# block 1

Figure 1. Signal wires by layer (block 1).
Scale bar: 20 um.
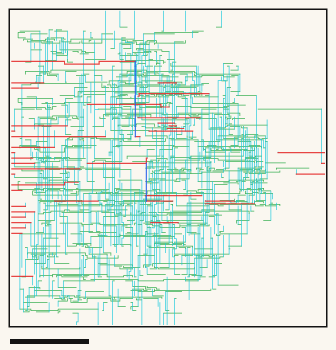

==> src/rtl/im_loader.sv <==
// rtl/im_loader.sv - byte-serial loader that fills the 32-entry instruction memory
//
// Purpose:
//   Accepts a framed byte stream: count N, then N 16-bit words sent high byte
//   first, then an XOR checksum byte. Each completed word is written to
//   instruction memory. The CPU is held in reset for the whole session and is
//   released only after the checksum matches.
//
// Ports:
//   clk, rst          clock and synchronous active-high reset
//   start             begin a load session (honoured in IDLE, DONE, ERR)
//   in_valid, in_data byte source; a byte moves when in_valid && in_ready
//   in_ready          loader will take a byte this cycle
//   im_we             one-cycle instruction memory write strobe
//   im_addr, im_wdata write address and 16-bit instruction word
//   cpu_hold          keeps the CPU in reset while high
//   done, err         level status of the last session

module im_loader #(
    parameter int ADDR_W = 5,
    parameter int DEPTH  = 2 ** ADDR_W
) (
    input  logic              clk,
    input  logic              rst,
    input  logic              start,
    input  logic              in_valid,
    input  logic [7:0]        in_data,
    output logic              in_ready,
    output logic              im_we,
    output logic [ADDR_W-1:0] im_addr,
    output logic [15:0]       im_wdata,
    output logic              cpu_hold,
    output logic              done,
    output logic              err
);

    typedef enum logic [2:0] {
        S_IDLE,
        S_COUNT,
        S_HI,
        S_LO,
        S_CHECK,
        S_DONE,
        S_ERR
    } state_t;

    localparam logic [8:0] LP_DEPTH = 9'(DEPTH);

    state_t             r_state;
    state_t             w_next;
    logic               w_in_ready;
    logic               w_accept;
    logic               w_count_bad;
    logic               w_idle_like;

    logic [ADDR_W:0]    r_remaining;
    logic [7:0]         r_csum;
    logic [7:0]         r_high;
    logic               r_we;
    logic [ADDR_W-1:0]  r_addr;
    logic [15:0]        r_wdata;
    logic               r_hold;
    logic               r_done;
    logic               r_err;

    assign w_accept    = in_valid & w_in_ready;
    assign w_count_bad = (in_data == 8'd0) || ({1'b0, in_data} > LP_DEPTH);
    assign w_idle_like = (r_state == S_IDLE) || (r_state == S_DONE) || (r_state == S_ERR);

    always_ff @(posedge clk) begin
        if (rst) begin
            r_state <= S_IDLE;
        end else begin
            r_state <= w_next;
        end
    end

    always_comb begin
        w_next     = r_state;
        w_in_ready = 1'b0;
        case (r_state)
            S_IDLE, S_DONE, S_ERR: begin
                if (start) begin
                    w_next = S_COUNT;
                end
            end
            S_COUNT: begin
                w_in_ready = 1'b1;
                if (w_accept) begin
                    w_next = w_count_bad ? S_ERR : S_HI;
                end
            end
            S_HI: begin
                w_in_ready = 1'b1;
                if (w_accept) begin
                    w_next = S_LO;
                end
            end
            S_LO: begin
                w_in_ready = 1'b1;
                if (w_accept) begin
                    w_next = (r_remaining == (ADDR_W+1)'(1)) ? S_CHECK : S_HI;
                end
            end
            S_CHECK: begin
                w_in_ready = 1'b1;
                if (w_accept) begin
                    w_next = (in_data == r_csum) ? S_DONE : S_ERR;
                end
            end
            default: begin
                w_next = S_IDLE;
            end
        endcase
    end

    always_ff @(posedge clk) begin
        if (rst) begin
            r_remaining <= '0;
            r_csum      <= '0;
            r_high      <= '0;
            r_we        <= 1'b0;
            r_addr      <= '0;
            r_wdata     <= '0;
            r_hold      <= 1'b0;
            r_done      <= 1'b0;
            r_err       <= 1'b0;
        end else begin
            r_we <= 1'b0;
            // Advance after each write, except after the last word so the
            // address stays at the final written slot instead of wrapping.
            if (r_we && (r_remaining != '0)) begin
                r_addr <= r_addr + 1'b1;
            end
            if (w_idle_like) begin
                if (start) begin
                    r_hold <= 1'b1;
                    r_done <= 1'b0;
                    r_err  <= 1'b0;
                    r_csum <= '0;
                    r_addr <= '0;
                end
            end else if (w_accept) begin
                case (r_state)
                    S_COUNT: begin
                        if (w_count_bad) begin
                            r_err <= 1'b1;
                        end else begin
                            r_remaining <= in_data[ADDR_W:0];
                            r_csum      <= r_csum ^ in_data;
                        end
                    end
                    S_HI: begin
                        r_high <= in_data;
                        r_csum <= r_csum ^ in_data;
                    end
                    S_LO: begin
                        r_csum      <= r_csum ^ in_data;
                        r_remaining <= r_remaining - 1'b1;
                        r_we        <= 1'b1;
                        r_wdata     <= {r_high, in_data};
                    end
                    S_CHECK: begin
                        if (in_data == r_csum) begin
                            r_done <= 1'b1;
                            r_hold <= 1'b0;
                        end else begin
                            r_err <= 1'b1;
                        end
                    end
                    default: begin
                    end
                endcase
            end
        end
    end

    assign in_ready = w_in_ready;
    assign im_we    = r_we;
    assign im_addr  = r_addr;
    assign im_wdata = r_wdata;
    assign cpu_hold = r_hold;
    assign done     = r_done;
    assign err      = r_err;

endmodule
==> config.mk <==
export PLATFORM = sky130hd
export DESIGN_NAME = im_loader
export DESIGN_NICKNAME = d
export VERILOG_FILES = /design/src/rtl/im_loader.sv
export SDC_FILE = /design/constraint.sdc
export NUM_CORES = 1
export LEC_CHECK = 0
export CORE_MARGIN = 2
export CORE_UTILIZATION = 45
export CTS_CLUSTER_DIAMETER = 100
export DETAILED_ROUTE_END_ITERATION = 12
export GPL_TIMING_DRIVEN = 1
export HOLD_SLACK_MARGIN = 0.06
export PLACE_DENSITY = 0.75
export SETUP_SLACK_MARGIN = 0.1
export SYNTH_ARGS = -nofsm -noshare
export SYNTH_HDL_FRONTEND = slang
export SYNTH_SLANG_ARGS = --single-unit
==> constraint.sdc <==
create_clock -name clk -period 4.7 [get_ports clk]
set_input_delay 0.94 -clock clk [delete_from_list [all_inputs] [get_ports clk]]
set_output_delay 0.94 -clock clk [all_outputs]
set_load 0.01 [all_outputs]
# block 2

`src/rtl/melody_sequencer.sv`:
```
`default_nettype none
// ============================================================================
//  Module   : melody_sequencer
//  Purpose  : Steps a 5-bit note address through the "Happy Birthday" tune,
//             holding each note for NOTE_TICKS clocks, and decodes the current
//             address into a half-period cycle count for the square-wave
//             tone generator (tone period = 2*(ciclos_de_nota+1) clocks).
//  Ports    : clk             - system clock, rising edge (12 MHz nominal)
//             rst_n           - synchronous active-low reset
//             direccion_nota  - current note address (registered, 5 bits)
//             contador_tiempo - cycles elapsed in current note (registered)
//             ciclos_de_nota  - half-period count for current note
//                               (combinational from direccion_nota)
//  Revision : 1.0 - initial release
// ============================================================================
module melody_sequencer #(
  parameter int NOTE_TICKS = 6000000,  // clocks per note, 1..2^24
  parameter int SONG_LEN   = 25        // notes before wrapping, 1..32
) (
  input  logic        clk,
  input  logic        rst_n,
  output logic [4:0]  direccion_nota,
  output logic [23:0] contador_tiempo,
  output logic [15:0] ciclos_de_nota
);

  // Terminal values; NOTE_TICKS = 2^24 still fits because we compare
  // against NOTE_TICKS-1.
  localparam logic [23:0] C_LAST_TICK = 24'(NOTE_TICKS - 1);
  localparam logic [4:0]  C_LAST_NOTE = 5'(SONG_LEN - 1);

  // Note half-period counts at 12 MHz.
  localparam logic [15:0] C_G4 = 16'd15305;
  localparam logic [15:0] C_A4 = 16'd13635;
  localparam logic [15:0] C_B4 = 16'd12148;
  localparam logic [15:0] C_C5 = 16'd11466;
  localparam logic [15:0] C_D5 = 16'd10215;
  localparam logic [15:0] C_E5 = 16'd9100;
  localparam logic [15:0] C_F5 = 16'd8589;
  localparam logic [15:0] C_G5 = 16'd7652;

  // Declaration initialisers give the reset values at power-up so the
  // outputs are defined even before the first reset edge.
  logic [4:0]  r_direccion = '0;
  logic [23:0] r_contador  = '0;
  logic [15:0] w_ciclos;
  logic        w_note_end;

  assign w_note_end = (r_contador == C_LAST_TICK);

  always_ff @(posedge clk) begin
    if (!rst_n) begin
      r_direccion <= '0;
      r_contador  <= '0;
    end else if (w_note_end) begin
      r_contador <= '0;
      if (r_direccion == C_LAST_NOTE) begin
        r_direccion <= '0;
      end else begin
        r_direccion <= r_direccion + 5'd1;
      end
    end else begin
      r_contador <= r_contador + 24'd1;
    end
  end

  // Zero-latency melody ROM; addresses past the tune decode to 0.
  always_comb begin
    w_ciclos = '0;
    case (r_direccion)
      5'd0:  w_ciclos = C_G4;
      5'd1:  w_ciclos = C_G4;
      5'd2:  w_ciclos = C_A4;
      5'd3:  w_ciclos = C_G4;
      5'd4:  w_ciclos = C_C5;
      5'd5:  w_ciclos = C_B4;
      5'd6:  w_ciclos = C_G4;
      5'd7:  w_ciclos = C_G4;
      5'd8:  w_ciclos = C_A4;
      5'd9:  w_ciclos = C_G4;
      5'd10: w_ciclos = C_D5;
      5'd11: w_ciclos = C_C5;
      5'd12: w_ciclos = C_G4;
      5'd13: w_ciclos = C_G4;
      5'd14: w_ciclos = C_G5;
      5'd15: w_ciclos = C_E5;
      5'd16: w_ciclos = C_C5;
      5'd17: w_ciclos = C_B4;
      5'd18: w_ciclos = C_A4;
      5'd19: w_ciclos = C_F5;
      5'd20: w_ciclos = C_F5;
      5'd21: w_ciclos = C_E5;
      5'd22: w_ciclos = C_C5;
      5'd23: w_ciclos = C_D5;
      5'd24: w_ciclos = C_C5;
      default: w_ciclos = '0;
    endcase
  end

  assign direccion_nota  = r_direccion;
  assign contador_tiempo = r_contador;
  assign ciclos_de_nota  = w_ciclos;

endmodule
`default_nettype wire

```
`config.mk`:
```
export PLATFORM = sky130hd
export DESIGN_NAME = melody_sequencer
export DESIGN_NICKNAME = d
export VERILOG_FILES = /design/src/rtl/melody_sequencer.sv
export SDC_FILE = /design/constraint.sdc
export NUM_CORES = 1
export LEC_CHECK = 0
export ABC_AREA = 1
export CORE_UTILIZATION = 40
export DETAILED_ROUTE_END_ITERATION = 16
export PLACE_DENSITY = 0.66
export SLEW_MARGIN = 5
export SYNTH_ARGS = -nofsm -noshare
export SYNTH_HDL_FRONTEND = slang
export SYNTH_SLANG_ARGS = --single-unit
```
`constraint.sdc`:
```
create_clock -name clk -period 2.1 [get_ports clk]
set_clock_uncertainty 0.05 [all_clocks]
set_input_delay 0.42 -clock clk [delete_from_list [all_inputs] [get_ports clk]]
set_output_delay 0.42 -clock clk [all_outputs]
set_load 0.1 [all_outputs]
```
Figure 2. Cells coloured by class (block 1).
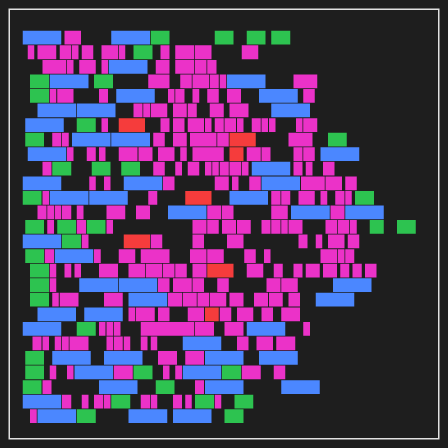
- other buffers and delay cells: green (cells 38)
- flops: blue (cells 50)
- all other logic: magenta (cells 231)
- clock drivers and dummy loads: red (cells 7)

## Picture notes: Figure 1
- met4: blue (wire length 28.6 um)
- met1: green (wire length 2830 um)
- met3: red (wire length 352 um)
- met2: cyan (wire length 2860 um)

==> GITHUB_STEP_SUMMARY, block 1 <==
### Flow metrics

| Metric | Value |
|---|---|
| Comb power frac | `0.403` |
| Status | `finished clean` |
| P_leak | `approximately 0.001 uW` |
| Syn Inst Count | `306` |
| Max Freq | `0.320 GHz` |
| Latency at later pin | `0.30 ns` |
| Wl on met1 | `2830 um` |
| Largest net degree at the start of global routing | `40` |
| Hold Buf Count CTS | `0` |
| Placed Instances | `around 400` |
| RSZ-0062 raised after global routing | `false` |
| WHS | `between 0.4 and 0.5 ns` |
| CP Launch Type | `register` |
| YS chip area | `2600 um2` |
| Post-CTS Setup Repair Bufs | `0` |
| Least-Margin Pin Slew | `about 0.79 ns` |
| Crit path DRT | `3.76 ns` |
| Clkbuf count | `5` |
| Hold/Removal Path Class | `register to register` |
| Synth area leaders | `dfxtp_1 39%, nand2_1 5.9%, a21oi_1 4.8%, mux2i_1 4.2%, xor2_1 4.0%` |
| Hold Path Depth | `2` |
| Max reg flops | `16` |
| Most frequent cell after synthesis | `dfxtp_1` |
| Post-Syn Nets | `322` |
Figure 3. Clock wires, drivers and flops (block 2).
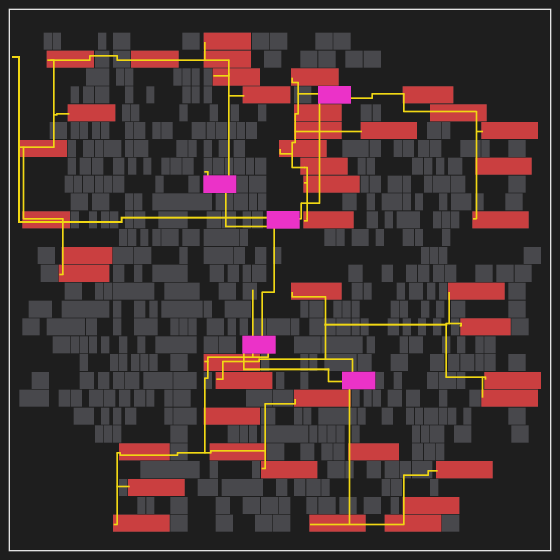
- flip-flops: red (count 43)
- clock wires: yellow (length 578 um)
- cells driving clock nets: magenta (count 5)
- flops lie: all over the die
Clk network pwr share: 0.379
Latency at later pin: 0.30 ns
Clock Power: 548 uW

==> GITHUB_STEP_SUMMARY, block 2 <==
### Flow metrics

| Metric | Value |
|---|---|
| Status | `finished clean` |
| Tcrit/Tclk final | `0.964` |
| DR WL met2 | `3190 um` |
| Die width | `82.3 um` |
| Initial DRC count | `131` |
| Total power | `1450 uW` |
| Most frequent cells in the layout | `108 x nand2_1, 62 x buf_4, 36 x nand3_1` |
| Comb_multi_in | `289` |
| Post-detail-place hpwl | `between 5000 and 6000 um` |
| Synth cell count leaders | `113 x nand2_1, 43 x dfxtp_1, 40 x inv_1, 39 x nand3_1, 39 x nor2_1` |
| Met3 GRT Util | `0.0352` |
| Most frequent cell after synthesis | `nand2_1` |
| Synth area leaders | `dfxtp_1 33%, nand2_1 16%, nand3_1 7.6%, inv_1 5.8%, nor2_1 5.7%` |
| Buffers added on ports | `44` |
| CP Class | `register to register` |
| Max clock buf depth | `2` |
| Ys async rst share | `0` |
| EDFF count, synth | `0` |
| Met1 Resource Use GR | `0.260` |

==> layout pictures side by side <==
Floorplan with the power grid.
Scale bar: 20 um. Pins as bars on the die edge.
shot_01.png
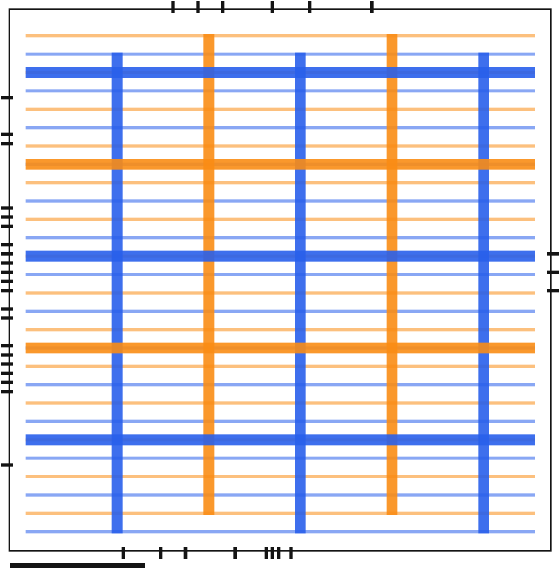
shot_02.png
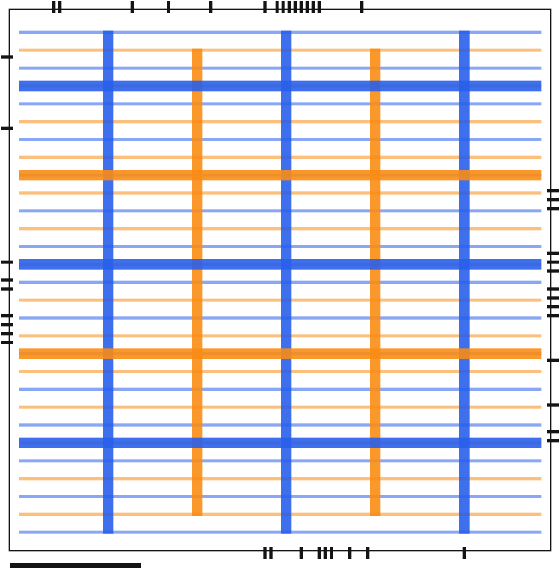
| from | picture |
|---|---|
| block 2 | shot_02.png |
| block 1 | shot_01.png |


# block 3

$ cat src/rtl/lsu_pkg.sv
// Shared types and constants for the load/store stage.
// FSM encoding, funct3 codes, strobe masks and access checks.
package lsu_pkg;

  typedef enum logic [1:0] {
    S_IDLE,
    S_REQ,
    S_RESP,
    S_DONE
  } state_e;

  typedef logic [3:0] strb_t;

  localparam logic [2:0] OP_B  = 3'b000;
  localparam logic [2:0] OP_H  = 3'b001;
  localparam logic [2:0] OP_W  = 3'b010;
  localparam logic [2:0] OP_BU = 3'b100;
  localparam logic [2:0] OP_HU = 3'b101;

  localparam strb_t STRB_B = 4'b0001;
  localparam strb_t STRB_H = 4'b0011;
  localparam strb_t STRB_W = 4'b1111;

  function automatic logic op_illegal(
    input logic [2:0] op
  );
    return !(op inside {OP_B, OP_H, OP_W, OP_BU, OP_HU});
  endfunction

  function automatic logic op_misalign(
    input logic [2:0] op,
    input logic [1:0] off
  );
    logic r;
    r = 1'b0;
    if (op == OP_H || op == OP_HU)
      r = off[0];
    else if (op == OP_W)
      r = (off != 2'b00);
    return r;
  endfunction

endpackage

$ cat src/rtl/lsu_fmt.sv
// Store lane replication / strobes and load extract / extend.
// Purely combinational; fed from the latched bundle.
module lsu_fmt
  import lsu_pkg::*;
(
  input  logic [2:0]  i_op,
  input  logic [1:0]  i_off,
  input  logic [31:0] i_src2,
  input  logic [31:0] i_rdata,
  output logic [31:0] o_wdata,
  output strb_t       o_wstrb,
  output logic [31:0] o_ldata
);

  logic [31:0] w_s;
  logic        w_b;
  logic        w_h;
  logic        w_sx;

  assign w_s  = i_rdata >> {i_off, 3'b000};
  assign w_b  = (i_op[1:0] == 2'b00);
  assign w_h  = (i_op[1:0] == 2'b01);
  assign w_sx = ~i_op[2];

  always_comb begin
    o_wdata = i_src2;
    o_wstrb = STRB_W;
    o_ldata = w_s;
    unique case (1'b1)
      w_b: begin
        o_wdata = {4{i_src2[7:0]}};
        o_wstrb = STRB_B << i_off;
        o_ldata = {{24{w_s[7] & w_sx}}, w_s[7:0]};
      end
      w_h: begin
        o_wdata = {2{i_src2[15:0]}};
        o_wstrb = STRB_H << i_off;
        o_ldata = {{16{w_s[15] & w_sx}}, w_s[15:0]};
      end
      default: ;
    endcase
  end

endmodule

$ cat src/rtl/lsu.sv
// Load/store stage: one memory request per instruction,
// registered result bundle toward write-back.
module lsu
  import lsu_pkg::*;
#(
  parameter bit MISALIGN_CHK = 1'b1
) (
  input  logic        i_clk,
  input  logic        i_rst_n,
  input  logic        i_valid,
  output logic        o_ready,
  input  logic        i_reg_wena,
  input  logic [1:0]  i_reg_sel,
  input  logic        i_MemWr,
  input  logic        i_MemRe,
  input  logic [2:0]  i_MemOp,
  input  logic [31:0] i_ALUout,
  input  logic [31:0] i_src2,
  input  logic [31:0] i_pc,
  input  logic [31:0] i_inst,
  output logic        o_valid,
  input  logic        i_ready,
  output logic        o_reg_wena,
  output logic [1:0]  o_reg_sel,
  output logic [31:0] o_ALUout,
  output logic [31:0] o_mem_rdata,
  output logic [31:0] o_pc,
  output logic [31:0] o_inst,
  output logic        o_err,
  output logic        o_mem_req_valid,
  input  logic        i_mem_req_ready,
  output logic        o_mem_we,
  output logic [31:0] o_mem_addr,
  output logic [31:0] o_mem_wdata,
  output logic [3:0]  o_mem_wstrb,
  input  logic        i_mem_rsp_valid,
  input  logic [31:0] i_mem_rsp_rdata,
  input  logic        i_mem_rsp_err
);

  state_e      r_state;
  state_e      w_next;

  logic        r_reg_wena;
  logic [1:0]  r_reg_sel;
  logic [31:0] r_alu;
  logic [31:0] r_src2;
  logic [31:0] r_pc;
  logic [31:0] r_inst;
  logic [2:0]  r_op;
  logic        r_we;
  logic        r_ld;
  logic [31:0] r_rdata;
  logic        r_err;

  logic        w_mem;
  logic        w_bad;
  logic        w_acc;
  logic        w_rsp;
  strb_t       w_wstrb;
  logic [31:0] w_ldata;

  assign w_mem = i_MemWr | i_MemRe;
  assign w_bad = w_mem & (op_illegal(i_MemOp)
               | (MISALIGN_CHK & op_misalign(i_MemOp, i_ALUout[1:0])));
  assign w_acc = i_valid & (r_state == S_IDLE);
  assign w_rsp = i_mem_rsp_valid & (r_state == S_RESP);

  always_comb begin
    w_next = r_state;
    unique case (r_state)
      S_IDLE: if (i_valid)
                w_next = (w_mem & ~w_bad) ? S_REQ : S_DONE;
      S_REQ:  if (i_mem_req_ready) w_next = S_RESP;
      S_RESP: if (i_mem_rsp_valid) w_next = S_DONE;
      S_DONE: if (i_ready) w_next = S_IDLE;
      default: w_next = S_IDLE;
    endcase
  end

  always_ff @(posedge i_clk or negedge i_rst_n) begin
    if (!i_rst_n) r_state <= S_IDLE;
    else          r_state <= w_next;
  end

  always_ff @(posedge i_clk or negedge i_rst_n) begin
    if (!i_rst_n) begin
      r_reg_wena <= 1'b0;
      r_reg_sel  <= 2'b0;
      r_alu      <= 32'b0;
      r_src2     <= 32'b0;
      r_pc       <= 32'b0;
      r_inst     <= 32'b0;
      r_op       <= 3'b0;
      r_we       <= 1'b0;
      r_ld       <= 1'b0;
      r_rdata    <= 32'b0;
      r_err      <= 1'b0;
    end else if (w_acc) begin
      r_reg_wena <= i_reg_wena & ~w_bad;
      r_reg_sel  <= i_reg_sel;
      r_alu      <= i_ALUout;
      r_src2     <= i_src2;
      r_pc       <= i_pc;
      r_inst     <= i_inst;
      r_op       <= i_MemOp;
      r_we       <= i_MemWr;
      r_ld       <= i_MemRe & ~i_MemWr;
      r_rdata    <= 32'b0;
      r_err      <= w_bad;
    end else if (w_rsp) begin
      r_err <= i_mem_rsp_err;
      if (i_mem_rsp_err) begin
        r_reg_wena <= 1'b0;
        r_rdata    <= 32'b0;
      end else if (r_ld) begin
        r_rdata <= w_ldata;
      end
    end
  end

  lsu_fmt u_fmt (
    .i_op    (r_op),
    .i_off   (r_alu[1:0]),
    .i_src2  (r_src2),
    .i_rdata (i_mem_rsp_rdata),
    .o_wdata (o_mem_wdata),
    .o_wstrb (w_wstrb),
    .o_ldata (w_ldata)
  );

  // request lines follow the state register, so reset kills them at once
  assign o_mem_req_valid = (r_state == S_REQ);
  assign o_mem_we        = r_we;
  assign o_mem_addr      = r_alu;
  assign o_mem_wstrb     = r_we ? w_wstrb : 4'b0;

  assign o_ready     = (r_state == S_IDLE);
  assign o_valid     = (r_state == S_DONE);
  assign o_reg_wena  = r_reg_wena;
  assign o_reg_sel   = r_reg_sel;
  assign o_ALUout    = r_alu;
  assign o_mem_rdata = r_rdata;
  assign o_pc        = r_pc;
  assign o_inst      = r_inst;
  assign o_err       = r_err;

endmodule

$ cat config.mk
export PLATFORM = sky130hd
export DESIGN_NAME = lsu
export DESIGN_NICKNAME = d
export VERILOG_FILES = /design/src/rtl/lsu_pkg.sv /design/src/rtl/lsu_fmt.sv /design/src/rtl/lsu.sv
export SDC_FILE = /design/constraint.sdc
export NUM_CORES = 1
export LEC_CHECK = 0
export CORE_AREA = 2 2 146 148
export DETAILED_ROUTE_END_ITERATION = 10
export DIE_AREA = 0 0 148 150
export PLACE_DENSITY = 0.76
export SLEW_MARGIN = 20
export SYNTH_ARGS = -nofsm -noshare
export SYNTH_HDL_FRONTEND = slang
export SYNTH_SLANG_ARGS = --single-unit
$ cat constraint.sdc
create_clock -name i_clk -period 2.22 [get_ports i_clk]
set_input_delay 0.333 -clock i_clk [delete_from_list [all_inputs] [get_ports i_clk]]
set_output_delay 0.333 -clock i_clk [all_outputs]
set_load 0.02 [all_outputs]
# block 4

## config.mk

```make
export PLATFORM = sky130hd
export DESIGN_NAME = mul_hilo_unit
export DESIGN_NICKNAME = d
export VERILOG_FILES = /design/src/rtl/mul_hilo_pkg.sv /design/src/rtl/mul_shift_add.sv /design/src/rtl/mul_hilo_unit.sv
export SDC_FILE = /design/constraint.sdc
export NUM_CORES = 1
export LEC_CHECK = 0
export ABC_AREA = 1
export CAP_MARGIN = 10
export CORE_MARGIN = 2
export CORE_UTILIZATION = 26
export DETAILED_ROUTE_END_ITERATION = 10
export HOLD_SLACK_MARGIN = 0.08
export PLACE_DENSITY = 0.4
export REMOVE_ABC_BUFFERS = 1
export SLEW_MARGIN = 0
export SYNTH_ARGS = -nofsm -noshare
export SYNTH_HDL_FRONTEND = slang
export SYNTH_SLANG_ARGS = --single-unit
```

## constraint.sdc

```tcl
create_clock -name clk -period 3.9 [get_ports clk]
set_input_delay 0.39 -clock clk [delete_from_list [all_inputs] [get_ports clk]]
set_output_delay 0.39 -clock clk [all_outputs]
set_load 0.02 [all_outputs]
```

## src/rtl/mul_hilo_pkg.sv

```systemverilog
// Shared codes and FSM state type for the HI/LO multiply unit.
// The optional multiply-accumulate mode is controlled by macro MUL_HILO_MADD_EN.
package mul_hilo_pkg;

  localparam logic [2:0] ALU_mul = 3'b100;

  localparam logic [5:0] F_mad = 6'd1;
  localparam logic [5:0] F_mul = 6'd25;

  localparam logic [1:0] SEL_NONE = 2'b00;
  localparam logic [1:0] SEL_HI   = 2'b01;
  localparam logic [1:0] SEL_LO   = 2'b10;

  typedef enum logic [1:0] {
    IDLE = 2'd0,
    MUL  = 2'd1,
    DONE = 2'd2
  } state_t;

endpackage

```

## src/rtl/mul_shift_add.sv

```systemverilog
// Iterative unsigned shift-add multiplier: one partial product per step, WIDTH steps.
// Holds the captured operands, the running product and the step counter.
module mul_shift_add #(
  parameter int WIDTH = 32
) (
  input  logic                 clk,
  input  logic                 rst,
  input  logic                 load,
  input  logic                 step,
  input  logic [WIDTH-1:0]     a,
  input  logic [WIDTH-1:0]     b,
  output logic [2*WIDTH-1:0]   product,
  output logic                 last
);

  localparam int CW = (WIDTH > 1) ? $clog2(WIDTH) : 1;

  logic [2*WIDTH-1:0] mcand_q, mcand_d;
  logic [2*WIDTH-1:0] prod_q, prod_d;
  logic [2*WIDTH-1:0] partial;
  logic [WIDTH-1:0]   mplier_q, mplier_d;
  logic [CW-1:0]      cnt_q, cnt_d;

  // product is the running sum including the current step, so on the last
  // step it is already the complete result the parent writes into HI/LO.
  assign partial = mplier_q[0] ? mcand_q : '0;
  assign product = prod_q + partial;
  assign last    = (cnt_q == CW'(WIDTH - 1));

  always_comb begin
    // NOTE: every signal gets a default here so no latch is inferred on paths
    // that do not assign it.
    mcand_d  = mcand_q;
    mplier_d = mplier_q;
    prod_d   = prod_q;
    cnt_d    = cnt_q;
    if (load) begin
      mcand_d  = {{WIDTH{1'b0}}, a};
      mplier_d = b;
      prod_d   = '0;
      cnt_d    = '0;
    end else if (step) begin
      prod_d   = product;
      mcand_d  = mcand_q << 1;
      mplier_d = mplier_q >> 1;
      cnt_d    = cnt_q + 1'b1;
    end
  end

  always_ff @(posedge clk) begin
    // NOTE: state registers use non-blocking assignments so all flops update
    // together on the edge, independent of statement order.
    if (rst) begin
      mcand_q  <= '0;
      mplier_q <= '0;
      prod_q   <= '0;
      cnt_q    <= '0;
    end else begin
      mcand_q  <= mcand_d;
      mplier_q <= mplier_d;
      prod_q   <= prod_d;
      cnt_q    <= cnt_d;
    end
  end

endmodule

```

## src/rtl/mul_hilo_unit.sv

```systemverilog
// HI/LO multiply unit: FSM, HI/LO registers and read mux around mul_shift_add.
// Define MUL_HILO_MADD_EN to enable multiply-accumulate (Funct == F_mad).
module mul_hilo_unit
  import mul_hilo_pkg::*;
#(
  parameter int WIDTH = 32
) (
  input  logic             clk,
  input  logic             rst,
  input  logic             start,
  input  logic [2:0]       ALUOperation,
  input  logic [5:0]       Funct,
  input  logic [1:0]       sel,
  input  logic [WIDTH-1:0] a,
  input  logic [WIDTH-1:0] b,
  output logic [WIDTH-1:0] dout,
  output logic             busy,
  output logic             done,
  output logic             stall
);

  state_t             state_q, state_d;
  logic [WIDTH-1:0]   hi_q, hi_d;
  logic [WIDTH-1:0]   lo_q, lo_d;
  logic               busy_q, busy_d;
  logic               done_q, done_d;
  logic               load, step, last;
  logic [2*WIDTH-1:0] product, result;

  mul_shift_add #(.WIDTH(WIDTH)) u_mul (
    .clk     (clk),
    .rst     (rst),
    .load    (load),
    .step    (step),
    .a       (a),
    .b       (b),
    .product (product),
    .last    (last)
  );

`ifdef MUL_HILO_MADD_EN
  logic mode_q, mode_d;

  assign mode_d = load ? (Funct == F_mad) : mode_q;
  // Accumulate wraps modulo 2^(2*WIDTH); the carry out is dropped by width.
  assign result = mode_q ? ({hi_q, lo_q} + product) : product;

  always_ff @(posedge clk) begin
    if (rst) mode_q <= 1'b0;
    else     mode_q <= mode_d;
  end
`else
  logic unused_funct;

  assign unused_funct = ^Funct;
  assign result       = product;
`endif

  always_comb begin
    state_d = state_q;
    hi_d    = hi_q;
    lo_d    = lo_q;
    load    = 1'b0;
    step    = 1'b0;
    case (state_q)
      IDLE: begin
        if (start && (ALUOperation == ALU_mul)) begin
          load    = 1'b1;
          state_d = MUL;
        end
      end
      MUL: begin
        step = 1'b1;
        if (last) begin
          {hi_d, lo_d} = result;
          state_d      = DONE;
        end
      end
      DONE:    state_d = IDLE;
      default: state_d = IDLE;
    endcase
    busy_d = (state_d == MUL);
    done_d = (state_d == DONE);
  end

  always_ff @(posedge clk) begin
    if (rst) begin
      state_q <= IDLE;
      hi_q    <= '0;
      lo_q    <= '0;
      busy_q  <= 1'b0;
      done_q  <= 1'b0;
    end else begin
      state_q <= state_d;
      hi_q    <= hi_d;
      lo_q    <= lo_d;
      busy_q  <= busy_d;
      done_q  <= done_d;
    end
  end

  always_comb begin
    case (sel)
      SEL_HI:  dout = hi_q;
      SEL_LO:  dout = lo_q;
      default: dout = '0;
    endcase
  end

  assign busy  = busy_q;
  assign done  = done_q;
  assign stall = busy_q && ((sel == SEL_HI) || (sel == SEL_LO));

endmodule

```

# block 5

File: src/rtl/hazard_ctrl_if.sv
// Pipeline hazard control bundle: ID/EX/MEM observation inputs and hazard/status outputs.
// master drives the pipeline observations, slave is the hazard controller.
interface hazard_ctrl_if;
  logic [4:0]  ID_rs1;
  logic [4:0]  ID_rs2;
  logic [1:0]  ID_uses_reg;
  logic [4:0]  EXrd;
  logic        EXmemRead;
  logic        PCSel;
  logic        dmem_req;
  logic        dmem_ready;
  logic [3:0]  hazard_signal;
  logic        mem_timeout;
  logic [1:0]  state_dbg;
  logic [31:0] perf_stall_cycles;
  logic [31:0] perf_flushes;

  modport master (
    output ID_rs1, ID_rs2, ID_uses_reg, EXrd, EXmemRead, PCSel, dmem_req, dmem_ready,
    input  hazard_signal, mem_timeout, state_dbg, perf_stall_cycles, perf_flushes
  );

  modport slave (
    input  ID_rs1, ID_rs2, ID_uses_reg, EXrd, EXmemRead, PCSel, dmem_req, dmem_ready,
    output hazard_signal, mem_timeout, state_dbg, perf_stall_cycles, perf_flushes
  );
endinterface

File: src/rtl/hazard_ctrl.sv
// Pipeline hazard controller: freeze / flush / load-use stall FSM with memory-timeout fault.
// Optional saturating perf counters are built when HAZARD_PERF_CNT_EN is defined.
module hazard_ctrl #(
  parameter int MEM_TIMEOUT = 64
) (
  input logic         clk,
  input logic         rst,
  hazard_ctrl_if.slave hz
);
  typedef enum logic [1:0] {
    ST_RUN   = 2'b00,
    ST_WAIT  = 2'b01,
    ST_FLUSH = 2'b10,
    ST_FAULT = 2'b11
  } state_t;

  localparam logic [7:0] TIMEOUT = 8'(MEM_TIMEOUT);

  state_t     state_reg, state_next;
  logic [7:0] freeze_cnt_reg, freeze_cnt_next;
  logic [3:0] hazard;
  logic [1:0] src_match;
  logic [4:0] id_src [2];
  logic       load_use;
  logic       mem_stall;

  assign id_src[0] = hz.ID_rs1;
  assign id_src[1] = hz.ID_rs2;

  genvar gi;
  generate
    for (gi = 0; gi < 2; gi++) begin : g_src
      assign src_match[gi] = hz.ID_uses_reg[gi] && (hz.EXrd == id_src[gi]);
    end
  endgenerate

  assign load_use  = hz.EXmemRead && (hz.EXrd != 5'd0) && (|src_match);
  assign mem_stall = hz.dmem_req && !hz.dmem_ready;

  always_ff @(posedge clk) begin
    if (rst) begin
      state_reg      <= ST_RUN;
      freeze_cnt_reg <= 8'd0;
    end else begin
      state_reg      <= state_next;
      freeze_cnt_reg <= freeze_cnt_next;
    end
  end

  // PCSel is never latched while frozen; MEM keeps presenting it until a free cycle.
  always_comb begin
    state_next      = state_reg;
    freeze_cnt_next = 8'd0;
    case (state_reg)
      ST_RUN, ST_FLUSH: begin
        if (mem_stall) begin
          state_next      = ST_WAIT;
          freeze_cnt_next = 8'd1;
        end else if (hz.PCSel) begin
          state_next = ST_FLUSH;
        end else begin
          state_next = ST_RUN;
        end
      end
      ST_WAIT: begin
        if (mem_stall) begin
          freeze_cnt_next = freeze_cnt_reg + 8'd1;
          if (freeze_cnt_next == TIMEOUT) begin
            state_next = ST_FAULT;
          end
        end else if (hz.PCSel) begin
          state_next = ST_FLUSH;
        end else begin
          state_next = ST_RUN;
        end
      end
      default: begin
        state_next      = ST_FAULT;
        freeze_cnt_next = freeze_cnt_reg;
      end
    endcase
  end

  // One class at a time: freeze beats flush beats load-use.
  always_comb begin
    hazard = 4'b0000;
    if (state_reg == ST_FAULT || mem_stall) begin
      hazard[3] = 1'b1;
    end else if (hz.PCSel) begin
      hazard[2] = 1'b1;
    end else if (state_reg == ST_RUN && load_use) begin
      hazard[0] = 1'b1;
      hazard[1] = 1'b1;
    end
  end

  assign hz.hazard_signal = hazard;
  assign hz.state_dbg     = state_reg;
  assign hz.mem_timeout   = (state_reg == ST_FAULT);

`ifdef HAZARD_PERF_CNT_EN
  logic [1:0]       perf_inc;
  logic [1:0][31:0] perf_reg;

  assign perf_inc[0] = hazard[0] | hazard[3];
  assign perf_inc[1] = hazard[2];

  always_ff @(posedge clk) begin
    if (rst) begin
      perf_reg <= '0;
    end else begin
      for (int i = 0; i < 2; i++) begin
        if (perf_inc[i] && (perf_reg[i] != 32'hFFFF_FFFF)) begin
          perf_reg[i] <= perf_reg[i] + 32'd1;
        end
      end
    end
  end

  assign hz.perf_stall_cycles = perf_reg[0];
  assign hz.perf_flushes      = perf_reg[1];
`else
  assign hz.perf_stall_cycles = 32'd0;
  assign hz.perf_flushes      = 32'd0;
`endif
endmodule
File: src/flat_wrapper.sv
// flat-port wrapper written by rule: the top's interface ports become plain ports
module hazard_ctrl_flat 
#(
  parameter int MEM_TIMEOUT = 64
)
  (clk, rst, hz_ID_rs1, hz_ID_rs2, hz_ID_uses_reg, hz_EXrd, hz_EXmemRead, hz_PCSel, hz_dmem_req, hz_dmem_ready, hz_hazard_signal, hz_mem_timeout, hz_state_dbg, hz_perf_stall_cycles, hz_perf_flushes);
  hazard_ctrl_if hz_i ();
  input logic clk;
  input logic rst;
  input wire logic [$bits(hz_i.ID_rs1)-1:0] hz_ID_rs1;
  input wire logic [$bits(hz_i.ID_rs2)-1:0] hz_ID_rs2;
  input wire logic [$bits(hz_i.ID_uses_reg)-1:0] hz_ID_uses_reg;
  input wire logic [$bits(hz_i.EXrd)-1:0] hz_EXrd;
  input wire logic [$bits(hz_i.EXmemRead)-1:0] hz_EXmemRead;
  input wire logic [$bits(hz_i.PCSel)-1:0] hz_PCSel;
  input wire logic [$bits(hz_i.dmem_req)-1:0] hz_dmem_req;
  input wire logic [$bits(hz_i.dmem_ready)-1:0] hz_dmem_ready;
  output wire logic [$bits(hz_i.hazard_signal)-1:0] hz_hazard_signal;
  output wire logic [$bits(hz_i.mem_timeout)-1:0] hz_mem_timeout;
  output wire logic [$bits(hz_i.state_dbg)-1:0] hz_state_dbg;
  output wire logic [$bits(hz_i.perf_stall_cycles)-1:0] hz_perf_stall_cycles;
  output wire logic [$bits(hz_i.perf_flushes)-1:0] hz_perf_flushes;
  assign hz_i.ID_rs1 = hz_ID_rs1;
  assign hz_i.ID_rs2 = hz_ID_rs2;
  assign hz_i.ID_uses_reg = hz_ID_uses_reg;
  assign hz_i.EXrd = hz_EXrd;
  assign hz_i.EXmemRead = hz_EXmemRead;
  assign hz_i.PCSel = hz_PCSel;
  assign hz_i.dmem_req = hz_dmem_req;
  assign hz_i.dmem_ready = hz_dmem_ready;
  assign hz_hazard_signal = hz_i.hazard_signal;
  assign hz_mem_timeout = hz_i.mem_timeout;
  assign hz_state_dbg = hz_i.state_dbg;
  assign hz_perf_stall_cycles = hz_i.perf_stall_cycles;
  assign hz_perf_flushes = hz_i.perf_flushes;
  hazard_ctrl #(.MEM_TIMEOUT(MEM_TIMEOUT)) u_core (.clk(clk), .rst(rst), .hz(hz_i));
endmodule
File: config.mk
export PLATFORM = sky130hd
export DESIGN_NAME = hazard_ctrl_flat
export DESIGN_NICKNAME = d
export VERILOG_FILES = /design/src/rtl/hazard_ctrl_if.sv /design/src/rtl/hazard_ctrl.sv /design/src/flat_wrapper.sv
export SDC_FILE = /design/constraint.sdc
export NUM_CORES = 1
export LEC_CHECK = 0
export ABC_AREA = 1
export CORE_MARGIN = 3
export CORE_UTILIZATION = 30
export DETAILED_ROUTE_END_ITERATION = 12
export GPL_TIMING_DRIVEN = 0
export PLACE_DENSITY = 0.69
export SLEW_MARGIN = 20
export SYNTH_ARGS = -nofsm -noshare
export SYNTH_HDL_FRONTEND = slang
export SYNTH_SLANG_ARGS = --single-unit
File: constraint.sdc
create_clock -name clk -period 1.32 [get_ports clk]
set_clock_uncertainty 0.05 [all_clocks]
set_input_delay 0.132 -clock clk [delete_from_list [all_inputs] [get_ports clk]]
set_output_delay 0.132 -clock clk [all_outputs]
set_load 0.05 [all_outputs]
# block 6

===== config.mk =====
export PLATFORM = sky130hd
export DESIGN_NAME = gray_rx_decoder_flat
export DESIGN_NICKNAME = d
export VERILOG_FILES = /design/src/rtl/gray_rx_decoder_if.sv /design/src/rtl/gray_rx_decoder.sv /design/src/flat_wrapper.sv
export SDC_FILE = /design/constraint.sdc
export NUM_CORES = 1
export LEC_CHECK = 0
export CORE_MARGIN = 4
export CORE_UTILIZATION = 43
export CTS_CLUSTER_DIAMETER = 150
export CTS_CLUSTER_SIZE = 28
export DETAILED_ROUTE_END_ITERATION = 8
export GPL_TIMING_DRIVEN = 0
export PLACE_DENSITY = 0.81
export SLEW_MARGIN = 5
export SYNTH_ARGS = -nofsm -noshare
export SYNTH_HDL_FRONTEND = slang
export SYNTH_SLANG_ARGS = --single-unit

===== constraint.sdc =====
create_clock -name clk -period 1.8 [get_ports clk]
set_input_delay 0.36 -clock clk [delete_from_list [all_inputs] [get_ports clk]]
set_output_delay 0.36 -clock clk [all_outputs]
set_load 0.01 [all_outputs]

===== src/rtl/gray_rx_decoder_if.sv =====
// Handshake-free sample bus between the Gray synchronizer and its decoder.
// The driver presents the sample and enable; the decoder returns the decoded state and pulses.
interface gray_rx_decoder_if #(
  parameter int unsigned WIDTH     = 2,
  parameter int unsigned ERR_CNT_W = 8
);
  logic                 en;
  logic [WIDTH-1:0]     gray_in;
  logic [WIDTH-1:0]     bin_out;
  logic [WIDTH-1:0]     delta;
  logic                 upd;
  logic                 err;
  logic [ERR_CNT_W-1:0] err_cnt;
  logic                 primed;

  modport master (
    output en, gray_in,
    input  bin_out, delta, upd, err, err_cnt, primed
  );

  modport slave (
    input  en, gray_in,
    output bin_out, delta, upd, err, err_cnt, primed
  );
endinterface


===== src/rtl/gray_rx_decoder.sv =====
// Destination-side Gray decoder: converts the synchronized Gray word to binary, reports the
// signed step on legal single-bit changes and flags/counts illegal multi-bit jumps.
module gray_rx_decoder #(
  parameter int unsigned WIDTH     = 2,
  parameter int unsigned ERR_CNT_W = 8
) (
  input  logic               clk,
  input  logic               rst,
  gray_rx_decoder_if.slave   bus
);

  localparam logic [ERR_CNT_W-1:0] CNT_MAX = '1;

  typedef enum logic [0:0] {
    ST_UNPRIMED = 1'b0,
    ST_ACTIVE   = 1'b1
  } state_t;

  state_t               state, state_nxt;
  logic [WIDTH-1:0]     g_prev, g_prev_nxt;
  logic [WIDTH-1:0]     bin_q, bin_nxt;
  logic [WIDTH-1:0]     delta_q, delta_nxt;
  logic                 upd_q, upd_nxt;
  logic                 err_q, err_nxt;
  logic [ERR_CNT_W-1:0] cnt_q, cnt_nxt;

  logic [WIDTH-1:0]     bin_in_c;
  logic [WIDTH-1:0]     bin_prev_c;
  logic [WIDTH-1:0]     diff_c;
  logic                 one_bit_c;

  // Gray to binary: each binary bit is the XOR of all Gray bits at or above it.
  function automatic logic [WIDTH-1:0] g2b(input logic [WIDTH-1:0] g);
    logic [WIDTH-1:0] b;
    b[WIDTH-1] = g[WIDTH-1];
    for (int i = int'(WIDTH) - 2; i >= 0; i--) begin
      b[i] = b[i+1] ^ g[i];
    end
    return b;
  endfunction

  assign bin_in_c   = g2b(bus.gray_in);
  assign bin_prev_c = g2b(g_prev);
  assign diff_c     = bus.gray_in ^ g_prev;
  // Nonzero with a single set bit means Hamming distance exactly one.
  assign one_bit_c  = (diff_c != '0) && ((diff_c & (diff_c - WIDTH'(1))) == '0);

  always_comb begin
    state_nxt  = state;
    g_prev_nxt = g_prev;
    bin_nxt    = bin_q;
    delta_nxt  = delta_q;
    cnt_nxt    = cnt_q;
    upd_nxt    = 1'b0;
    err_nxt    = 1'b0;
    if (bus.en) begin
      case (state)
        ST_UNPRIMED: begin
          g_prev_nxt = bus.gray_in;
          bin_nxt    = bin_in_c;
          state_nxt  = ST_ACTIVE;
        end
        ST_ACTIVE: begin
          if (one_bit_c) begin
            upd_nxt    = 1'b1;
            g_prev_nxt = bus.gray_in;
            bin_nxt    = bin_in_c;
            delta_nxt  = WIDTH'(bin_in_c - bin_prev_c);
          end else if (diff_c != '0) begin
            // Illegal jump: flag it and resynchronize to the new word.
            err_nxt    = 1'b1;
            g_prev_nxt = bus.gray_in;
            bin_nxt    = bin_in_c;
            if (cnt_q != CNT_MAX) begin
              cnt_nxt = cnt_q + ERR_CNT_W'(1);
            end
          end
        end
        default: state_nxt = ST_UNPRIMED;
      endcase
    end
  end

  always_ff @(posedge clk or posedge rst) begin
    if (rst) begin
      state   <= ST_UNPRIMED;
      g_prev  <= '0;
      bin_q   <= '0;
      delta_q <= '0;
      cnt_q   <= '0;
      upd_q   <= 1'b0;
      err_q   <= 1'b0;
    end else begin
      state   <= state_nxt;
      g_prev  <= g_prev_nxt;
      bin_q   <= bin_nxt;
      delta_q <= delta_nxt;
      cnt_q   <= cnt_nxt;
      upd_q   <= upd_nxt;
      err_q   <= err_nxt;
    end
  end

  assign bus.bin_out = bin_q;
  assign bus.delta   = delta_q;
  assign bus.upd     = upd_q;
  assign bus.err     = err_q;
  assign bus.err_cnt = cnt_q;
  assign bus.primed  = (state == ST_ACTIVE);

endmodule


===== src/flat_wrapper.sv =====
// flat-port wrapper written by rule: the top's interface ports become plain ports
module gray_rx_decoder_flat 
#(
  parameter int unsigned WIDTH     = 2,
  parameter int unsigned ERR_CNT_W = 8
)
  (clk, rst, bus_en, bus_gray_in, bus_bin_out, bus_delta, bus_upd, bus_err, bus_err_cnt, bus_primed);
  gray_rx_decoder_if #(.WIDTH(WIDTH), .ERR_CNT_W(ERR_CNT_W)) bus_i ();
  input  logic clk;
  input  logic rst;
  input wire logic [$bits(bus_i.en)-1:0] bus_en;
  input wire logic [$bits(bus_i.gray_in)-1:0] bus_gray_in;
  output wire logic [$bits(bus_i.bin_out)-1:0] bus_bin_out;
  output wire logic [$bits(bus_i.delta)-1:0] bus_delta;
  output wire logic [$bits(bus_i.upd)-1:0] bus_upd;
  output wire logic [$bits(bus_i.err)-1:0] bus_err;
  output wire logic [$bits(bus_i.err_cnt)-1:0] bus_err_cnt;
  output wire logic [$bits(bus_i.primed)-1:0] bus_primed;
  assign bus_i.en = bus_en;
  assign bus_i.gray_in = bus_gray_in;
  assign bus_bin_out = bus_i.bin_out;
  assign bus_delta = bus_i.delta;
  assign bus_upd = bus_i.upd;
  assign bus_err = bus_i.err;
  assign bus_err_cnt = bus_i.err_cnt;
  assign bus_primed = bus_i.primed;
  gray_rx_decoder #(.WIDTH(WIDTH), .ERR_CNT_W(ERR_CNT_W)) u_core (.clk(clk), .rst(rst), .bus(bus_i));
endmodule

Figure 4. Floorplan with the power grid (block 6).
Scale bar: 20 um. Pins as bars on the die edge.
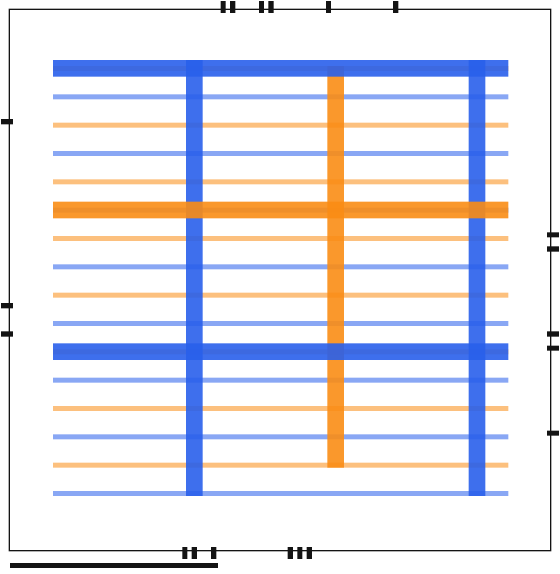
- VDD: orange
- VSS: blue
- rows: 15
- met4 straps: 3
- met5 straps: 3
- met1 rails: 16
die width: 51.9 um
VDD IR-drop max: 0.000891 V
Core Area: 1780 um2

Figure 5. Clock wires, drivers and flops (block 6).
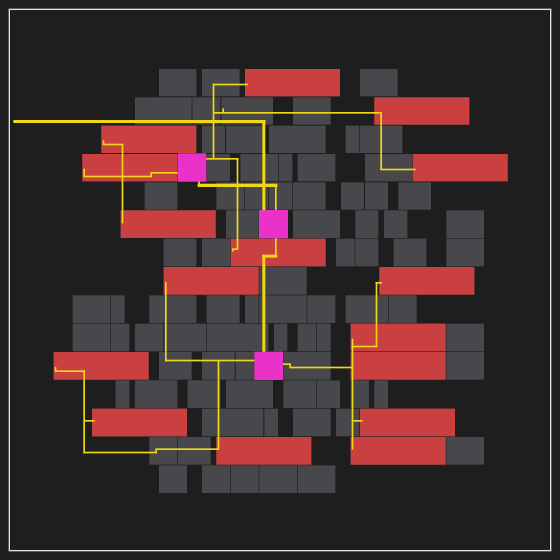
- clock wires: yellow (length 213 um)
- flip-flops: red (count 16)
- cells driving clock nets: magenta (count 3)
- routed clock nets: 4

==> GITHUB_STEP_SUMMARY, block 6 <==
### Flow metrics

| Metric | Value |
|---|---|
| Number of global-route vias before repair | `574` |
| Failing checks | `negative setup slack` |
| Total power | `1670 uW` |
| Register area share after synthesis | `0.484` |
| Crit path from | `u_core.bus.bin_out[1]` |
| Final min period | `1.80 ns` |
| Post-cts resize count | `7` |
| Yosys top cell area share | `0.484` |
| Final setup margin | `-0.00243 ns` |
| Sequential power | `around 600 uW` |
| Max clock buf depth | `2` |
| Setup Viol. Count Final | `2` |
| CTS Sinks | `16` |
| Reg2reg end | `u_core.bus.err_cnt[4]` |
| CP bufs+invs | `1` |
| CP Class | `register to register` |
| Fraction of area in registers | `0.351` |
| CTS buffer count | `3` |
| Final hold vios | `0` |
| Tcrit/Tclk final | `1.00` |
| Area Growth Syn to Fin | `38.0%` |
| Max cap viols | `0` |
| WHS | `0.429 ns` |
| Post-route ant nets | `0` |
| Status | `finished with violations` |
| Buffers added on ports | `19` |
| Ao+oa area frac | `0.0741` |
Figure 6. Clock wires, drivers and flops (block 4).
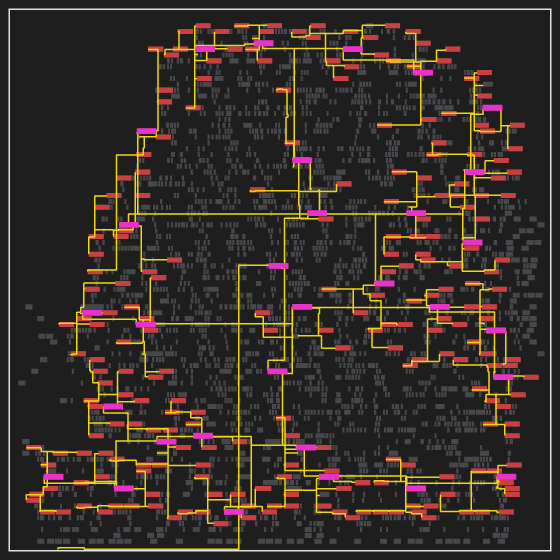
- cells driving clock nets: magenta (count 31)
- flip-flops: red (count 233)
- clock wires: yellow (length 4200 um)
- routed clock nets: 32
- flops lie: all over the die

Figure 7. Floorplan with the power grid (block 4).
Scale bar: 100 um. Pins as bars on the die edge.
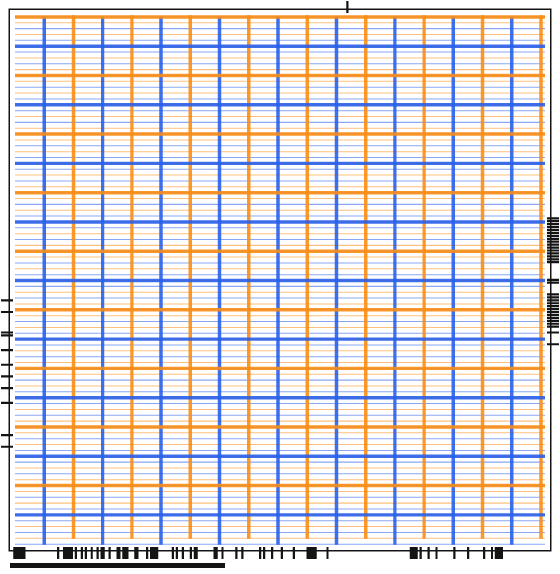
- VSS: blue
- VDD: orange
- met1 rails: 91
- rows: 90
- signal pins: 113
- met5 straps: 18

==> GITHUB_STEP_SUMMARY, block 4 <==
### Flow metrics

| Metric | Value |
|---|---|
| Max Freq | `0.311 GHz` |
| Gate Area | `8850 um2` |
| Final Slew Violations | `0` |
| Pre-CTS setup slack | `0.719 ns` |
| TNS Setup | `0 ns` |
| Cell mode on critical path | `clkdlybuf4s50_1` |
| Placed cell areas | `17700 um2` |
| Top non-seq family | `simple AND/OR/NAND/NOR gates` |
| CTS buffer count | `31` |
| Least-Margin Pin Slew | `1.17 ns` |
| Switching Share | `0.255` |
| Critical path's top delay family | `buffers and inverters` |
| Buffers added on ports | `106` |
| R2R Path Start | `u_mul.mplier_q[0]` |
| Status | `finished clean` |
| Tapcell Cnt | `782` |
| Fraction of area in registers | `0.250` |
| Sequential power | `2450 uW` |
| Post-cts resize count | `0` |
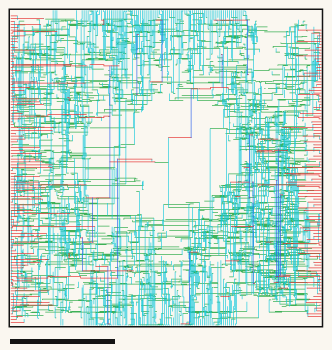
Figure 8: block 3, signal wires by layer.
Scale bar: 50 um.
- met1: green (wire length 9280 um)
- met4: blue (wire length 564 um)
- met2: cyan (wire length 11900 um)
- met3: red (wire length 1920 um)
Avg WL per Cell: 18.9 um
Total GRT Usage: 0.209
Post-Route WL: 23600 um

==> GITHUB_STEP_SUMMARY, block 3 <==
### Flow metrics

| Metric | Value |
|---|---|
| Status | `finished clean` |
| Placed cell areas | `11700 um2` |
| Met1 Resource Use GR | `0.250` |
| Area Growth Syn to Fin | `57.8%` |
| WL met3 | `around 1900 um` |
| Vias per inst | `4.98` |
| Max Freq | `0.471 GHz` |
| Total power | `roughly 19000 uW` |
| Met2 usage | `0.354` |
| Hold/Removal Path Class | `input pin to asynchronous set/reset pin` |
| Pre-CTS setup slack | `0.0316 ns` |
| Fraction of area in registers | `0.347` |
| Avg Cell Area, Syn | `12.8 um2` |
| Internal power | `between 10000 and 15000 uW` |
| Top sig layer | `met4` |
| Critical path's top delay family | `simple AND/OR/NAND/NOR gates` |
Figure 9. Floorplan with the power grid (block 5).
Scale bar: 20 um. Pins as bars on the die edge.
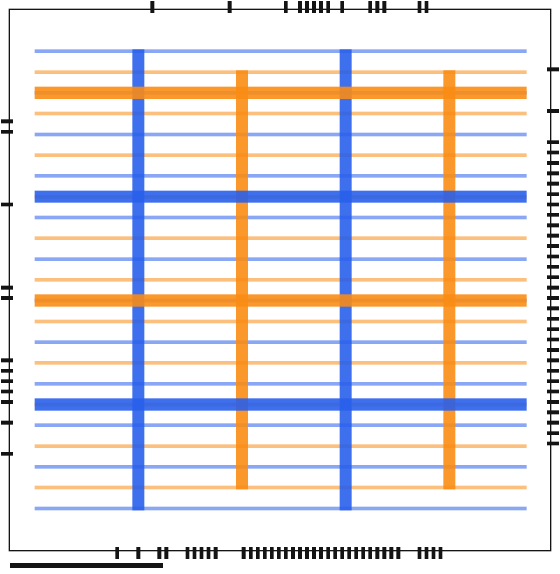
- VDD: orange
- VSS: blue
- signal pins: 94
- met4 straps: 4
die height: 70.7 um
die width: 70.7 um
Core Area: 3850 um2
VDD IR-drop max: 0.000516 V

==> GITHUB_STEP_SUMMARY, block 5 <==
### Flow metrics

| Metric | Value |
|---|---|
| Area of the mapped netlist | `between 1000 and 1500 um2` |
| Sequential share of power | `0.221` |
| Registers | `10` |
| Final min period | `1.56 ns` |
| CP Class | `input pin to output pin` |
| Drc violations | `0` |
| Failing checks | `negative setup slack` |
| Detailed-route via count | `1217` |
| Sequential power | `315 uW` |
| Tcrit/Tclk final | `1.18` |
| Number of global-route vias before repair | `994` |
| FF-to-FF path depth | `6` |
| Status | `finished with violations` |
| TNS Setup | `-0.479 ns` |
| Comb/total area | `0.395` |
| Adder Area Share | `0.00997` |
| CP Launch Type | `input pin` |
| Switching Share | `0.470` |
| Final setup margin | `-0.244 ns` |
| Reg2reg end | `u_core.freeze_cnt_reg[6]` |
| Met1 Resource Use GR | `0.107` |
| Die Size | `4990 um2` |
| Tapcell Cnt | `48` |
| Avg WL per Cell | `about 8.9 um` |
| Setup Viol. Count Final | `3` |
| Max Freq | `~0.64 GHz` |
| Simple share | `0.259` |
| Mux area share | `0` |
| Commonest flop | `dfxtp_1` |
| Io pins | `94` |

## Gallery

Cells coloured by class.
(a)
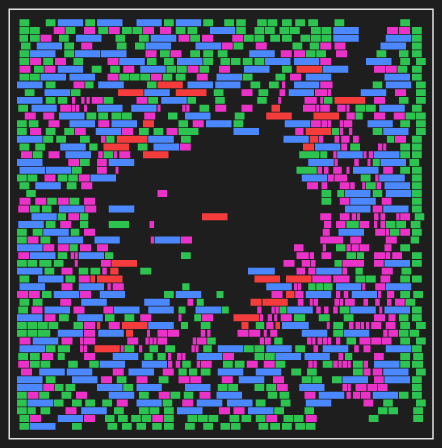
(b)
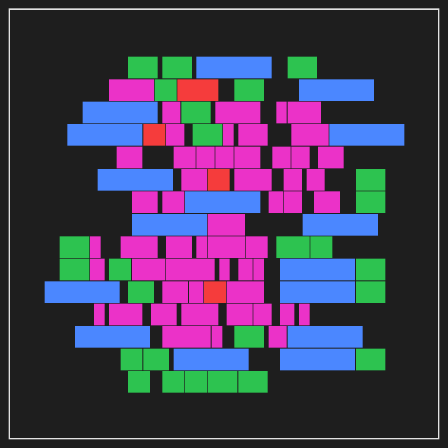
(c)
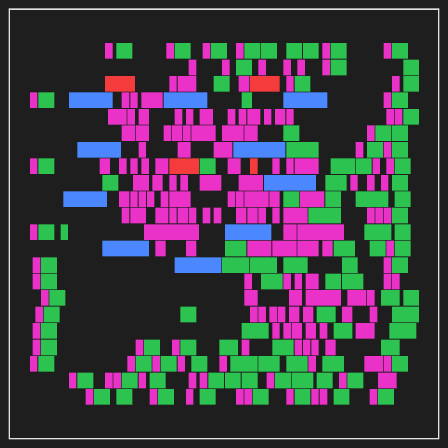
(d)
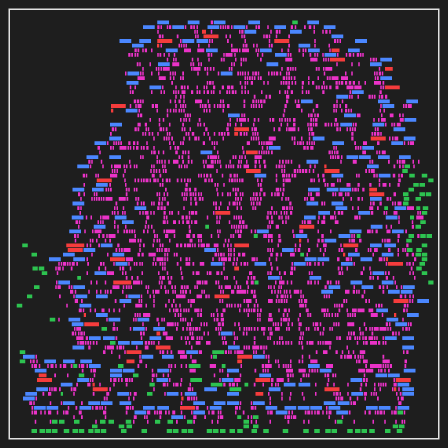
(b) -> block 6
(a) -> block 3
(d) -> block 4
(c) -> block 5
Of these, lowest utilization: (d)

Key to (d):
- clock drivers and dummy loads: red (cells 56)
- all other logic: magenta (cells 2393)
- other buffers and delay cells: green (cells 125)
- flops: blue (cells 233)


# block 7

Figure 10. Signal wires by layer (block 7).
Scale bar: 20 um.
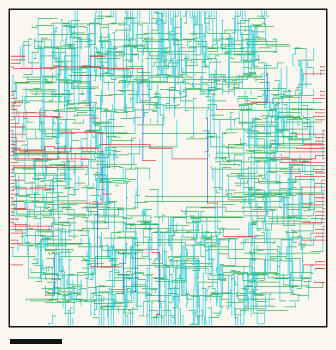

[config.mk]
export PLATFORM = sky130hd
export DESIGN_NAME = integer_writeback
export DESIGN_NICKNAME = d
export VERILOG_FILES = /design/src/rtl/integer_writeback_pkg.sv /design/src/rtl/int_wb_fifo.sv /design/src/rtl/integer_writeback.sv
export SDC_FILE = /design/constraint.sdc
export NUM_CORES = 1
export LEC_CHECK = 0
export CORE_UTILIZATION = 49
export CTS_CLUSTER_DIAMETER = 100
export DETAILED_ROUTE_END_ITERATION = 16
export GPL_ROUTABILITY_DRIVEN = 0
export PLACE_DENSITY = 0.81
export REMOVE_ABC_BUFFERS = 1
export SLEW_MARGIN = 20
export SYNTH_ARGS = -nofsm -noshare
export SYNTH_HDL_FRONTEND = slang
export SYNTH_SLANG_ARGS = --single-unit
export TNS_END_PERCENT = 20
[constraint.sdc]
create_clock -name clk -period 1.9 [get_ports clk]
set_input_delay 0.285 -clock clk [delete_from_list [all_inputs] [get_ports clk]]
set_output_delay 0.285 -clock clk [all_outputs]
set_load 0.02 [all_outputs]
[src/rtl/integer_writeback_pkg.sv]
// integer_writeback_pkg: shared datapath types and the writeback buffer entry layout
package integer_writeback_pkg;

    localparam int ROB_ID_W     = 6;
    localparam int INT_WB_DEPTH = 2;

    typedef logic [ROB_ID_W-1:0] rob_id_t;
    typedef logic [31:0]         reg_data_t;
    typedef logic [31:0]         addr_t;

    typedef struct packed {
        rob_id_t   rob_id;
        logic      dst_valid;
        reg_data_t dst;
        logic      br_wb_valid;
        addr_t     npc;
        logic      br_mispred;
    } int_wb_entry_t;

endpackage

[src/rtl/int_wb_fifo.sv]
// int_wb_fifo: in-order storage for writeback entries with push/pop/flush and full/empty status
module int_wb_fifo
    import integer_writeback_pkg::*;
#(
    parameter int DEPTH = INT_WB_DEPTH
) (
    input  logic          clk,
    input  logic          rst_aL,
    input  logic          flush,
    input  logic          push,
    input  logic          pop,
    input  int_wb_entry_t din,
    output int_wb_entry_t dout,
    output logic          full,
    output logic          empty
);

    localparam int PW = $clog2(DEPTH);
    localparam int CW = PW + 1;

    logic [PW-1:0] head;
    logic [PW-1:0] tail;
    logic [CW-1:0] count;
    int_wb_entry_t mem [DEPTH];
    logic          do_push;
    logic          do_pop;

    assign full    = count == CW'(DEPTH);
    assign empty   = count == '0;
    assign do_push = push & !full;
    assign do_pop  = pop & !empty;
    assign dout    = mem[head];

    // Pointer and occupancy tracking; flush empties the buffer regardless of traffic
    always_ff @(posedge clk or negedge rst_aL) begin
        if (!rst_aL) begin
            head  <= '0;
            tail  <= '0;
            count <= '0;
        end else if (flush) begin
            head  <= '0;
            tail  <= '0;
            count <= '0;
        end else begin
            if (do_push) tail <= tail + PW'(1);
            if (do_pop) head <= head + PW'(1);
            count <= count + CW'(do_push) - CW'(do_pop);
        end
    end

    // Entry storage, cleared on reset so an empty buffer presents all-zero fields
    always_ff @(posedge clk or negedge rst_aL) begin
        if (!rst_aL) begin
            for (int i = 0; i < DEPTH; i++) mem[i] <= '0;
        end else if (do_push && !flush) begin
            mem[tail] <= din;
        end
    end

endmodule

[src/rtl/integer_writeback.sv]
// integer_writeback: buffers execute results, drives the shared ROB writeback port and the tag broadcast
// Optional zero-latency bypass when the buffer is empty: define INT_WB_BYPASS_EN
module integer_writeback
    import integer_writeback_pkg::*;
#(
    parameter int DEPTH = INT_WB_DEPTH
) (
    input  logic      clk,
    input  logic      rst_aL,
    input  logic      flush,
    input  logic      ex_valid,
    output logic      ex_ready,
    input  rob_id_t   ex_rob_id,
    input  logic      ex_dst_valid,
    input  reg_data_t ex_dst,
    input  logic      ex_br_wb_valid,
    input  addr_t     ex_npc,
    input  logic      ex_br_mispred,
    output logic      rob_wb_valid,
    input  logic      rob_wb_ready,
    output rob_id_t   rob_wb_rob_id,
    output logic      rob_wb_dst_valid,
    output reg_data_t rob_wb_dst,
    output logic      rob_wb_br_valid,
    output addr_t     rob_wb_npc,
    output logic      rob_wb_br_mispred,
    output logic      bcast_valid,
    output rob_id_t   bcast_rob_id,
    output reg_data_t bcast_dst
);

    int_wb_entry_t ex_entry;
    int_wb_entry_t head_entry;
    int_wb_entry_t out_entry;
    logic          full;
    logic          empty;
    logic          bypass;
    logic          push;
    logic          pop;

    assign ex_entry = '{
        rob_id:      ex_rob_id,
        dst_valid:   ex_dst_valid,
        dst:         ex_dst,
        br_wb_valid: ex_br_wb_valid,
        npc:         ex_npc,
        br_mispred:  ex_br_mispred
    };

    int_wb_fifo #(.DEPTH(DEPTH)) u_fifo (
        .clk    (clk),
        .rst_aL (rst_aL),
        .flush  (flush),
        .push   (push),
        .pop    (pop),
        .din    (ex_entry),
        .dout   (head_entry),
        .full   (full),
        .empty  (empty)
    );

    // Select the ROB port source and decide what enters and leaves the buffer
    always_comb begin
`ifdef INT_WB_BYPASS_EN
        bypass = empty & ex_valid & !flush;
`else
        bypass = 1'b0;
`endif
        out_entry    = bypass ? ex_entry : head_entry;
        ex_ready     = !full;
        rob_wb_valid = !empty | bypass;
        push         = ex_valid & !full & !(bypass & rob_wb_ready);
        pop          = rob_wb_valid & rob_wb_ready & !bypass;
    end

    // ROB write fields and the handshake-qualified tag broadcast
    always_comb begin
        rob_wb_rob_id     = out_entry.rob_id;
        rob_wb_dst_valid  = out_entry.dst_valid;
        rob_wb_dst        = out_entry.dst;
        rob_wb_br_valid   = out_entry.br_wb_valid;
        rob_wb_npc        = out_entry.npc;
        rob_wb_br_mispred = out_entry.br_mispred;
        bcast_valid       = rob_wb_valid & rob_wb_ready & out_entry.dst_valid;
        bcast_rob_id      = out_entry.rob_id;
        bcast_dst         = out_entry.dst;
    end

endmodule

# block 8

[src/rtl/int_to_fp_converter.sv]
// Integer to IEEE-754 single-precision converter.
// Three register stages: absolute value, normalise, round and pack.
// Handshake: a transfer happens on a rising edge where valid and ready are both 1.
// The whole pipeline advances only when the output register is empty or being
// consumed; in_ready is that same advance signal, so a stalled output freezes
// every stage and the held result stays stable until it is taken.
module int_to_fp_converter #(
    parameter int INT_W = 32
) (
    input  logic             clk,
    input  logic             reset,
    input  logic [INT_W-1:0] int_in,
    input  logic             is_signed,
    input  logic [1:0]       round_mode,
    input  logic             in_valid,
    output logic             in_ready,
    output logic [31:0]      FP_out,
    output logic             inexact,
    output logic             out_valid,
    input  logic             out_ready
);

    localparam int LZW = $clog2(INT_W + 1);

    localparam logic [1:0] RM_RNE  = 2'b00;
    localparam logic [1:0] RM_RTZ  = 2'b01;
    localparam logic [1:0] RM_POS  = 2'b10;
    localparam logic [1:0] RM_NEG  = 2'b11;

    logic adv;

    // Stage 1 registers: sign, magnitude, rounding mode
    logic             s1_valid_q;
    logic             s1_sign_q,  s1_sign_d;
    logic [INT_W-1:0] s1_mag_q,   s1_mag_d;
    logic [1:0]       s1_rm_q;

    // Stage 2 registers: normalised magnitude and biased exponent
    logic             s2_valid_q;
    logic             s2_sign_q;
    logic [INT_W-1:0] s2_norm_q,  s2_norm_d;
    logic [8:0]       s2_exp_q,   s2_exp_d;
    logic             s2_zero_q,  s2_zero_d;
    logic [1:0]       s2_rm_q;
    logic [LZW-1:0]   lz_d;
    logic             lz_found;

    // Stage 3 (output) registers
    logic             out_valid_q;
    logic [31:0]      fp_q,       fp_d;
    logic             inexact_q,  inexact_d;

    // Rounding datapath
    logic [INT_W+23:0] ext;
    logic [22:0]       frac;
    logic              g_bit;
    logic              s_bit;
    logic              round_up;
    logic [23:0]       frac_sum;
    logic [8:0]        exp_r;
    logic [22:0]       frac_r;
    logic [1:0]        unused_bits;

    assign adv      = !out_valid_q | out_ready;
    assign in_ready = adv;

    assign out_valid = out_valid_q;
    assign FP_out    = fp_q;
    assign inexact   = inexact_q;

    // Stage 1 combinational: extract sign and two's complement magnitude
    always_comb begin
        s1_sign_d = is_signed & int_in[INT_W-1];
        s1_mag_d  = s1_sign_d ? -int_in : int_in;
    end

    // Stage 2 combinational: leading-zero count, normalise, exponent
    always_comb begin
        lz_d     = '0;
        lz_found = 1'b0;
        for (int i = INT_W - 1; i >= 0; i--) begin
            if (!lz_found && s1_mag_q[i]) begin
                lz_found = 1'b1;
                lz_d     = LZW'(INT_W - 1 - i);
            end
        end
        s2_norm_d = s1_mag_q << lz_d;
        s2_exp_d  = 9'(127 + INT_W - 1 - int'(lz_d));
        s2_zero_d = (s1_mag_q == '0);
    end

    // Stage 3 combinational: guard/sticky, mode-dependent rounding, pack
    always_comb begin
        // Padding below the magnitude makes frac/G/S extraction uniform for narrow INT_W
        ext    = {s2_norm_q, 24'b0};
        frac   = ext[INT_W+22 -: 23];
        g_bit  = ext[INT_W-1];
        s_bit  = |ext[INT_W-2:0];
        case (s2_rm_q)
            RM_RNE:  round_up = g_bit & (s_bit | frac[0]);
            RM_RTZ:  round_up = 1'b0;
            RM_POS:  round_up = (g_bit | s_bit) & !s2_sign_q;
            RM_NEG:  round_up = (g_bit | s_bit) & s2_sign_q;
            default: round_up = 1'b0;
        endcase
        frac_sum = {1'b0, frac} + {23'b0, round_up};
        // Carry out of the fraction means the mantissa became 2.0: bump exponent
        if (frac_sum[23]) begin
            exp_r  = s2_exp_q + 9'd1;
            frac_r = 23'b0;
        end else begin
            exp_r  = s2_exp_q;
            frac_r = frac_sum[22:0];
        end
        if (s2_zero_q) begin
            fp_d      = 32'h0000_0000;
            inexact_d = 1'b0;
        end else begin
            fp_d      = {s2_sign_q, exp_r[7:0], frac_r};
            inexact_d = g_bit | s_bit;
        end
        // Exponent never exceeds 8 bits for legal INT_W; hidden bit is implicit
        unused_bits = {exp_r[8], ext[INT_W+23]};
    end

    // Stage 1 register
    always_ff @(posedge clk or negedge reset) begin
        if (!reset) begin
            s1_valid_q <= 1'b0;
            s1_sign_q  <= 1'b0;
            s1_mag_q   <= '0;
            s1_rm_q    <= 2'b00;
        end else if (adv) begin
            s1_valid_q <= in_valid & in_ready;
            s1_sign_q  <= s1_sign_d;
            s1_mag_q   <= s1_mag_d;
            s1_rm_q    <= round_mode;
        end
    end

    // Stage 2 register
    always_ff @(posedge clk or negedge reset) begin
        if (!reset) begin
            s2_valid_q <= 1'b0;
            s2_sign_q  <= 1'b0;
            s2_norm_q  <= '0;
            s2_exp_q   <= '0;
            s2_zero_q  <= 1'b0;
            s2_rm_q    <= 2'b00;
        end else if (adv) begin
            s2_valid_q <= s1_valid_q;
            s2_sign_q  <= s1_sign_q;
            s2_norm_q  <= s2_norm_d;
            s2_exp_q   <= s2_exp_d;
            s2_zero_q  <= s2_zero_d;
            s2_rm_q    <= s1_rm_q;
        end
    end

    // Output register: holds result while downstream stalls
    always_ff @(posedge clk or negedge reset) begin
        if (!reset) begin
            out_valid_q <= 1'b0;
            fp_q        <= 32'h0000_0000;
            inexact_q   <= 1'b0;
        end else if (adv) begin
            out_valid_q <= s2_valid_q;
            fp_q        <= fp_d;
            inexact_q   <= inexact_d;
        end
    end

endmodule

[config.mk]
export PLATFORM = sky130hd
export DESIGN_NAME = int_to_fp_converter
export DESIGN_NICKNAME = d
export VERILOG_FILES = /design/src/rtl/int_to_fp_converter.sv
export SDC_FILE = /design/constraint.sdc
export NUM_CORES = 1
export LEC_CHECK = 0
export CORE_ASPECT_RATIO = 0.8
export CORE_MARGIN = 4
export CORE_UTILIZATION = 50
export DETAILED_ROUTE_END_ITERATION = 8
export GPL_TIMING_DRIVEN = 0
export PLACE_DENSITY_LB_ADDON = 0.05
export SETUP_SLACK_MARGIN = 0.15
export SLEW_MARGIN = 25
export SYNTH_ARGS = -nofsm -noshare
export SYNTH_HDL_FRONTEND = slang
export SYNTH_SLANG_ARGS = --single-unit
[constraint.sdc]
create_clock -name clk -period 8.9 [get_ports clk]
set_input_delay 2.225 -clock clk [delete_from_list [all_inputs] [get_ports clk]]
set_output_delay 2.225 -clock clk [all_outputs]
set_load 0.02 [all_outputs]
# block 9

**config.mk**
```make
export PLATFORM = sky130hd
export DESIGN_NAME = keypad_matrix_scan_flat
export DESIGN_NICKNAME = d
export VERILOG_FILES = /design/src/rtl/keypad_matrix_scan_if.sv /design/src/rtl/keypad_matrix_scan.sv /design/src/flat_wrapper.sv
export SDC_FILE = /design/constraint.sdc
export NUM_CORES = 1
export LEC_CHECK = 0
export CORE_MARGIN = 5
export CORE_UTILIZATION = 44
export DETAILED_ROUTE_END_ITERATION = 8
export GPL_TIMING_DRIVEN = 0
export SLEW_MARGIN = 25
export SYNTH_ARGS = -nofsm -noshare
export SYNTH_HDL_FRONTEND = slang
export SYNTH_SLANG_ARGS = --single-unit
export TNS_END_PERCENT = 5
```
**constraint.sdc**
```tcl
create_clock -name clk -period 4.01 [get_ports clk]
set_clock_uncertainty 0.1 [all_clocks]
set_input_delay 0.802 -clock clk [delete_from_list [all_inputs] [get_ports clk]]
set_output_delay 0.802 -clock clk [all_outputs]
set_load 0.01 [all_outputs]
```
**src/rtl/keypad_matrix_scan_if.sv**
```systemverilog
// Keypad matrix bus: column sense in, row drive and decoded key status out.
interface keypad_matrix_scan_if #(
  parameter int unsigned N_PADS = 2,
  parameter int unsigned ROWS   = 4,
  parameter int unsigned COLS   = 4
);
  localparam int unsigned NK = ROWS * COLS;
  localparam int unsigned KW = (NK > 1) ? $clog2(NK) : 1;

  logic [N_PADS*COLS-1:0] cols_n;
  logic [N_PADS*ROWS-1:0] rows_n;
  logic [N_PADS*NK-1:0]   key_state;
  logic [N_PADS*KW-1:0]   keycode;
  logic [N_PADS-1:0]      key_valid;
  logic [N_PADS-1:0]      multi_key;
  logic [N_PADS-1:0]      press;
  // 'release' is a reserved word, so the release pulse carries a suffix
  logic [N_PADS-1:0]      release_evt;

  modport master (
    input  cols_n,
    output rows_n, key_state, keycode, key_valid, multi_key, press, release_evt
  );

  modport slave (
    output cols_n,
    input  rows_n, key_state, keycode, key_valid, multi_key, press, release_evt
  );
endinterface

```
**src/rtl/keypad_matrix_scan.sv**
```systemverilog
// Shared-timer ROWS x COLS matrix scanner for N_PADS keypads with frame
// debounce, pressed bitmap, lowest keycode, multi-key flag and press/release pulses.
module keypad_matrix_scan #(
  parameter int unsigned N_PADS   = 2,
  parameter int unsigned ROWS     = 4,
  parameter int unsigned COLS     = 4,
  parameter int unsigned SCAN_DIV = 1024,
  parameter int unsigned DEBOUNCE = 4
) (
  input logic                 clk,
  input logic                 rst,
  keypad_matrix_scan_if.master kp
);
  localparam int unsigned NK = ROWS * COLS;
  localparam int unsigned KW = (NK > 1) ? $clog2(NK) : 1;
  localparam int unsigned SW = (SCAN_DIV > 1) ? $clog2(SCAN_DIV) : 1;
  localparam int unsigned RW = (ROWS > 1) ? $clog2(ROWS) : 1;
  localparam int unsigned MW = $clog2(DEBOUNCE + 1);

  logic [N_PADS*COLS-1:0] sync1;
  logic [N_PADS*COLS-1:0] sync2;
  logic [SW-1:0]          slot_cnt;
  logic [RW-1:0]          row_idx;
  logic [N_PADS*ROWS-1:0] rows_q;

  logic [NK-1:0] shadow  [N_PADS];
  logic [NK-1:0] cand    [N_PADS];
  logic [MW-1:0] match   [N_PADS];
  logic [NK-1:0] state_q [N_PADS];
  logic [KW-1:0] code_q  [N_PADS];
  logic [N_PADS-1:0] valid_q;
  logic [N_PADS-1:0] multi_q;
  logic [N_PADS-1:0] press_q;
  logic [N_PADS-1:0] release_q;

  logic          running_c;
  logic          sample_c;
  logic          frame_done_c;
  logic [RW-1:0] nxt_row_c;
  logic [NK-1:0] frame_c  [N_PADS];
  logic [MW-1:0] nmatch_c [N_PADS];
  logic [KW-1:0] ncode_c  [N_PADS];
  logic [N_PADS-1:0] nvalid_c;
  logic [N_PADS-1:0] nmulti_c;
  logic [N_PADS-1:0] commit_c;

  // Row drive pattern: the selected row low on every pad, all others high.
  function automatic logic [N_PADS*ROWS-1:0] row_drive(input logic [RW-1:0] idx);
    logic [N_PADS*ROWS-1:0] v;
    v = '1;
    for (int unsigned p = 0; p < N_PADS; p++) begin
      for (int unsigned r = 0; r < ROWS; r++) begin
        if (RW'(r) == idx) v[p*ROWS + r] = 1'b0;
      end
    end
    return v;
  endfunction

  // All-ones row drive only exists in/just after reset: scanning has not begun.
  assign running_c    = ~(&rows_q);
  assign sample_c     = running_c && (slot_cnt == SW'(SCAN_DIV - 1));
  assign frame_done_c = sample_c && (row_idx == RW'(ROWS - 1));
  assign nxt_row_c    = (row_idx == RW'(ROWS - 1)) ? '0 : row_idx + RW'(1);

  // Frame view including the row sampled this cycle, plus debounce/decode next values.
  always_comb begin
    for (int unsigned p = 0; p < N_PADS; p++) begin
      frame_c[p] = shadow[p];
      for (int unsigned r = 0; r < ROWS; r++) begin
        for (int unsigned c = 0; c < COLS; c++) begin
          if (RW'(r) == row_idx) frame_c[p][r*COLS + c] = ~sync2[p*COLS + c];
        end
      end

      if (frame_c[p] != cand[p])            nmatch_c[p] = MW'(1);
      else if (match[p] >= MW'(DEBOUNCE))   nmatch_c[p] = MW'(DEBOUNCE);
      else                                  nmatch_c[p] = match[p] + MW'(1);

      commit_c[p] = frame_done_c && (nmatch_c[p] == MW'(DEBOUNCE)) &&
                    (frame_c[p] != state_q[p]);

      ncode_c[p] = code_q[p];
      for (int i = int'(NK) - 1; i >= 0; i--) begin
        if (frame_c[p][i]) ncode_c[p] = KW'(i);
      end
      nvalid_c[p] = |frame_c[p];
      nmulti_c[p] = |(frame_c[p] & (frame_c[p] - NK'(1)));
    end
  end

  // Scan timing, input synchroniser, frame capture, debounce and commit.
  always_ff @(posedge clk) begin
    if (rst) begin
      sync1     <= '0;
      sync2     <= '0;
      slot_cnt  <= '0;
      row_idx   <= '0;
      rows_q    <= '1;
      valid_q   <= '0;
      multi_q   <= '0;
      press_q   <= '0;
      release_q <= '0;
      for (int unsigned p = 0; p < N_PADS; p++) begin
        shadow[p]  <= '0;
        cand[p]    <= '0;
        match[p]   <= '0;
        state_q[p] <= '0;
        code_q[p]  <= '0;
      end
    end else begin
      sync1     <= kp.cols_n;
      sync2     <= sync1;
      press_q   <= '0;
      release_q <= '0;

      if (!running_c) begin
        rows_q <= row_drive('0);
      end else if (sample_c) begin
        slot_cnt <= '0;
        row_idx  <= nxt_row_c;
        rows_q   <= row_drive(nxt_row_c);
      end else begin
        slot_cnt <= slot_cnt + SW'(1);
      end

      for (int unsigned p = 0; p < N_PADS; p++) begin
        if (sample_c) shadow[p] <= frame_c[p];
        if (frame_done_c) begin
          cand[p]  <= frame_c[p];
          match[p] <= nmatch_c[p];
        end
        if (commit_c[p]) begin
          state_q[p]   <= frame_c[p];
          code_q[p]    <= ncode_c[p];
          valid_q[p]   <= nvalid_c[p];
          multi_q[p]   <= nmulti_c[p];
          press_q[p]   <= nvalid_c[p] && (!valid_q[p] || (ncode_c[p] != code_q[p]));
          release_q[p] <= !nvalid_c[p] && valid_q[p];
        end
      end
    end
  end

  assign kp.rows_n      = rows_q;
  assign kp.key_valid   = valid_q;
  assign kp.multi_key   = multi_q;
  assign kp.press       = press_q;
  assign kp.release_evt = release_q;

  // Flatten per-pad registers onto the bus.
  for (genvar gp = 0; gp < int'(N_PADS); gp++) begin : g_pad_out
    assign kp.key_state[gp*NK +: NK] = state_q[gp];
    assign kp.keycode[gp*KW +: KW]   = code_q[gp];
  end
endmodule
```
**src/flat_wrapper.sv**
```systemverilog
// flat-port wrapper written by rule: the top's interface ports become plain ports
module keypad_matrix_scan_flat 
#(
  parameter int unsigned N_PADS   = 2,
  parameter int unsigned ROWS     = 4,
  parameter int unsigned COLS     = 4,
  parameter int unsigned SCAN_DIV = 1024,
  parameter int unsigned DEBOUNCE = 4
)
  (clk, rst, kp_cols_n, kp_rows_n, kp_key_state, kp_keycode, kp_key_valid, kp_multi_key, kp_press, kp_release_evt);
  keypad_matrix_scan_if #(.N_PADS(N_PADS), .ROWS(ROWS), .COLS(COLS)) kp_i ();
  input logic clk;
  input logic rst;
  input wire logic [$bits(kp_i.cols_n)-1:0] kp_cols_n;
  output wire logic [$bits(kp_i.rows_n)-1:0] kp_rows_n;
  output wire logic [$bits(kp_i.key_state)-1:0] kp_key_state;
  output wire logic [$bits(kp_i.keycode)-1:0] kp_keycode;
  output wire logic [$bits(kp_i.key_valid)-1:0] kp_key_valid;
  output wire logic [$bits(kp_i.multi_key)-1:0] kp_multi_key;
  output wire logic [$bits(kp_i.press)-1:0] kp_press;
  output wire logic [$bits(kp_i.release_evt)-1:0] kp_release_evt;
  assign kp_i.cols_n = kp_cols_n;
  assign kp_rows_n = kp_i.rows_n;
  assign kp_key_state = kp_i.key_state;
  assign kp_keycode = kp_i.keycode;
  assign kp_key_valid = kp_i.key_valid;
  assign kp_multi_key = kp_i.multi_key;
  assign kp_press = kp_i.press;
  assign kp_release_evt = kp_i.release_evt;
  keypad_matrix_scan #(.N_PADS(N_PADS), .ROWS(ROWS), .COLS(COLS), .SCAN_DIV(SCAN_DIV), .DEBOUNCE(DEBOUNCE)) u_core (.clk(clk), .rst(rst), .kp(kp_i));
endmodule
```
Figure 11. Signal wires by layer (block 9).
Scale bar: 50 um.
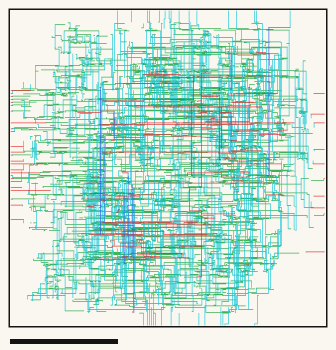
- met4: blue (wire length 582 um)
- met3: red (wire length 1700 um)
- met2: cyan (wire length 10200 um)
- met1: green (wire length 11000 um)

==> GITHUB_STEP_SUMMARY, block 9 <==
### Flow metrics

| Metric | Value |
|---|---|
| Status | `finished clean` |
| Fill cells | `between 1.5k and 2k` |
| Pre-Repair DR Iteration Count | `5` |
| Cell count in the Yosys report | `835` |
| Area of the mapped netlist | `around 8200 um2` |
| Wl on met1 | `11000 um` |
| P_leak | `0.00354 uW` |
| Total GRT Usage | `0.219` |
| Latency at later pin | `0.43 ns` |
| Hold Buf Count CTS | `0` |
| Largest regs | `u_core.cand (32), u_core.shadow (32), u_core.state_q (32)` |
| CTS Sinks | `~150` |
| Max cap viols | `0` |
| TNS Setup | `0 ns` |
| Die height | `147 um` |
| Area fraction in xor and xnor cells | `0.0438` |
Figure 12. Routing congestion (block 8).
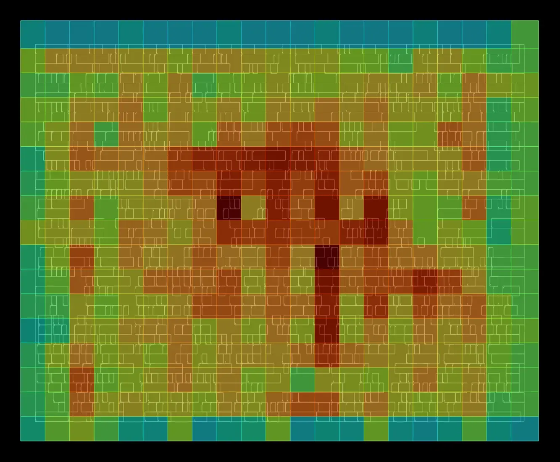
met3 GRT Util: 0.0773
GRT busiest layer: met1
final core utilization: 0.627

Figure 13. Signal wires by layer (block 8).
Scale bar: 50 um.
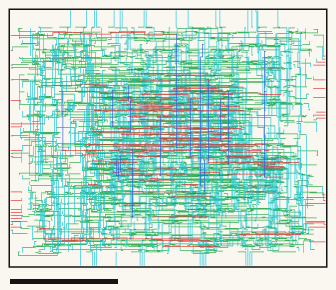
- met3: red (wire length 2370 um)
- met2: cyan (wire length 10000 um)
- met1: green (wire length 11900 um)
- met4: blue (wire length 450 um)
Avg WL per Cell: 20.7 um
Post-Route WL: 24700 um

==> GITHUB_STEP_SUMMARY, block 8 <==
### Flow metrics

| Metric | Value |
|---|---|
| Largest net degree at the start of global routing | `62` |
| Clk network pwr share | `0.220` |
| Core Area | `14600 um2` |
| Cell row count | `39` |
| Flops after synth | `114` |
| Comb/total area | `0.480` |
| Pre-CTS setup slack | `1.82 ns` |
| Hold Buf Count CTS | `0` |
| Critical Path Slowest Stage Cell | `clkdlybuf4s50_1` |
| Log Warnings | `26` |
| Ao+oa area frac | `0.205` |
| Internal power | `1700 uW` |
| HP Start | `s2_valid_q` |
| Fill cells | `between 1k and 1.5k` |
| Die Size | `around 17000 um2` |
| H-Tree Depth | `4` |
| Top sig layer | `met4` |
| Fin Clk Skew | `0.0131 ns` |
| Vias per inst | `6.16` |
| Commonest Layout Cell | `nand2_1` |
| P_leak | `0.00366 uW` |
| Status | `finished clean` |
| Tapcell Cnt | `roughly 180` |
| CP Launch Type | `input pin` |
| Biggest consumer | `combinational cells` |
| Post-route ant nets | `0` |
| Dominant kind of cell | `logic gates` |
Figure 14. Cells coloured by class (block 7).
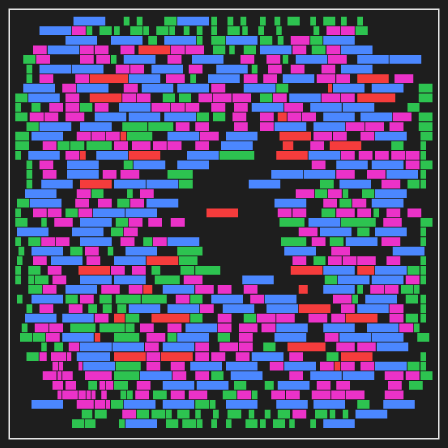
- clock drivers and dummy loads: red (cells 32)
- all other logic: magenta (cells 242)
- flops: blue (cells 150)
- other buffers and delay cells: green (cells 224)

## Picture notes: Figure 10
- met3: red (wire length 823 um)
- met2: cyan (wire length 7470 um)
- met4: blue (wire length 231 um)
- met1: green (wire length 6410 um)

==> GITHUB_STEP_SUMMARY, block 7 <==
### Flow metrics

| Metric | Value |
|---|---|
| Status | `finished with violations` |
| Failing checks | `negative setup slack` |
| H-Tree Depth | `4` |
| Crit path DRT | `1.62 ns` |
| Comb power frac | `0.487` |
| Fill cells | `1002` |
| RSZ-0062 raised after global routing | `true` |
| Top non-seq family | `multiplexers` |
| GRT busiest layer | `met2` |
| EDFF count, synth | `0` |
| Cell count in the Yosys report | `453` |
| Reg2reg end | `u_fifo.mem[26]` |
| Clkbuf count | `19` |
| Max clock buf depth | `2` |
| Switching Share | `0.357` |
| Max cap viols | `0` |
| Worst path max stage delay | `0.41 ns` |
| Fp_density | `0.504` |
| Cell mode on critical path | `buf_12` |
| Final setup margin | `-0.0946 ns` |
| Final min period | `1.99 ns` |
| Setup Viol. Count Final | `85` |
| Worst setup endpoint | `rob_wb_dst[17]` |
| Tcrit/Tclk final | `1.05` |
| Die height | `around 120 um` |
| CP max FO | `7` |

# block 10

Figure 15. Cells coloured by class (block 10).
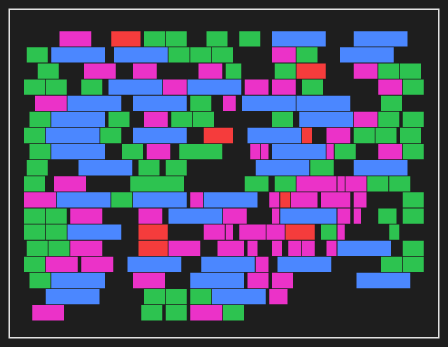

<file path="config.mk">
export PLATFORM = sky130hd
export DESIGN_NAME = lsu_writeback
export DESIGN_NICKNAME = d
export VERILOG_FILES = /design/src/rtl/lsu_pkg.sv /design/src/rtl/lsu_writeback.sv
export SDC_FILE = /design/constraint.sdc
export NUM_CORES = 1
export LEC_CHECK = 0
export CORE_ASPECT_RATIO = 0.75
export CORE_MARGIN = 2
export CORE_UTILIZATION = 41
export CTS_CLUSTER_DIAMETER = 200
export DETAILED_ROUTE_END_ITERATION = 16
export PLACE_DENSITY = 0.76
export SETUP_SLACK_MARGIN = 0.3
export SYNTH_ARGS = -nofsm -noshare
export SYNTH_HDL_FRONTEND = slang
export SYNTH_SLANG_ARGS = --single-unit
</file>
<file path="constraint.sdc">
create_clock -name clk -period 1.7 [get_ports clk]
set_input_delay 0.17 -clock clk [delete_from_list [all_inputs] [get_ports clk]]
set_output_delay 0.17 -clock clk [all_outputs]
set_load 0.005 [all_outputs]
</file>
<file path="src/rtl/lsu_pkg.sv">
// Shared types and default sizing for the load/store writeback unit.
package lsu_pkg;

    typedef enum logic [1:0] {IDLE, ACCESS, WB} lsu_state_t;

    localparam int LSU_DW      = 8;
    localparam int LSU_AW      = 8;
    localparam int LSU_RW      = 3;
    localparam int LSU_TIMEOUT = 15;

endpackage

</file>
<file path="src/rtl/lsu_writeback.sv">
// Single-outstanding load/store unit: issues one memory access, writes load data
// back into the register file, and aborts accesses the memory never acknowledges.
module lsu_writeback
    import lsu_pkg::*;
#(
    parameter int DW      = LSU_DW,
    parameter int AW      = LSU_AW,
    parameter int RW      = LSU_RW,
    parameter int TIMEOUT = LSU_TIMEOUT
) (
    input  logic          clk,
    input  logic          rst_n,
    input  logic          req_valid,
    output logic          req_ready,
    input  logic          req_is_load,
    input  logic [AW-1:0] req_addr,
    input  logic [DW-1:0] req_wdata,
    input  logic [RW-1:0] req_rd,
    output logic          mem_req,
    output logic          mem_we,
    output logic [AW-1:0] mem_addr,
    output logic [DW-1:0] mem_wdata,
    input  logic          mem_ack,
    input  logic [DW-1:0] mem_rdata,
    output logic          regWrite,
    output logic [RW-1:0] writeReg,
    output logic [DW-1:0] writeData,
    output logic          store_done,
    output logic          err
);

    localparam int             WDW  = $clog2(TIMEOUT + 1);
    localparam logic [WDW-1:0] TMAX = WDW'(TIMEOUT - 1);

    lsu_state_t     state, state_d;
    logic [WDW-1:0] wd, wd_d;
    logic           is_load_q;
    logic           accept, capture, done_d, err_d;

    // Handshake and memory strobes come from state alone, so no input reaches an output combinationally.
    assign req_ready = (state == IDLE);
    assign mem_req   = (state == ACCESS);
    assign mem_we    = mem_req & ~is_load_q;
    assign regWrite  = (state == WB);

    always_comb begin
        state_d = state;
        wd_d    = wd;
        accept  = 1'b0;
        capture = 1'b0;
        done_d  = 1'b0;
        err_d   = 1'b0;
        case (state)
            IDLE: begin
                if (req_valid) begin
                    accept  = 1'b1;
                    wd_d    = '0;
                    state_d = ACCESS;
                end
            end
            ACCESS: begin
                // An ack on the final watchdog cycle still completes the access.
                if (mem_ack) begin
                    if (is_load_q) begin
                        capture = 1'b1;
                        state_d = WB;
                    end else begin
                        done_d  = 1'b1;
                        state_d = IDLE;
                    end
                end else if (wd == TMAX) begin
                    err_d   = 1'b1;
                    state_d = IDLE;
                end else begin
                    wd_d = wd + WDW'(1);
                end
            end
            WB:      state_d = IDLE;
            default: state_d = IDLE;
        endcase
    end

    always_ff @(posedge clk or negedge rst_n) begin
        if (!rst_n) begin
            state      <= IDLE;
            wd         <= '0;
            is_load_q  <= 1'b0;
            mem_addr   <= '0;
            mem_wdata  <= '0;
            writeReg   <= '0;
            writeData  <= '0;
            store_done <= 1'b0;
            err        <= 1'b0;
        end else begin
            state      <= state_d;
            wd         <= wd_d;
            store_done <= done_d;
            err        <= err_d;
            if (accept) begin
                is_load_q <= req_is_load;
                mem_addr  <= req_addr;
                mem_wdata <= req_wdata;
                if (req_is_load) writeReg <= req_rd;
            end
            if (capture) writeData <= mem_rdata;
        end
    end

endmodule

</file>
# block 11

--- src/rtl/motion_guard_fsm.sv ---
// Motion-command guard: filters requested speed/direction against the active
// obstacle-sensor pair and operating mode, with registered outputs.
module motion_guard_fsm #(
  parameter int         CLEAR_CYCLES = 4,
  parameter logic [3:0] ECO_MAX      = 4'd8
) (
  input  logic       clk,
  input  logic       rst,
  input  logic [3:0] speed,
  input  logic [3:0] dir,
  input  logic [1:0] mode,
  input  logic       f1,
  input  logic       f2,
  input  logic       b1,
  input  logic       b2,
  output logic [3:0] speed_o,
  output logic [3:0] dir_o
);

  localparam int            CW       = $clog2(CLEAR_CYCLES) + 1;
  localparam logic [CW-1:0] CNT_LAST = CW'(CLEAR_CYCLES - 1);

  localparam logic [1:0] MODE_STANDBY  = 2'd0;
  localparam logic [1:0] MODE_ECO      = 2'd2;
  localparam logic [1:0] MODE_OVERRIDE = 2'd3;

  typedef enum logic [1:0] {
    ST_IDLE = 2'd0,
    ST_RUN  = 2'd1,
    ST_SLOW = 2'd2,
    ST_HALT = 2'd3
  } state_t;

  state_t        r_state;
  state_t        w_next;
  logic [CW-1:0] r_cnt;
  logic [CW-1:0] w_cnt_next;
  logic [3:0]    w_speed_d;
  logic [3:0]    w_dir_d;

  logic       w_p1;
  logic       w_p2;
  logic       w_blocked;
  logic       w_warn;
  logic [3:0] w_eff;

  // Reverse travel watches the rear pair; the other pair plays no part.
  assign w_p1      = dir[3] ? b1 : f1;
  assign w_p2      = dir[3] ? b2 : f2;
  assign w_blocked = w_p1 & w_p2;
  assign w_warn    = w_p1 ^ w_p2;
  assign w_eff     = ((mode == MODE_ECO) && (speed > ECO_MAX)) ? ECO_MAX : speed;

  // State and clearance-counter register.
  always_ff @(posedge clk or negedge rst) begin
    if (!rst) begin
      r_state <= ST_IDLE;
      r_cnt   <= '0;
    end else begin
      r_state <= w_next;
      r_cnt   <= w_cnt_next;
    end
  end

  // Next-state and clearance-count decision, highest priority first.
  always_comb begin
    w_next     = ST_IDLE;
    w_cnt_next = '0;
    if (mode == MODE_STANDBY) begin
      w_next = ST_IDLE;
    end else if (mode == MODE_OVERRIDE) begin
      w_next = ST_RUN;
    end else if (w_blocked) begin
      w_next = ST_HALT;
    end else begin
      case (r_state)
        ST_HALT: begin
          if (w_warn) begin
            w_next = ST_HALT;
          end else if (r_cnt == CNT_LAST) begin
            w_next = ST_RUN;
          end else begin
            w_next     = ST_HALT;
            w_cnt_next = r_cnt + {{(CW-1){1'b0}}, 1'b1};
          end
        end
        ST_IDLE, ST_RUN, ST_SLOW: begin
          if (w_warn) begin
            w_next = ST_SLOW;
          end else if (w_eff == 4'd0) begin
            w_next = ST_IDLE;
          end else begin
            w_next = ST_RUN;
          end
        end
        default: begin
          w_next = ST_IDLE;
        end
      endcase
    end
  end

  // Output values to be registered, derived from the chosen next state.
  always_comb begin
    w_speed_d = 4'd0;
    w_dir_d   = 4'd0;
    if (mode == MODE_STANDBY) begin
      w_speed_d = 4'd0;
      w_dir_d   = 4'd0;
    end else if (mode == MODE_OVERRIDE) begin
      w_speed_d = speed;
      w_dir_d   = dir;
    end else begin
      case (w_next)
        ST_HALT: begin
          w_speed_d = 4'd0;
          w_dir_d   = dir;
        end
        ST_RUN: begin
          w_speed_d = w_eff;
          w_dir_d   = dir;
        end
        ST_SLOW: begin
          w_speed_d = w_eff >> 1;
          w_dir_d   = dir;
        end
        ST_IDLE: begin
          w_speed_d = 4'd0;
          w_dir_d   = dir;
        end
        default: begin
          w_speed_d = 4'd0;
          w_dir_d   = 4'd0;
        end
      endcase
    end
  end

  // Output register; reset clears the filtered command immediately.
  always_ff @(posedge clk or negedge rst) begin
    if (!rst) begin
      speed_o <= 4'd0;
      dir_o   <= 4'd0;
    end else begin
      speed_o <= w_speed_d;
      dir_o   <= w_dir_d;
    end
  end

endmodule

--- config.mk ---
export PLATFORM = sky130hd
export DESIGN_NAME = motion_guard_fsm
export DESIGN_NICKNAME = d
export VERILOG_FILES = /design/src/rtl/motion_guard_fsm.sv
export SDC_FILE = /design/constraint.sdc
export NUM_CORES = 1
export LEC_CHECK = 0
export CAP_MARGIN = 15
export CORE_MARGIN = 1
export CORE_UTILIZATION = 42
export CTS_CLUSTER_SIZE = 16
export DETAILED_ROUTE_END_ITERATION = 8
export GPL_ROUTABILITY_DRIVEN = 0
export GPL_TIMING_DRIVEN = 0
export PLACE_DENSITY = 0.75
export SLEW_MARGIN = 20
export SYNTH_ARGS = -nofsm -noshare
export SYNTH_HDL_FRONTEND = slang
export SYNTH_SLANG_ARGS = --single-unit
--- constraint.sdc ---
create_clock -name clk -period 2.1 [get_ports clk]
set_clock_uncertainty 0.1 [all_clocks]
set_input_delay 0.42 -clock clk [delete_from_list [all_inputs] [get_ports clk]]
set_output_delay 0.42 -clock clk [all_outputs]
set_load 0.02 [all_outputs]
# block 12

File: src/rtl/triangle_loader_if.sv
`default_nettype none
// ============================================================================
//  Module      : triangle_loader_if
//  Description : Host word stream and rasterizer triangle handshake bundle
//                for triangle_loader. The master side is the host/consumer
//                pair; the slave side is the loader itself.
//  Revision    : 1.0 - initial release
// ============================================================================
interface triangle_loader_if #(
    parameter int COLOR_BITS = 24
);
    logic [31:0]           data_in;
    logic                  data_ready;
    logic                  data_read;
    logic [95:0]           triangle;
    logic [COLOR_BITS-1:0] color;
    logic                  tri_ready;
    logic                  tri_read;

    modport master (
        output data_in, data_ready, tri_read,
        input  data_read, triangle, color, tri_ready
    );

    modport slave (
        input  data_in, data_ready, tri_read,
        output data_read, triangle, color, tri_ready
    );
endinterface
`default_nettype wire

File: src/rtl/triangle_loader.sv
`default_nettype none
// ============================================================================
//  Module      : triangle_loader
//  Description : Assembles 4-word host packets (V0, V1, V2, color) into one
//                triangle plus color and presents them on the tri_ready /
//                tri_read handshake. An assembly slot behind the output slot
//                lets the next packet be collected while the current one
//                waits, so up to two complete triangles are buffered.
//                Optional feature macro: DEGENERATE_CULL_EN - drops packets
//                with two vertices sharing (x, y) and counts them on
//                cull_count (saturating).
//  Revision    : 1.0 - initial release
// ============================================================================
module triangle_loader #(
    parameter int COLOR_BITS = 24
) (
    input  wire logic          clk,
    input  wire logic          n_rst,
    triangle_loader_if.slave   bus,
    output logic               busy
`ifdef DEGENERATE_CULL_EN
    ,
    output logic [15:0]        cull_count
`endif
);

    localparam logic [1:0]  LAST_WORD = 2'd3;
    localparam logic [15:0] CULL_MAX  = 16'hFFFF;

    logic [1:0]            word_cnt_q,  word_cnt_d;
    logic [95:0]           asm_tri_q,   asm_tri_d;
    logic [COLOR_BITS-1:0] asm_color_q, asm_color_d;
    logic                  asm_full_q,  asm_full_d;
    logic [95:0]           out_tri_q,   out_tri_d;
    logic [COLOR_BITS-1:0] out_color_q, out_color_d;
    logic                  tri_ready_q, tri_ready_d;

    logic                  accept;
    logic                  pkt_done;
    logic                  pkt_fwd;
    logic                  release_out;
    logic                  degenerate;
    logic [COLOR_BITS-1:0] new_color;

    // Cull check looks only at the three stored vertex words; word 3 is color.
`ifdef DEGENERATE_CULL_EN
    logic [15:0] cull_count_q, cull_count_d;

    always_comb begin
        degenerate = (asm_tri_q[31:12] == asm_tri_q[63:44]) ||
                     (asm_tri_q[31:12] == asm_tri_q[95:76]) ||
                     (asm_tri_q[63:44] == asm_tri_q[95:76]);
    end
`else
    always_comb begin
        degenerate = 1'b0;
    end
`endif

    // Handshake decode: a packet completes when word 3 is accepted.
    always_comb begin
        accept      = bus.data_ready && !asm_full_q;
        pkt_done    = accept && (word_cnt_q == LAST_WORD);
        pkt_fwd     = pkt_done && !degenerate;
        release_out = tri_ready_q && bus.tri_read;
        new_color   = bus.data_in[COLOR_BITS-1:0];
    end

    // Next-state: word assembly, then output slot / assembly slot movement.
    always_comb begin
        word_cnt_d  = word_cnt_q;
        asm_tri_d   = asm_tri_q;
        asm_color_d = asm_color_q;
        asm_full_d  = asm_full_q;
        out_tri_d   = out_tri_q;
        out_color_d = out_color_q;
        tri_ready_d = tri_ready_q;

        if (accept) begin
            word_cnt_d = word_cnt_q + 2'd1;
            if (word_cnt_q != LAST_WORD) begin
                asm_tri_d[32*word_cnt_q +: 32] = bus.data_in;
            end
        end

        if (release_out) begin
            if (asm_full_q) begin
                // Parked packet moves up; accept is blocked so none can complete.
                out_tri_d   = asm_tri_q;
                out_color_d = asm_color_q;
                asm_full_d  = 1'b0;
            end else if (pkt_fwd) begin
                out_tri_d   = asm_tri_q;
                out_color_d = new_color;
            end else begin
                tri_ready_d = 1'b0;
            end
        end else if (pkt_fwd) begin
            if (!tri_ready_q) begin
                out_tri_d   = asm_tri_q;
                out_color_d = new_color;
                tri_ready_d = 1'b1;
            end else begin
                // Output occupied: park the packet and stall the host.
                asm_color_d = new_color;
                asm_full_d  = 1'b1;
            end
        end
    end

`ifdef DEGENERATE_CULL_EN
    // Saturating count of dropped degenerate packets.
    always_comb begin
        cull_count_d = cull_count_q;
        if (pkt_done && degenerate && (cull_count_q != CULL_MAX)) begin
            cull_count_d = cull_count_q + 16'd1;
        end
    end

    // Cull counter register with synchronous active-low reset.
    always_ff @(posedge clk) begin
        if (!n_rst) begin
            cull_count_q <= 16'd0;
        end else begin
            cull_count_q <= cull_count_d;
        end
    end

    assign cull_count = cull_count_q;
`endif

    // Main state registers; reset discards any partial or buffered packet.
    always_ff @(posedge clk) begin
        if (!n_rst) begin
            word_cnt_q  <= 2'd0;
            asm_tri_q   <= '0;
            asm_color_q <= '0;
            asm_full_q  <= 1'b0;
            out_tri_q   <= '0;
            out_color_q <= '0;
            tri_ready_q <= 1'b0;
        end else begin
            word_cnt_q  <= word_cnt_d;
            asm_tri_q   <= asm_tri_d;
            asm_color_q <= asm_color_d;
            asm_full_q  <= asm_full_d;
            out_tri_q   <= out_tri_d;
            out_color_q <= out_color_d;
            tri_ready_q <= tri_ready_d;
        end
    end

    assign bus.data_read = accept;
    assign bus.triangle  = out_tri_q;
    assign bus.color     = out_color_q;
    assign bus.tri_ready = tri_ready_q;
    assign busy          = (word_cnt_q != 2'd0) || asm_full_q || tri_ready_q;

endmodule
`default_nettype wire

File: src/flat_wrapper.sv
// flat-port wrapper written by rule: the top's interface ports become plain ports
module triangle_loader_flat 
#(
    parameter int COLOR_BITS = 24
)
  (clk, n_rst, busy, bus_data_in, bus_data_ready, bus_tri_read, bus_data_read, bus_triangle, bus_color, bus_tri_ready);
  triangle_loader_if #(.COLOR_BITS(COLOR_BITS)) bus_i ();
  input  wire logic clk;
  input  wire logic n_rst;
  output logic busy;
  input wire logic [$bits(bus_i.data_in)-1:0] bus_data_in;
  input wire logic [$bits(bus_i.data_ready)-1:0] bus_data_ready;
  input wire logic [$bits(bus_i.tri_read)-1:0] bus_tri_read;
  output wire logic [$bits(bus_i.data_read)-1:0] bus_data_read;
  output wire logic [$bits(bus_i.triangle)-1:0] bus_triangle;
  output wire logic [$bits(bus_i.color)-1:0] bus_color;
  output wire logic [$bits(bus_i.tri_ready)-1:0] bus_tri_ready;
  assign bus_i.data_in = bus_data_in;
  assign bus_i.data_ready = bus_data_ready;
  assign bus_i.tri_read = bus_tri_read;
  assign bus_data_read = bus_i.data_read;
  assign bus_triangle = bus_i.triangle;
  assign bus_color = bus_i.color;
  assign bus_tri_ready = bus_i.tri_ready;
  triangle_loader #(.COLOR_BITS(COLOR_BITS)) u_core (.clk(clk), .n_rst(n_rst), .bus(bus_i), .busy(busy));
endmodule
File: config.mk
export PLATFORM = sky130hd
export DESIGN_NAME = triangle_loader_flat
export DESIGN_NICKNAME = d
export VERILOG_FILES = /design/src/rtl/triangle_loader_if.sv /design/src/rtl/triangle_loader.sv /design/src/flat_wrapper.sv
export SDC_FILE = /design/constraint.sdc
export NUM_CORES = 1
export LEC_CHECK = 0
export CELL_PAD_IN_SITES_DETAIL_PLACEMENT = 0
export CELL_PAD_IN_SITES_GLOBAL_PLACEMENT = 1
export CORE_AREA = 3 3 186 188
export CTS_CLUSTER_DIAMETER = 80
export DETAILED_ROUTE_END_ITERATION = 12
export DIE_AREA = 0 0 189 191
export PLACE_DENSITY = 0.68
export SYNTH_ARGS = -nofsm -noshare
export SYNTH_HDL_FRONTEND = slang
export SYNTH_SLANG_ARGS = --single-unit
File: constraint.sdc
create_clock -name clk -period 2 [get_ports clk]
set_input_delay 0.2 -clock clk [delete_from_list [all_inputs] [get_ports clk]]
set_output_delay 0.2 -clock clk [all_outputs]
set_load 0.03 [all_outputs]
Figure 16. Floorplan with the power grid (block 12).
Scale bar: 50 um. Pins as bars on the die edge.
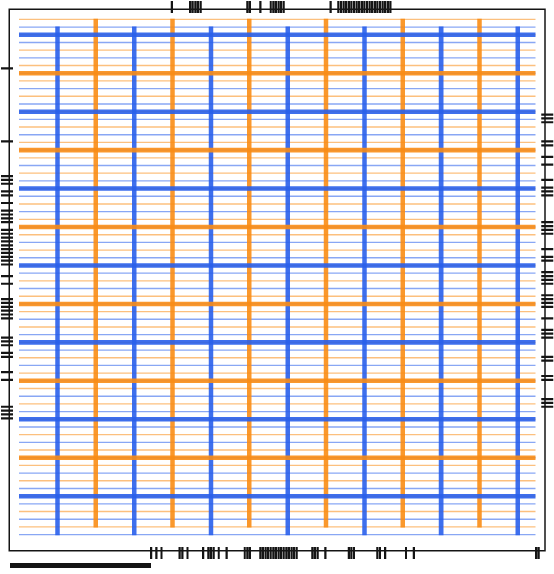
- VDD: orange
- VSS: blue
- met4 straps: 13
- met1 rails: 68
- met5 straps: 13
- rows: 67
- signal pins: 159

Figure 17. Routing congestion (block 12).
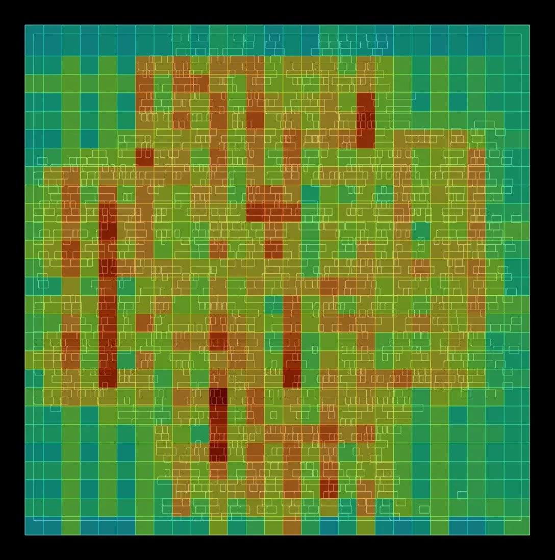
GRT busiest layer: met2
met3 GRT Util: 0.0282

==> GITHUB_STEP_SUMMARY, block 12 <==
### Flow metrics

| Metric | Value |
|---|---|
| Clk network pwr share | `0.476` |
| Pre-Repair DR Iteration Count | `5` |
| Reg2reg end | `u_core.bus.color[3]` |
| Fin Clk Skew | `~0.0076 ns` |
| Worst setup endpoint | `bus_data_read` |
| Status | `finished clean` |
| R2R setup slack | `0.25 ns` |
| Post-detail-place hpwl | `22300 um` |
| Final Cell Area | `13100 um2` |
| Number of global-route vias before repair | `8935` |
| Comb/total area | `0.337` |
| DR WL met2 | `~15000 um` |
| Buffers added on ports | `158` |
| Crit path DRT | `1.80 ns` |
| WHS | `roughly 0.40 ns` |
| Post-route ant nets | `0` |
| Initial antenna violation count | `0` |
| Largest net degree at the start of global routing | `96` |
| Hold Path Depth | `3` |
| WL met3 | `approximately 2200 um` |
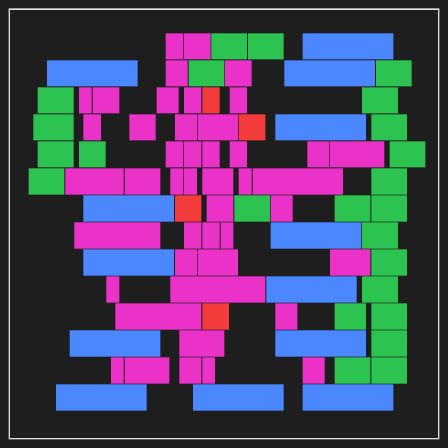
Figure 18: block 11, cells coloured by class.
- clock drivers and dummy loads: red (cells 4)
- other buffers and delay cells: green (cells 24)
- all other logic: magenta (cells 45)
- flops: blue (cells 13)

Figure 19. Clock wires, drivers and flops (block 11).
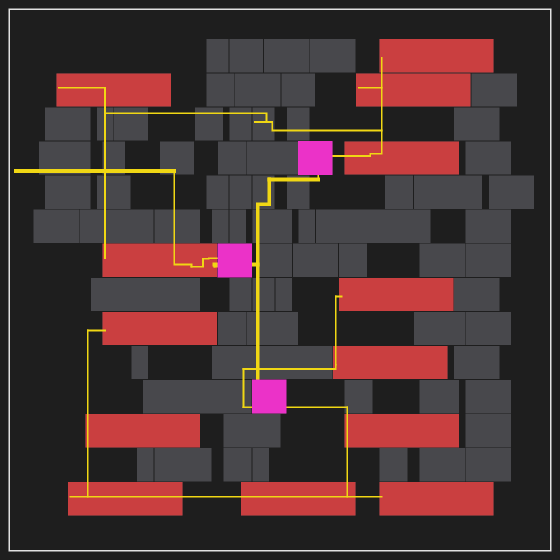
- clock wires: yellow (length 182 um)
- cells driving clock nets: magenta (count 3)
- flip-flops: red (count 13)
- routed clock nets: 4

==> GITHUB_STEP_SUMMARY, block 11 <==
### Flow metrics

| Metric | Value |
|---|---|
| Met1 Resource Use GR | `0.199` |
| Number of global-route vias before repair | `580` |
| Synth cell count leaders | `13 x dfrtp_1, 8 x nand3_1, 5 x nor2b_1, 4 x o211ai_1` |
| ClkCell Share | `0.0277` |
| Crit path depth | `5` |
| Critical path's top delay family | `simple AND/OR/NAND/NOR gates` |
| Hold Buf Count CTS | `0` |
| Largest net degree at the start of global routing | `14` |
| Comb power frac | `0.297` |
| Hold/Removal Path Class | `input pin to register` |
| Nets | `105` |
| Power Density | `between 600 and 700 nW/um2` |
| Status | `finished clean` |
| Core Area | `between 1500 and 2000 um2` |
| Vias per inst | `5.53` |
| Syn Inst Count | `60` |
| Clk network pwr share | `0.254` |
| WL met3 | `103 um` |
| Commonest flop | `dfrtp_1` |
| Grt total ovfl | `0` |
| Final setup margin | `0.160 ns` |
| Top sig layer | `met4` |
| Yosys top cell area share | `0.459` |
| Initial antenna violation count | `0` |
| CP max FO | `4` |
| Cell row count | `14` |
| Initial DRC count | `4` |
| Final core utilization | `0.644` |
Figure 20. Floorplan with the power grid (block 10).
Scale bar: 20 um. Pins as bars on the die edge.
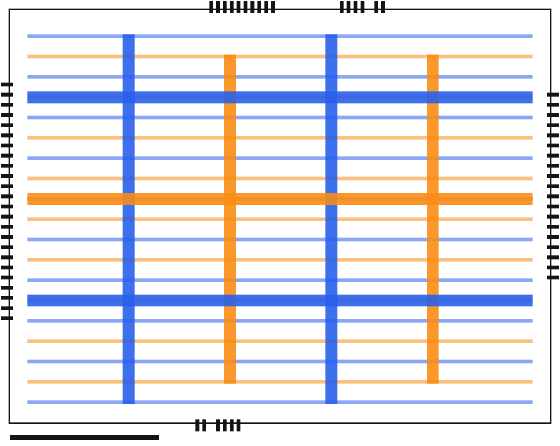
- VDD: orange
- VSS: blue
- met1 rails: 19
- met5 straps: 3
VDD IR-drop max: 0.000917 V
Core Area: 3310 um2
die width: 72.3 um
die height: 55.2 um

About Figure 15:
- other buffers and delay cells: green (cells 71)
- flops: blue (cells 36)
- all other logic: magenta (cells 58)
- clock drivers and dummy loads: red (cells 8)

==> GITHUB_STEP_SUMMARY, block 10 <==
### Flow metrics

| Metric | Value |
|---|---|
| Post-route ant nets | `0` |
| Least-Margin Pin Slew | `0.779 ns` |
| Setup Viol. Count Final | `0` |
| Fin Clk Skew | `0.00606 ns` |
| Clock slew seen by the registers of the worst setup and hold paths | `approximately 0.070 ns` |
| Status | `finished clean` |
| DR WL met2 | `1470 um` |
| Latency at later pin | `0.29 ns` |
| Log Warnings | `29` |
| Final Instance Count excl. Fillers | `around 210` |
| Met2 usage | `0.265` |
| Met3 GRT Util | `0.0906` |
| Power Density | `1520 nW/um2` |
| Fp_density | `0.433` |
| Switching Share | `0.267` |
| Post-Route WL | `3100 um` |
| ClkCell Share | `0.0393` |
| Layout cells sized above 1 | `0.277` |
| CTS buffer count | `5` |
| Clock Power | `between 600 and 700 uW` |
| Crit path DRT | `between 1.5 and 2 ns` |
| HP Start | `req_rd[0]` |
| Hold/Removal Path Class | `input pin to register` |
| Registers | `36` |
| Dominant kind of cell | `sequential cells` |
| Final setup margin | `0.238 ns` |
| Largest regs | `mem_addr (8), mem_wdata (8), writeData (8)` |


==> screenshots <==
Floorplan with the power grid.
picture 1
Scale bar: 20 um. Pins as bars on the die edge.
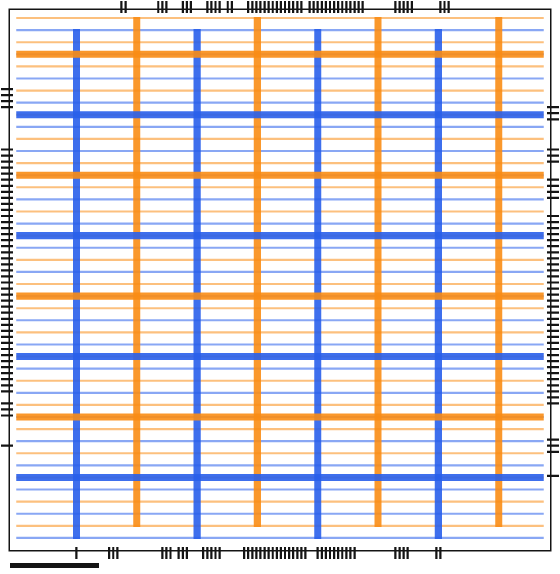
picture 2
Scale bar: 50 um. Pins as bars on the die edge.
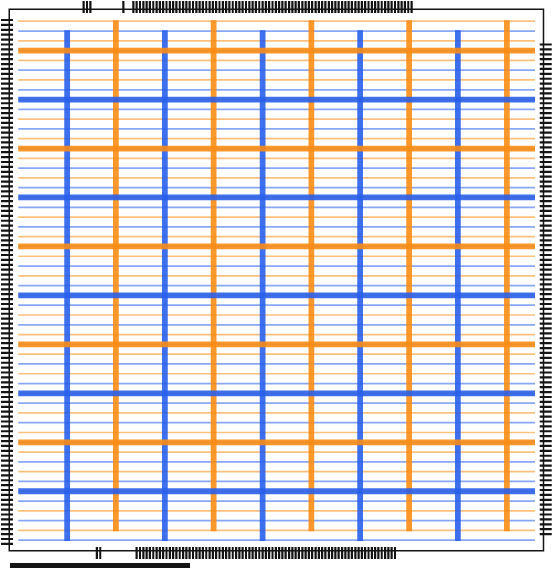
picture 3
Scale bar: 50 um. Pins as bars on the die edge.
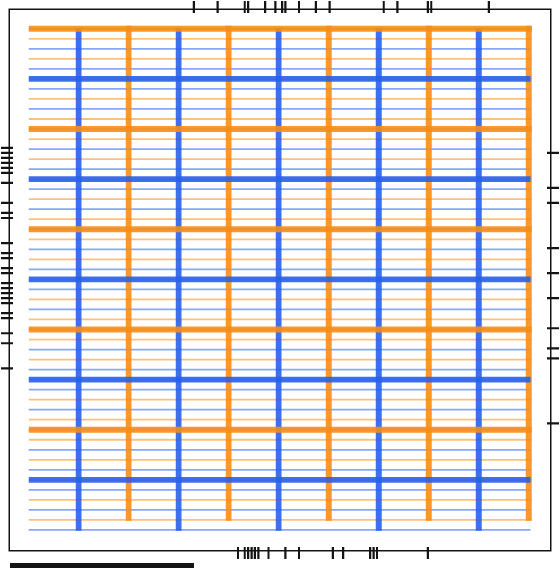
picture 4
Scale bar: 10 um. Pins as bars on the die edge.
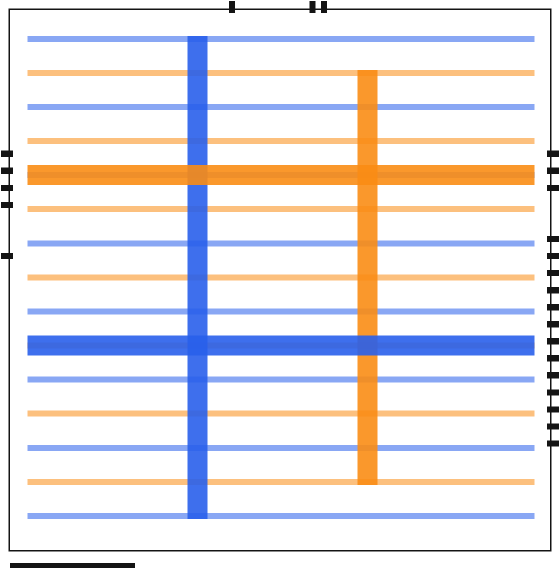
picture 5
Scale bar: 50 um. Pins as bars on the die edge.
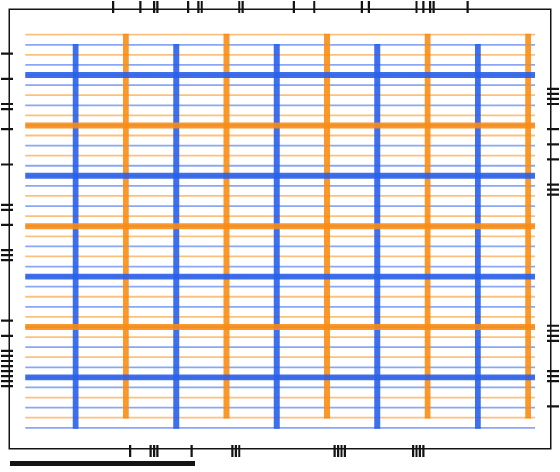
| from | picture |
|---|---|
| block 11 | picture 4 |
| block 7 | picture 1 |
| block 9 | picture 3 |
| block 3 | picture 2 |
| block 8 | picture 5 |
- fewest pins: picture 4
- most pins: picture 2


==> screenshots <==
Signal wires by layer.
panel A
Scale bar: 20 um.
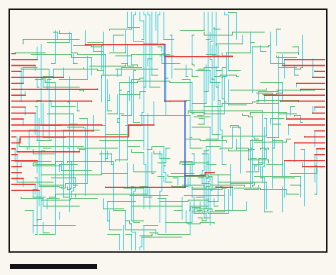
panel B
Scale bar: 20 um.
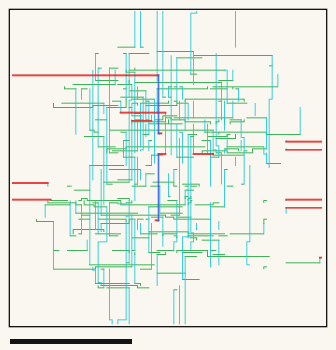
panel C
Scale bar: 50 um.
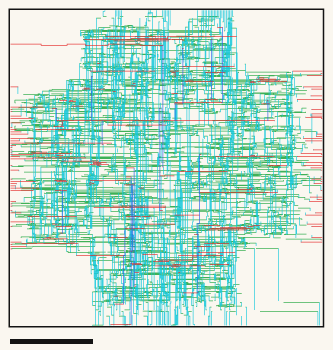
panel D
Scale bar: 20 um.
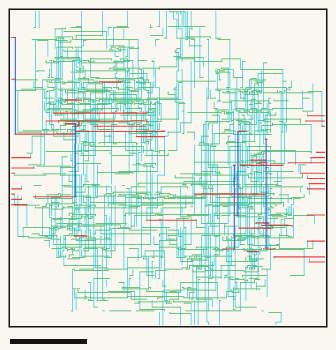
panel E
Scale bar: 10 um.
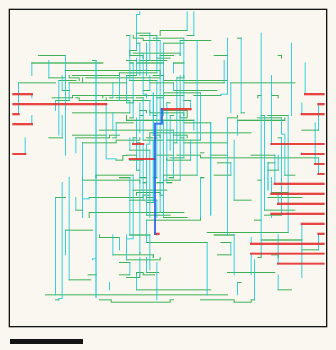
panel F
Scale bar: 100 um.
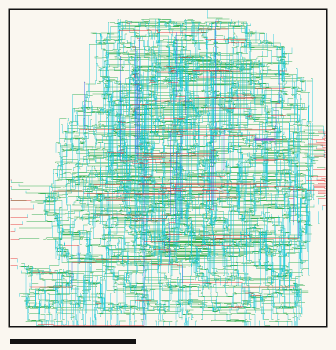
| picture | from |
|---|---|
| panel B | block 6 |
| panel E | block 11 |
| panel A | block 10 |
| panel F | block 4 |
| panel D | block 2 |
| panel C | block 12 |
The one with the smallest die is panel E.
The one with the largest die is panel F.

Power is estimated from default activity; no workload was simulated.
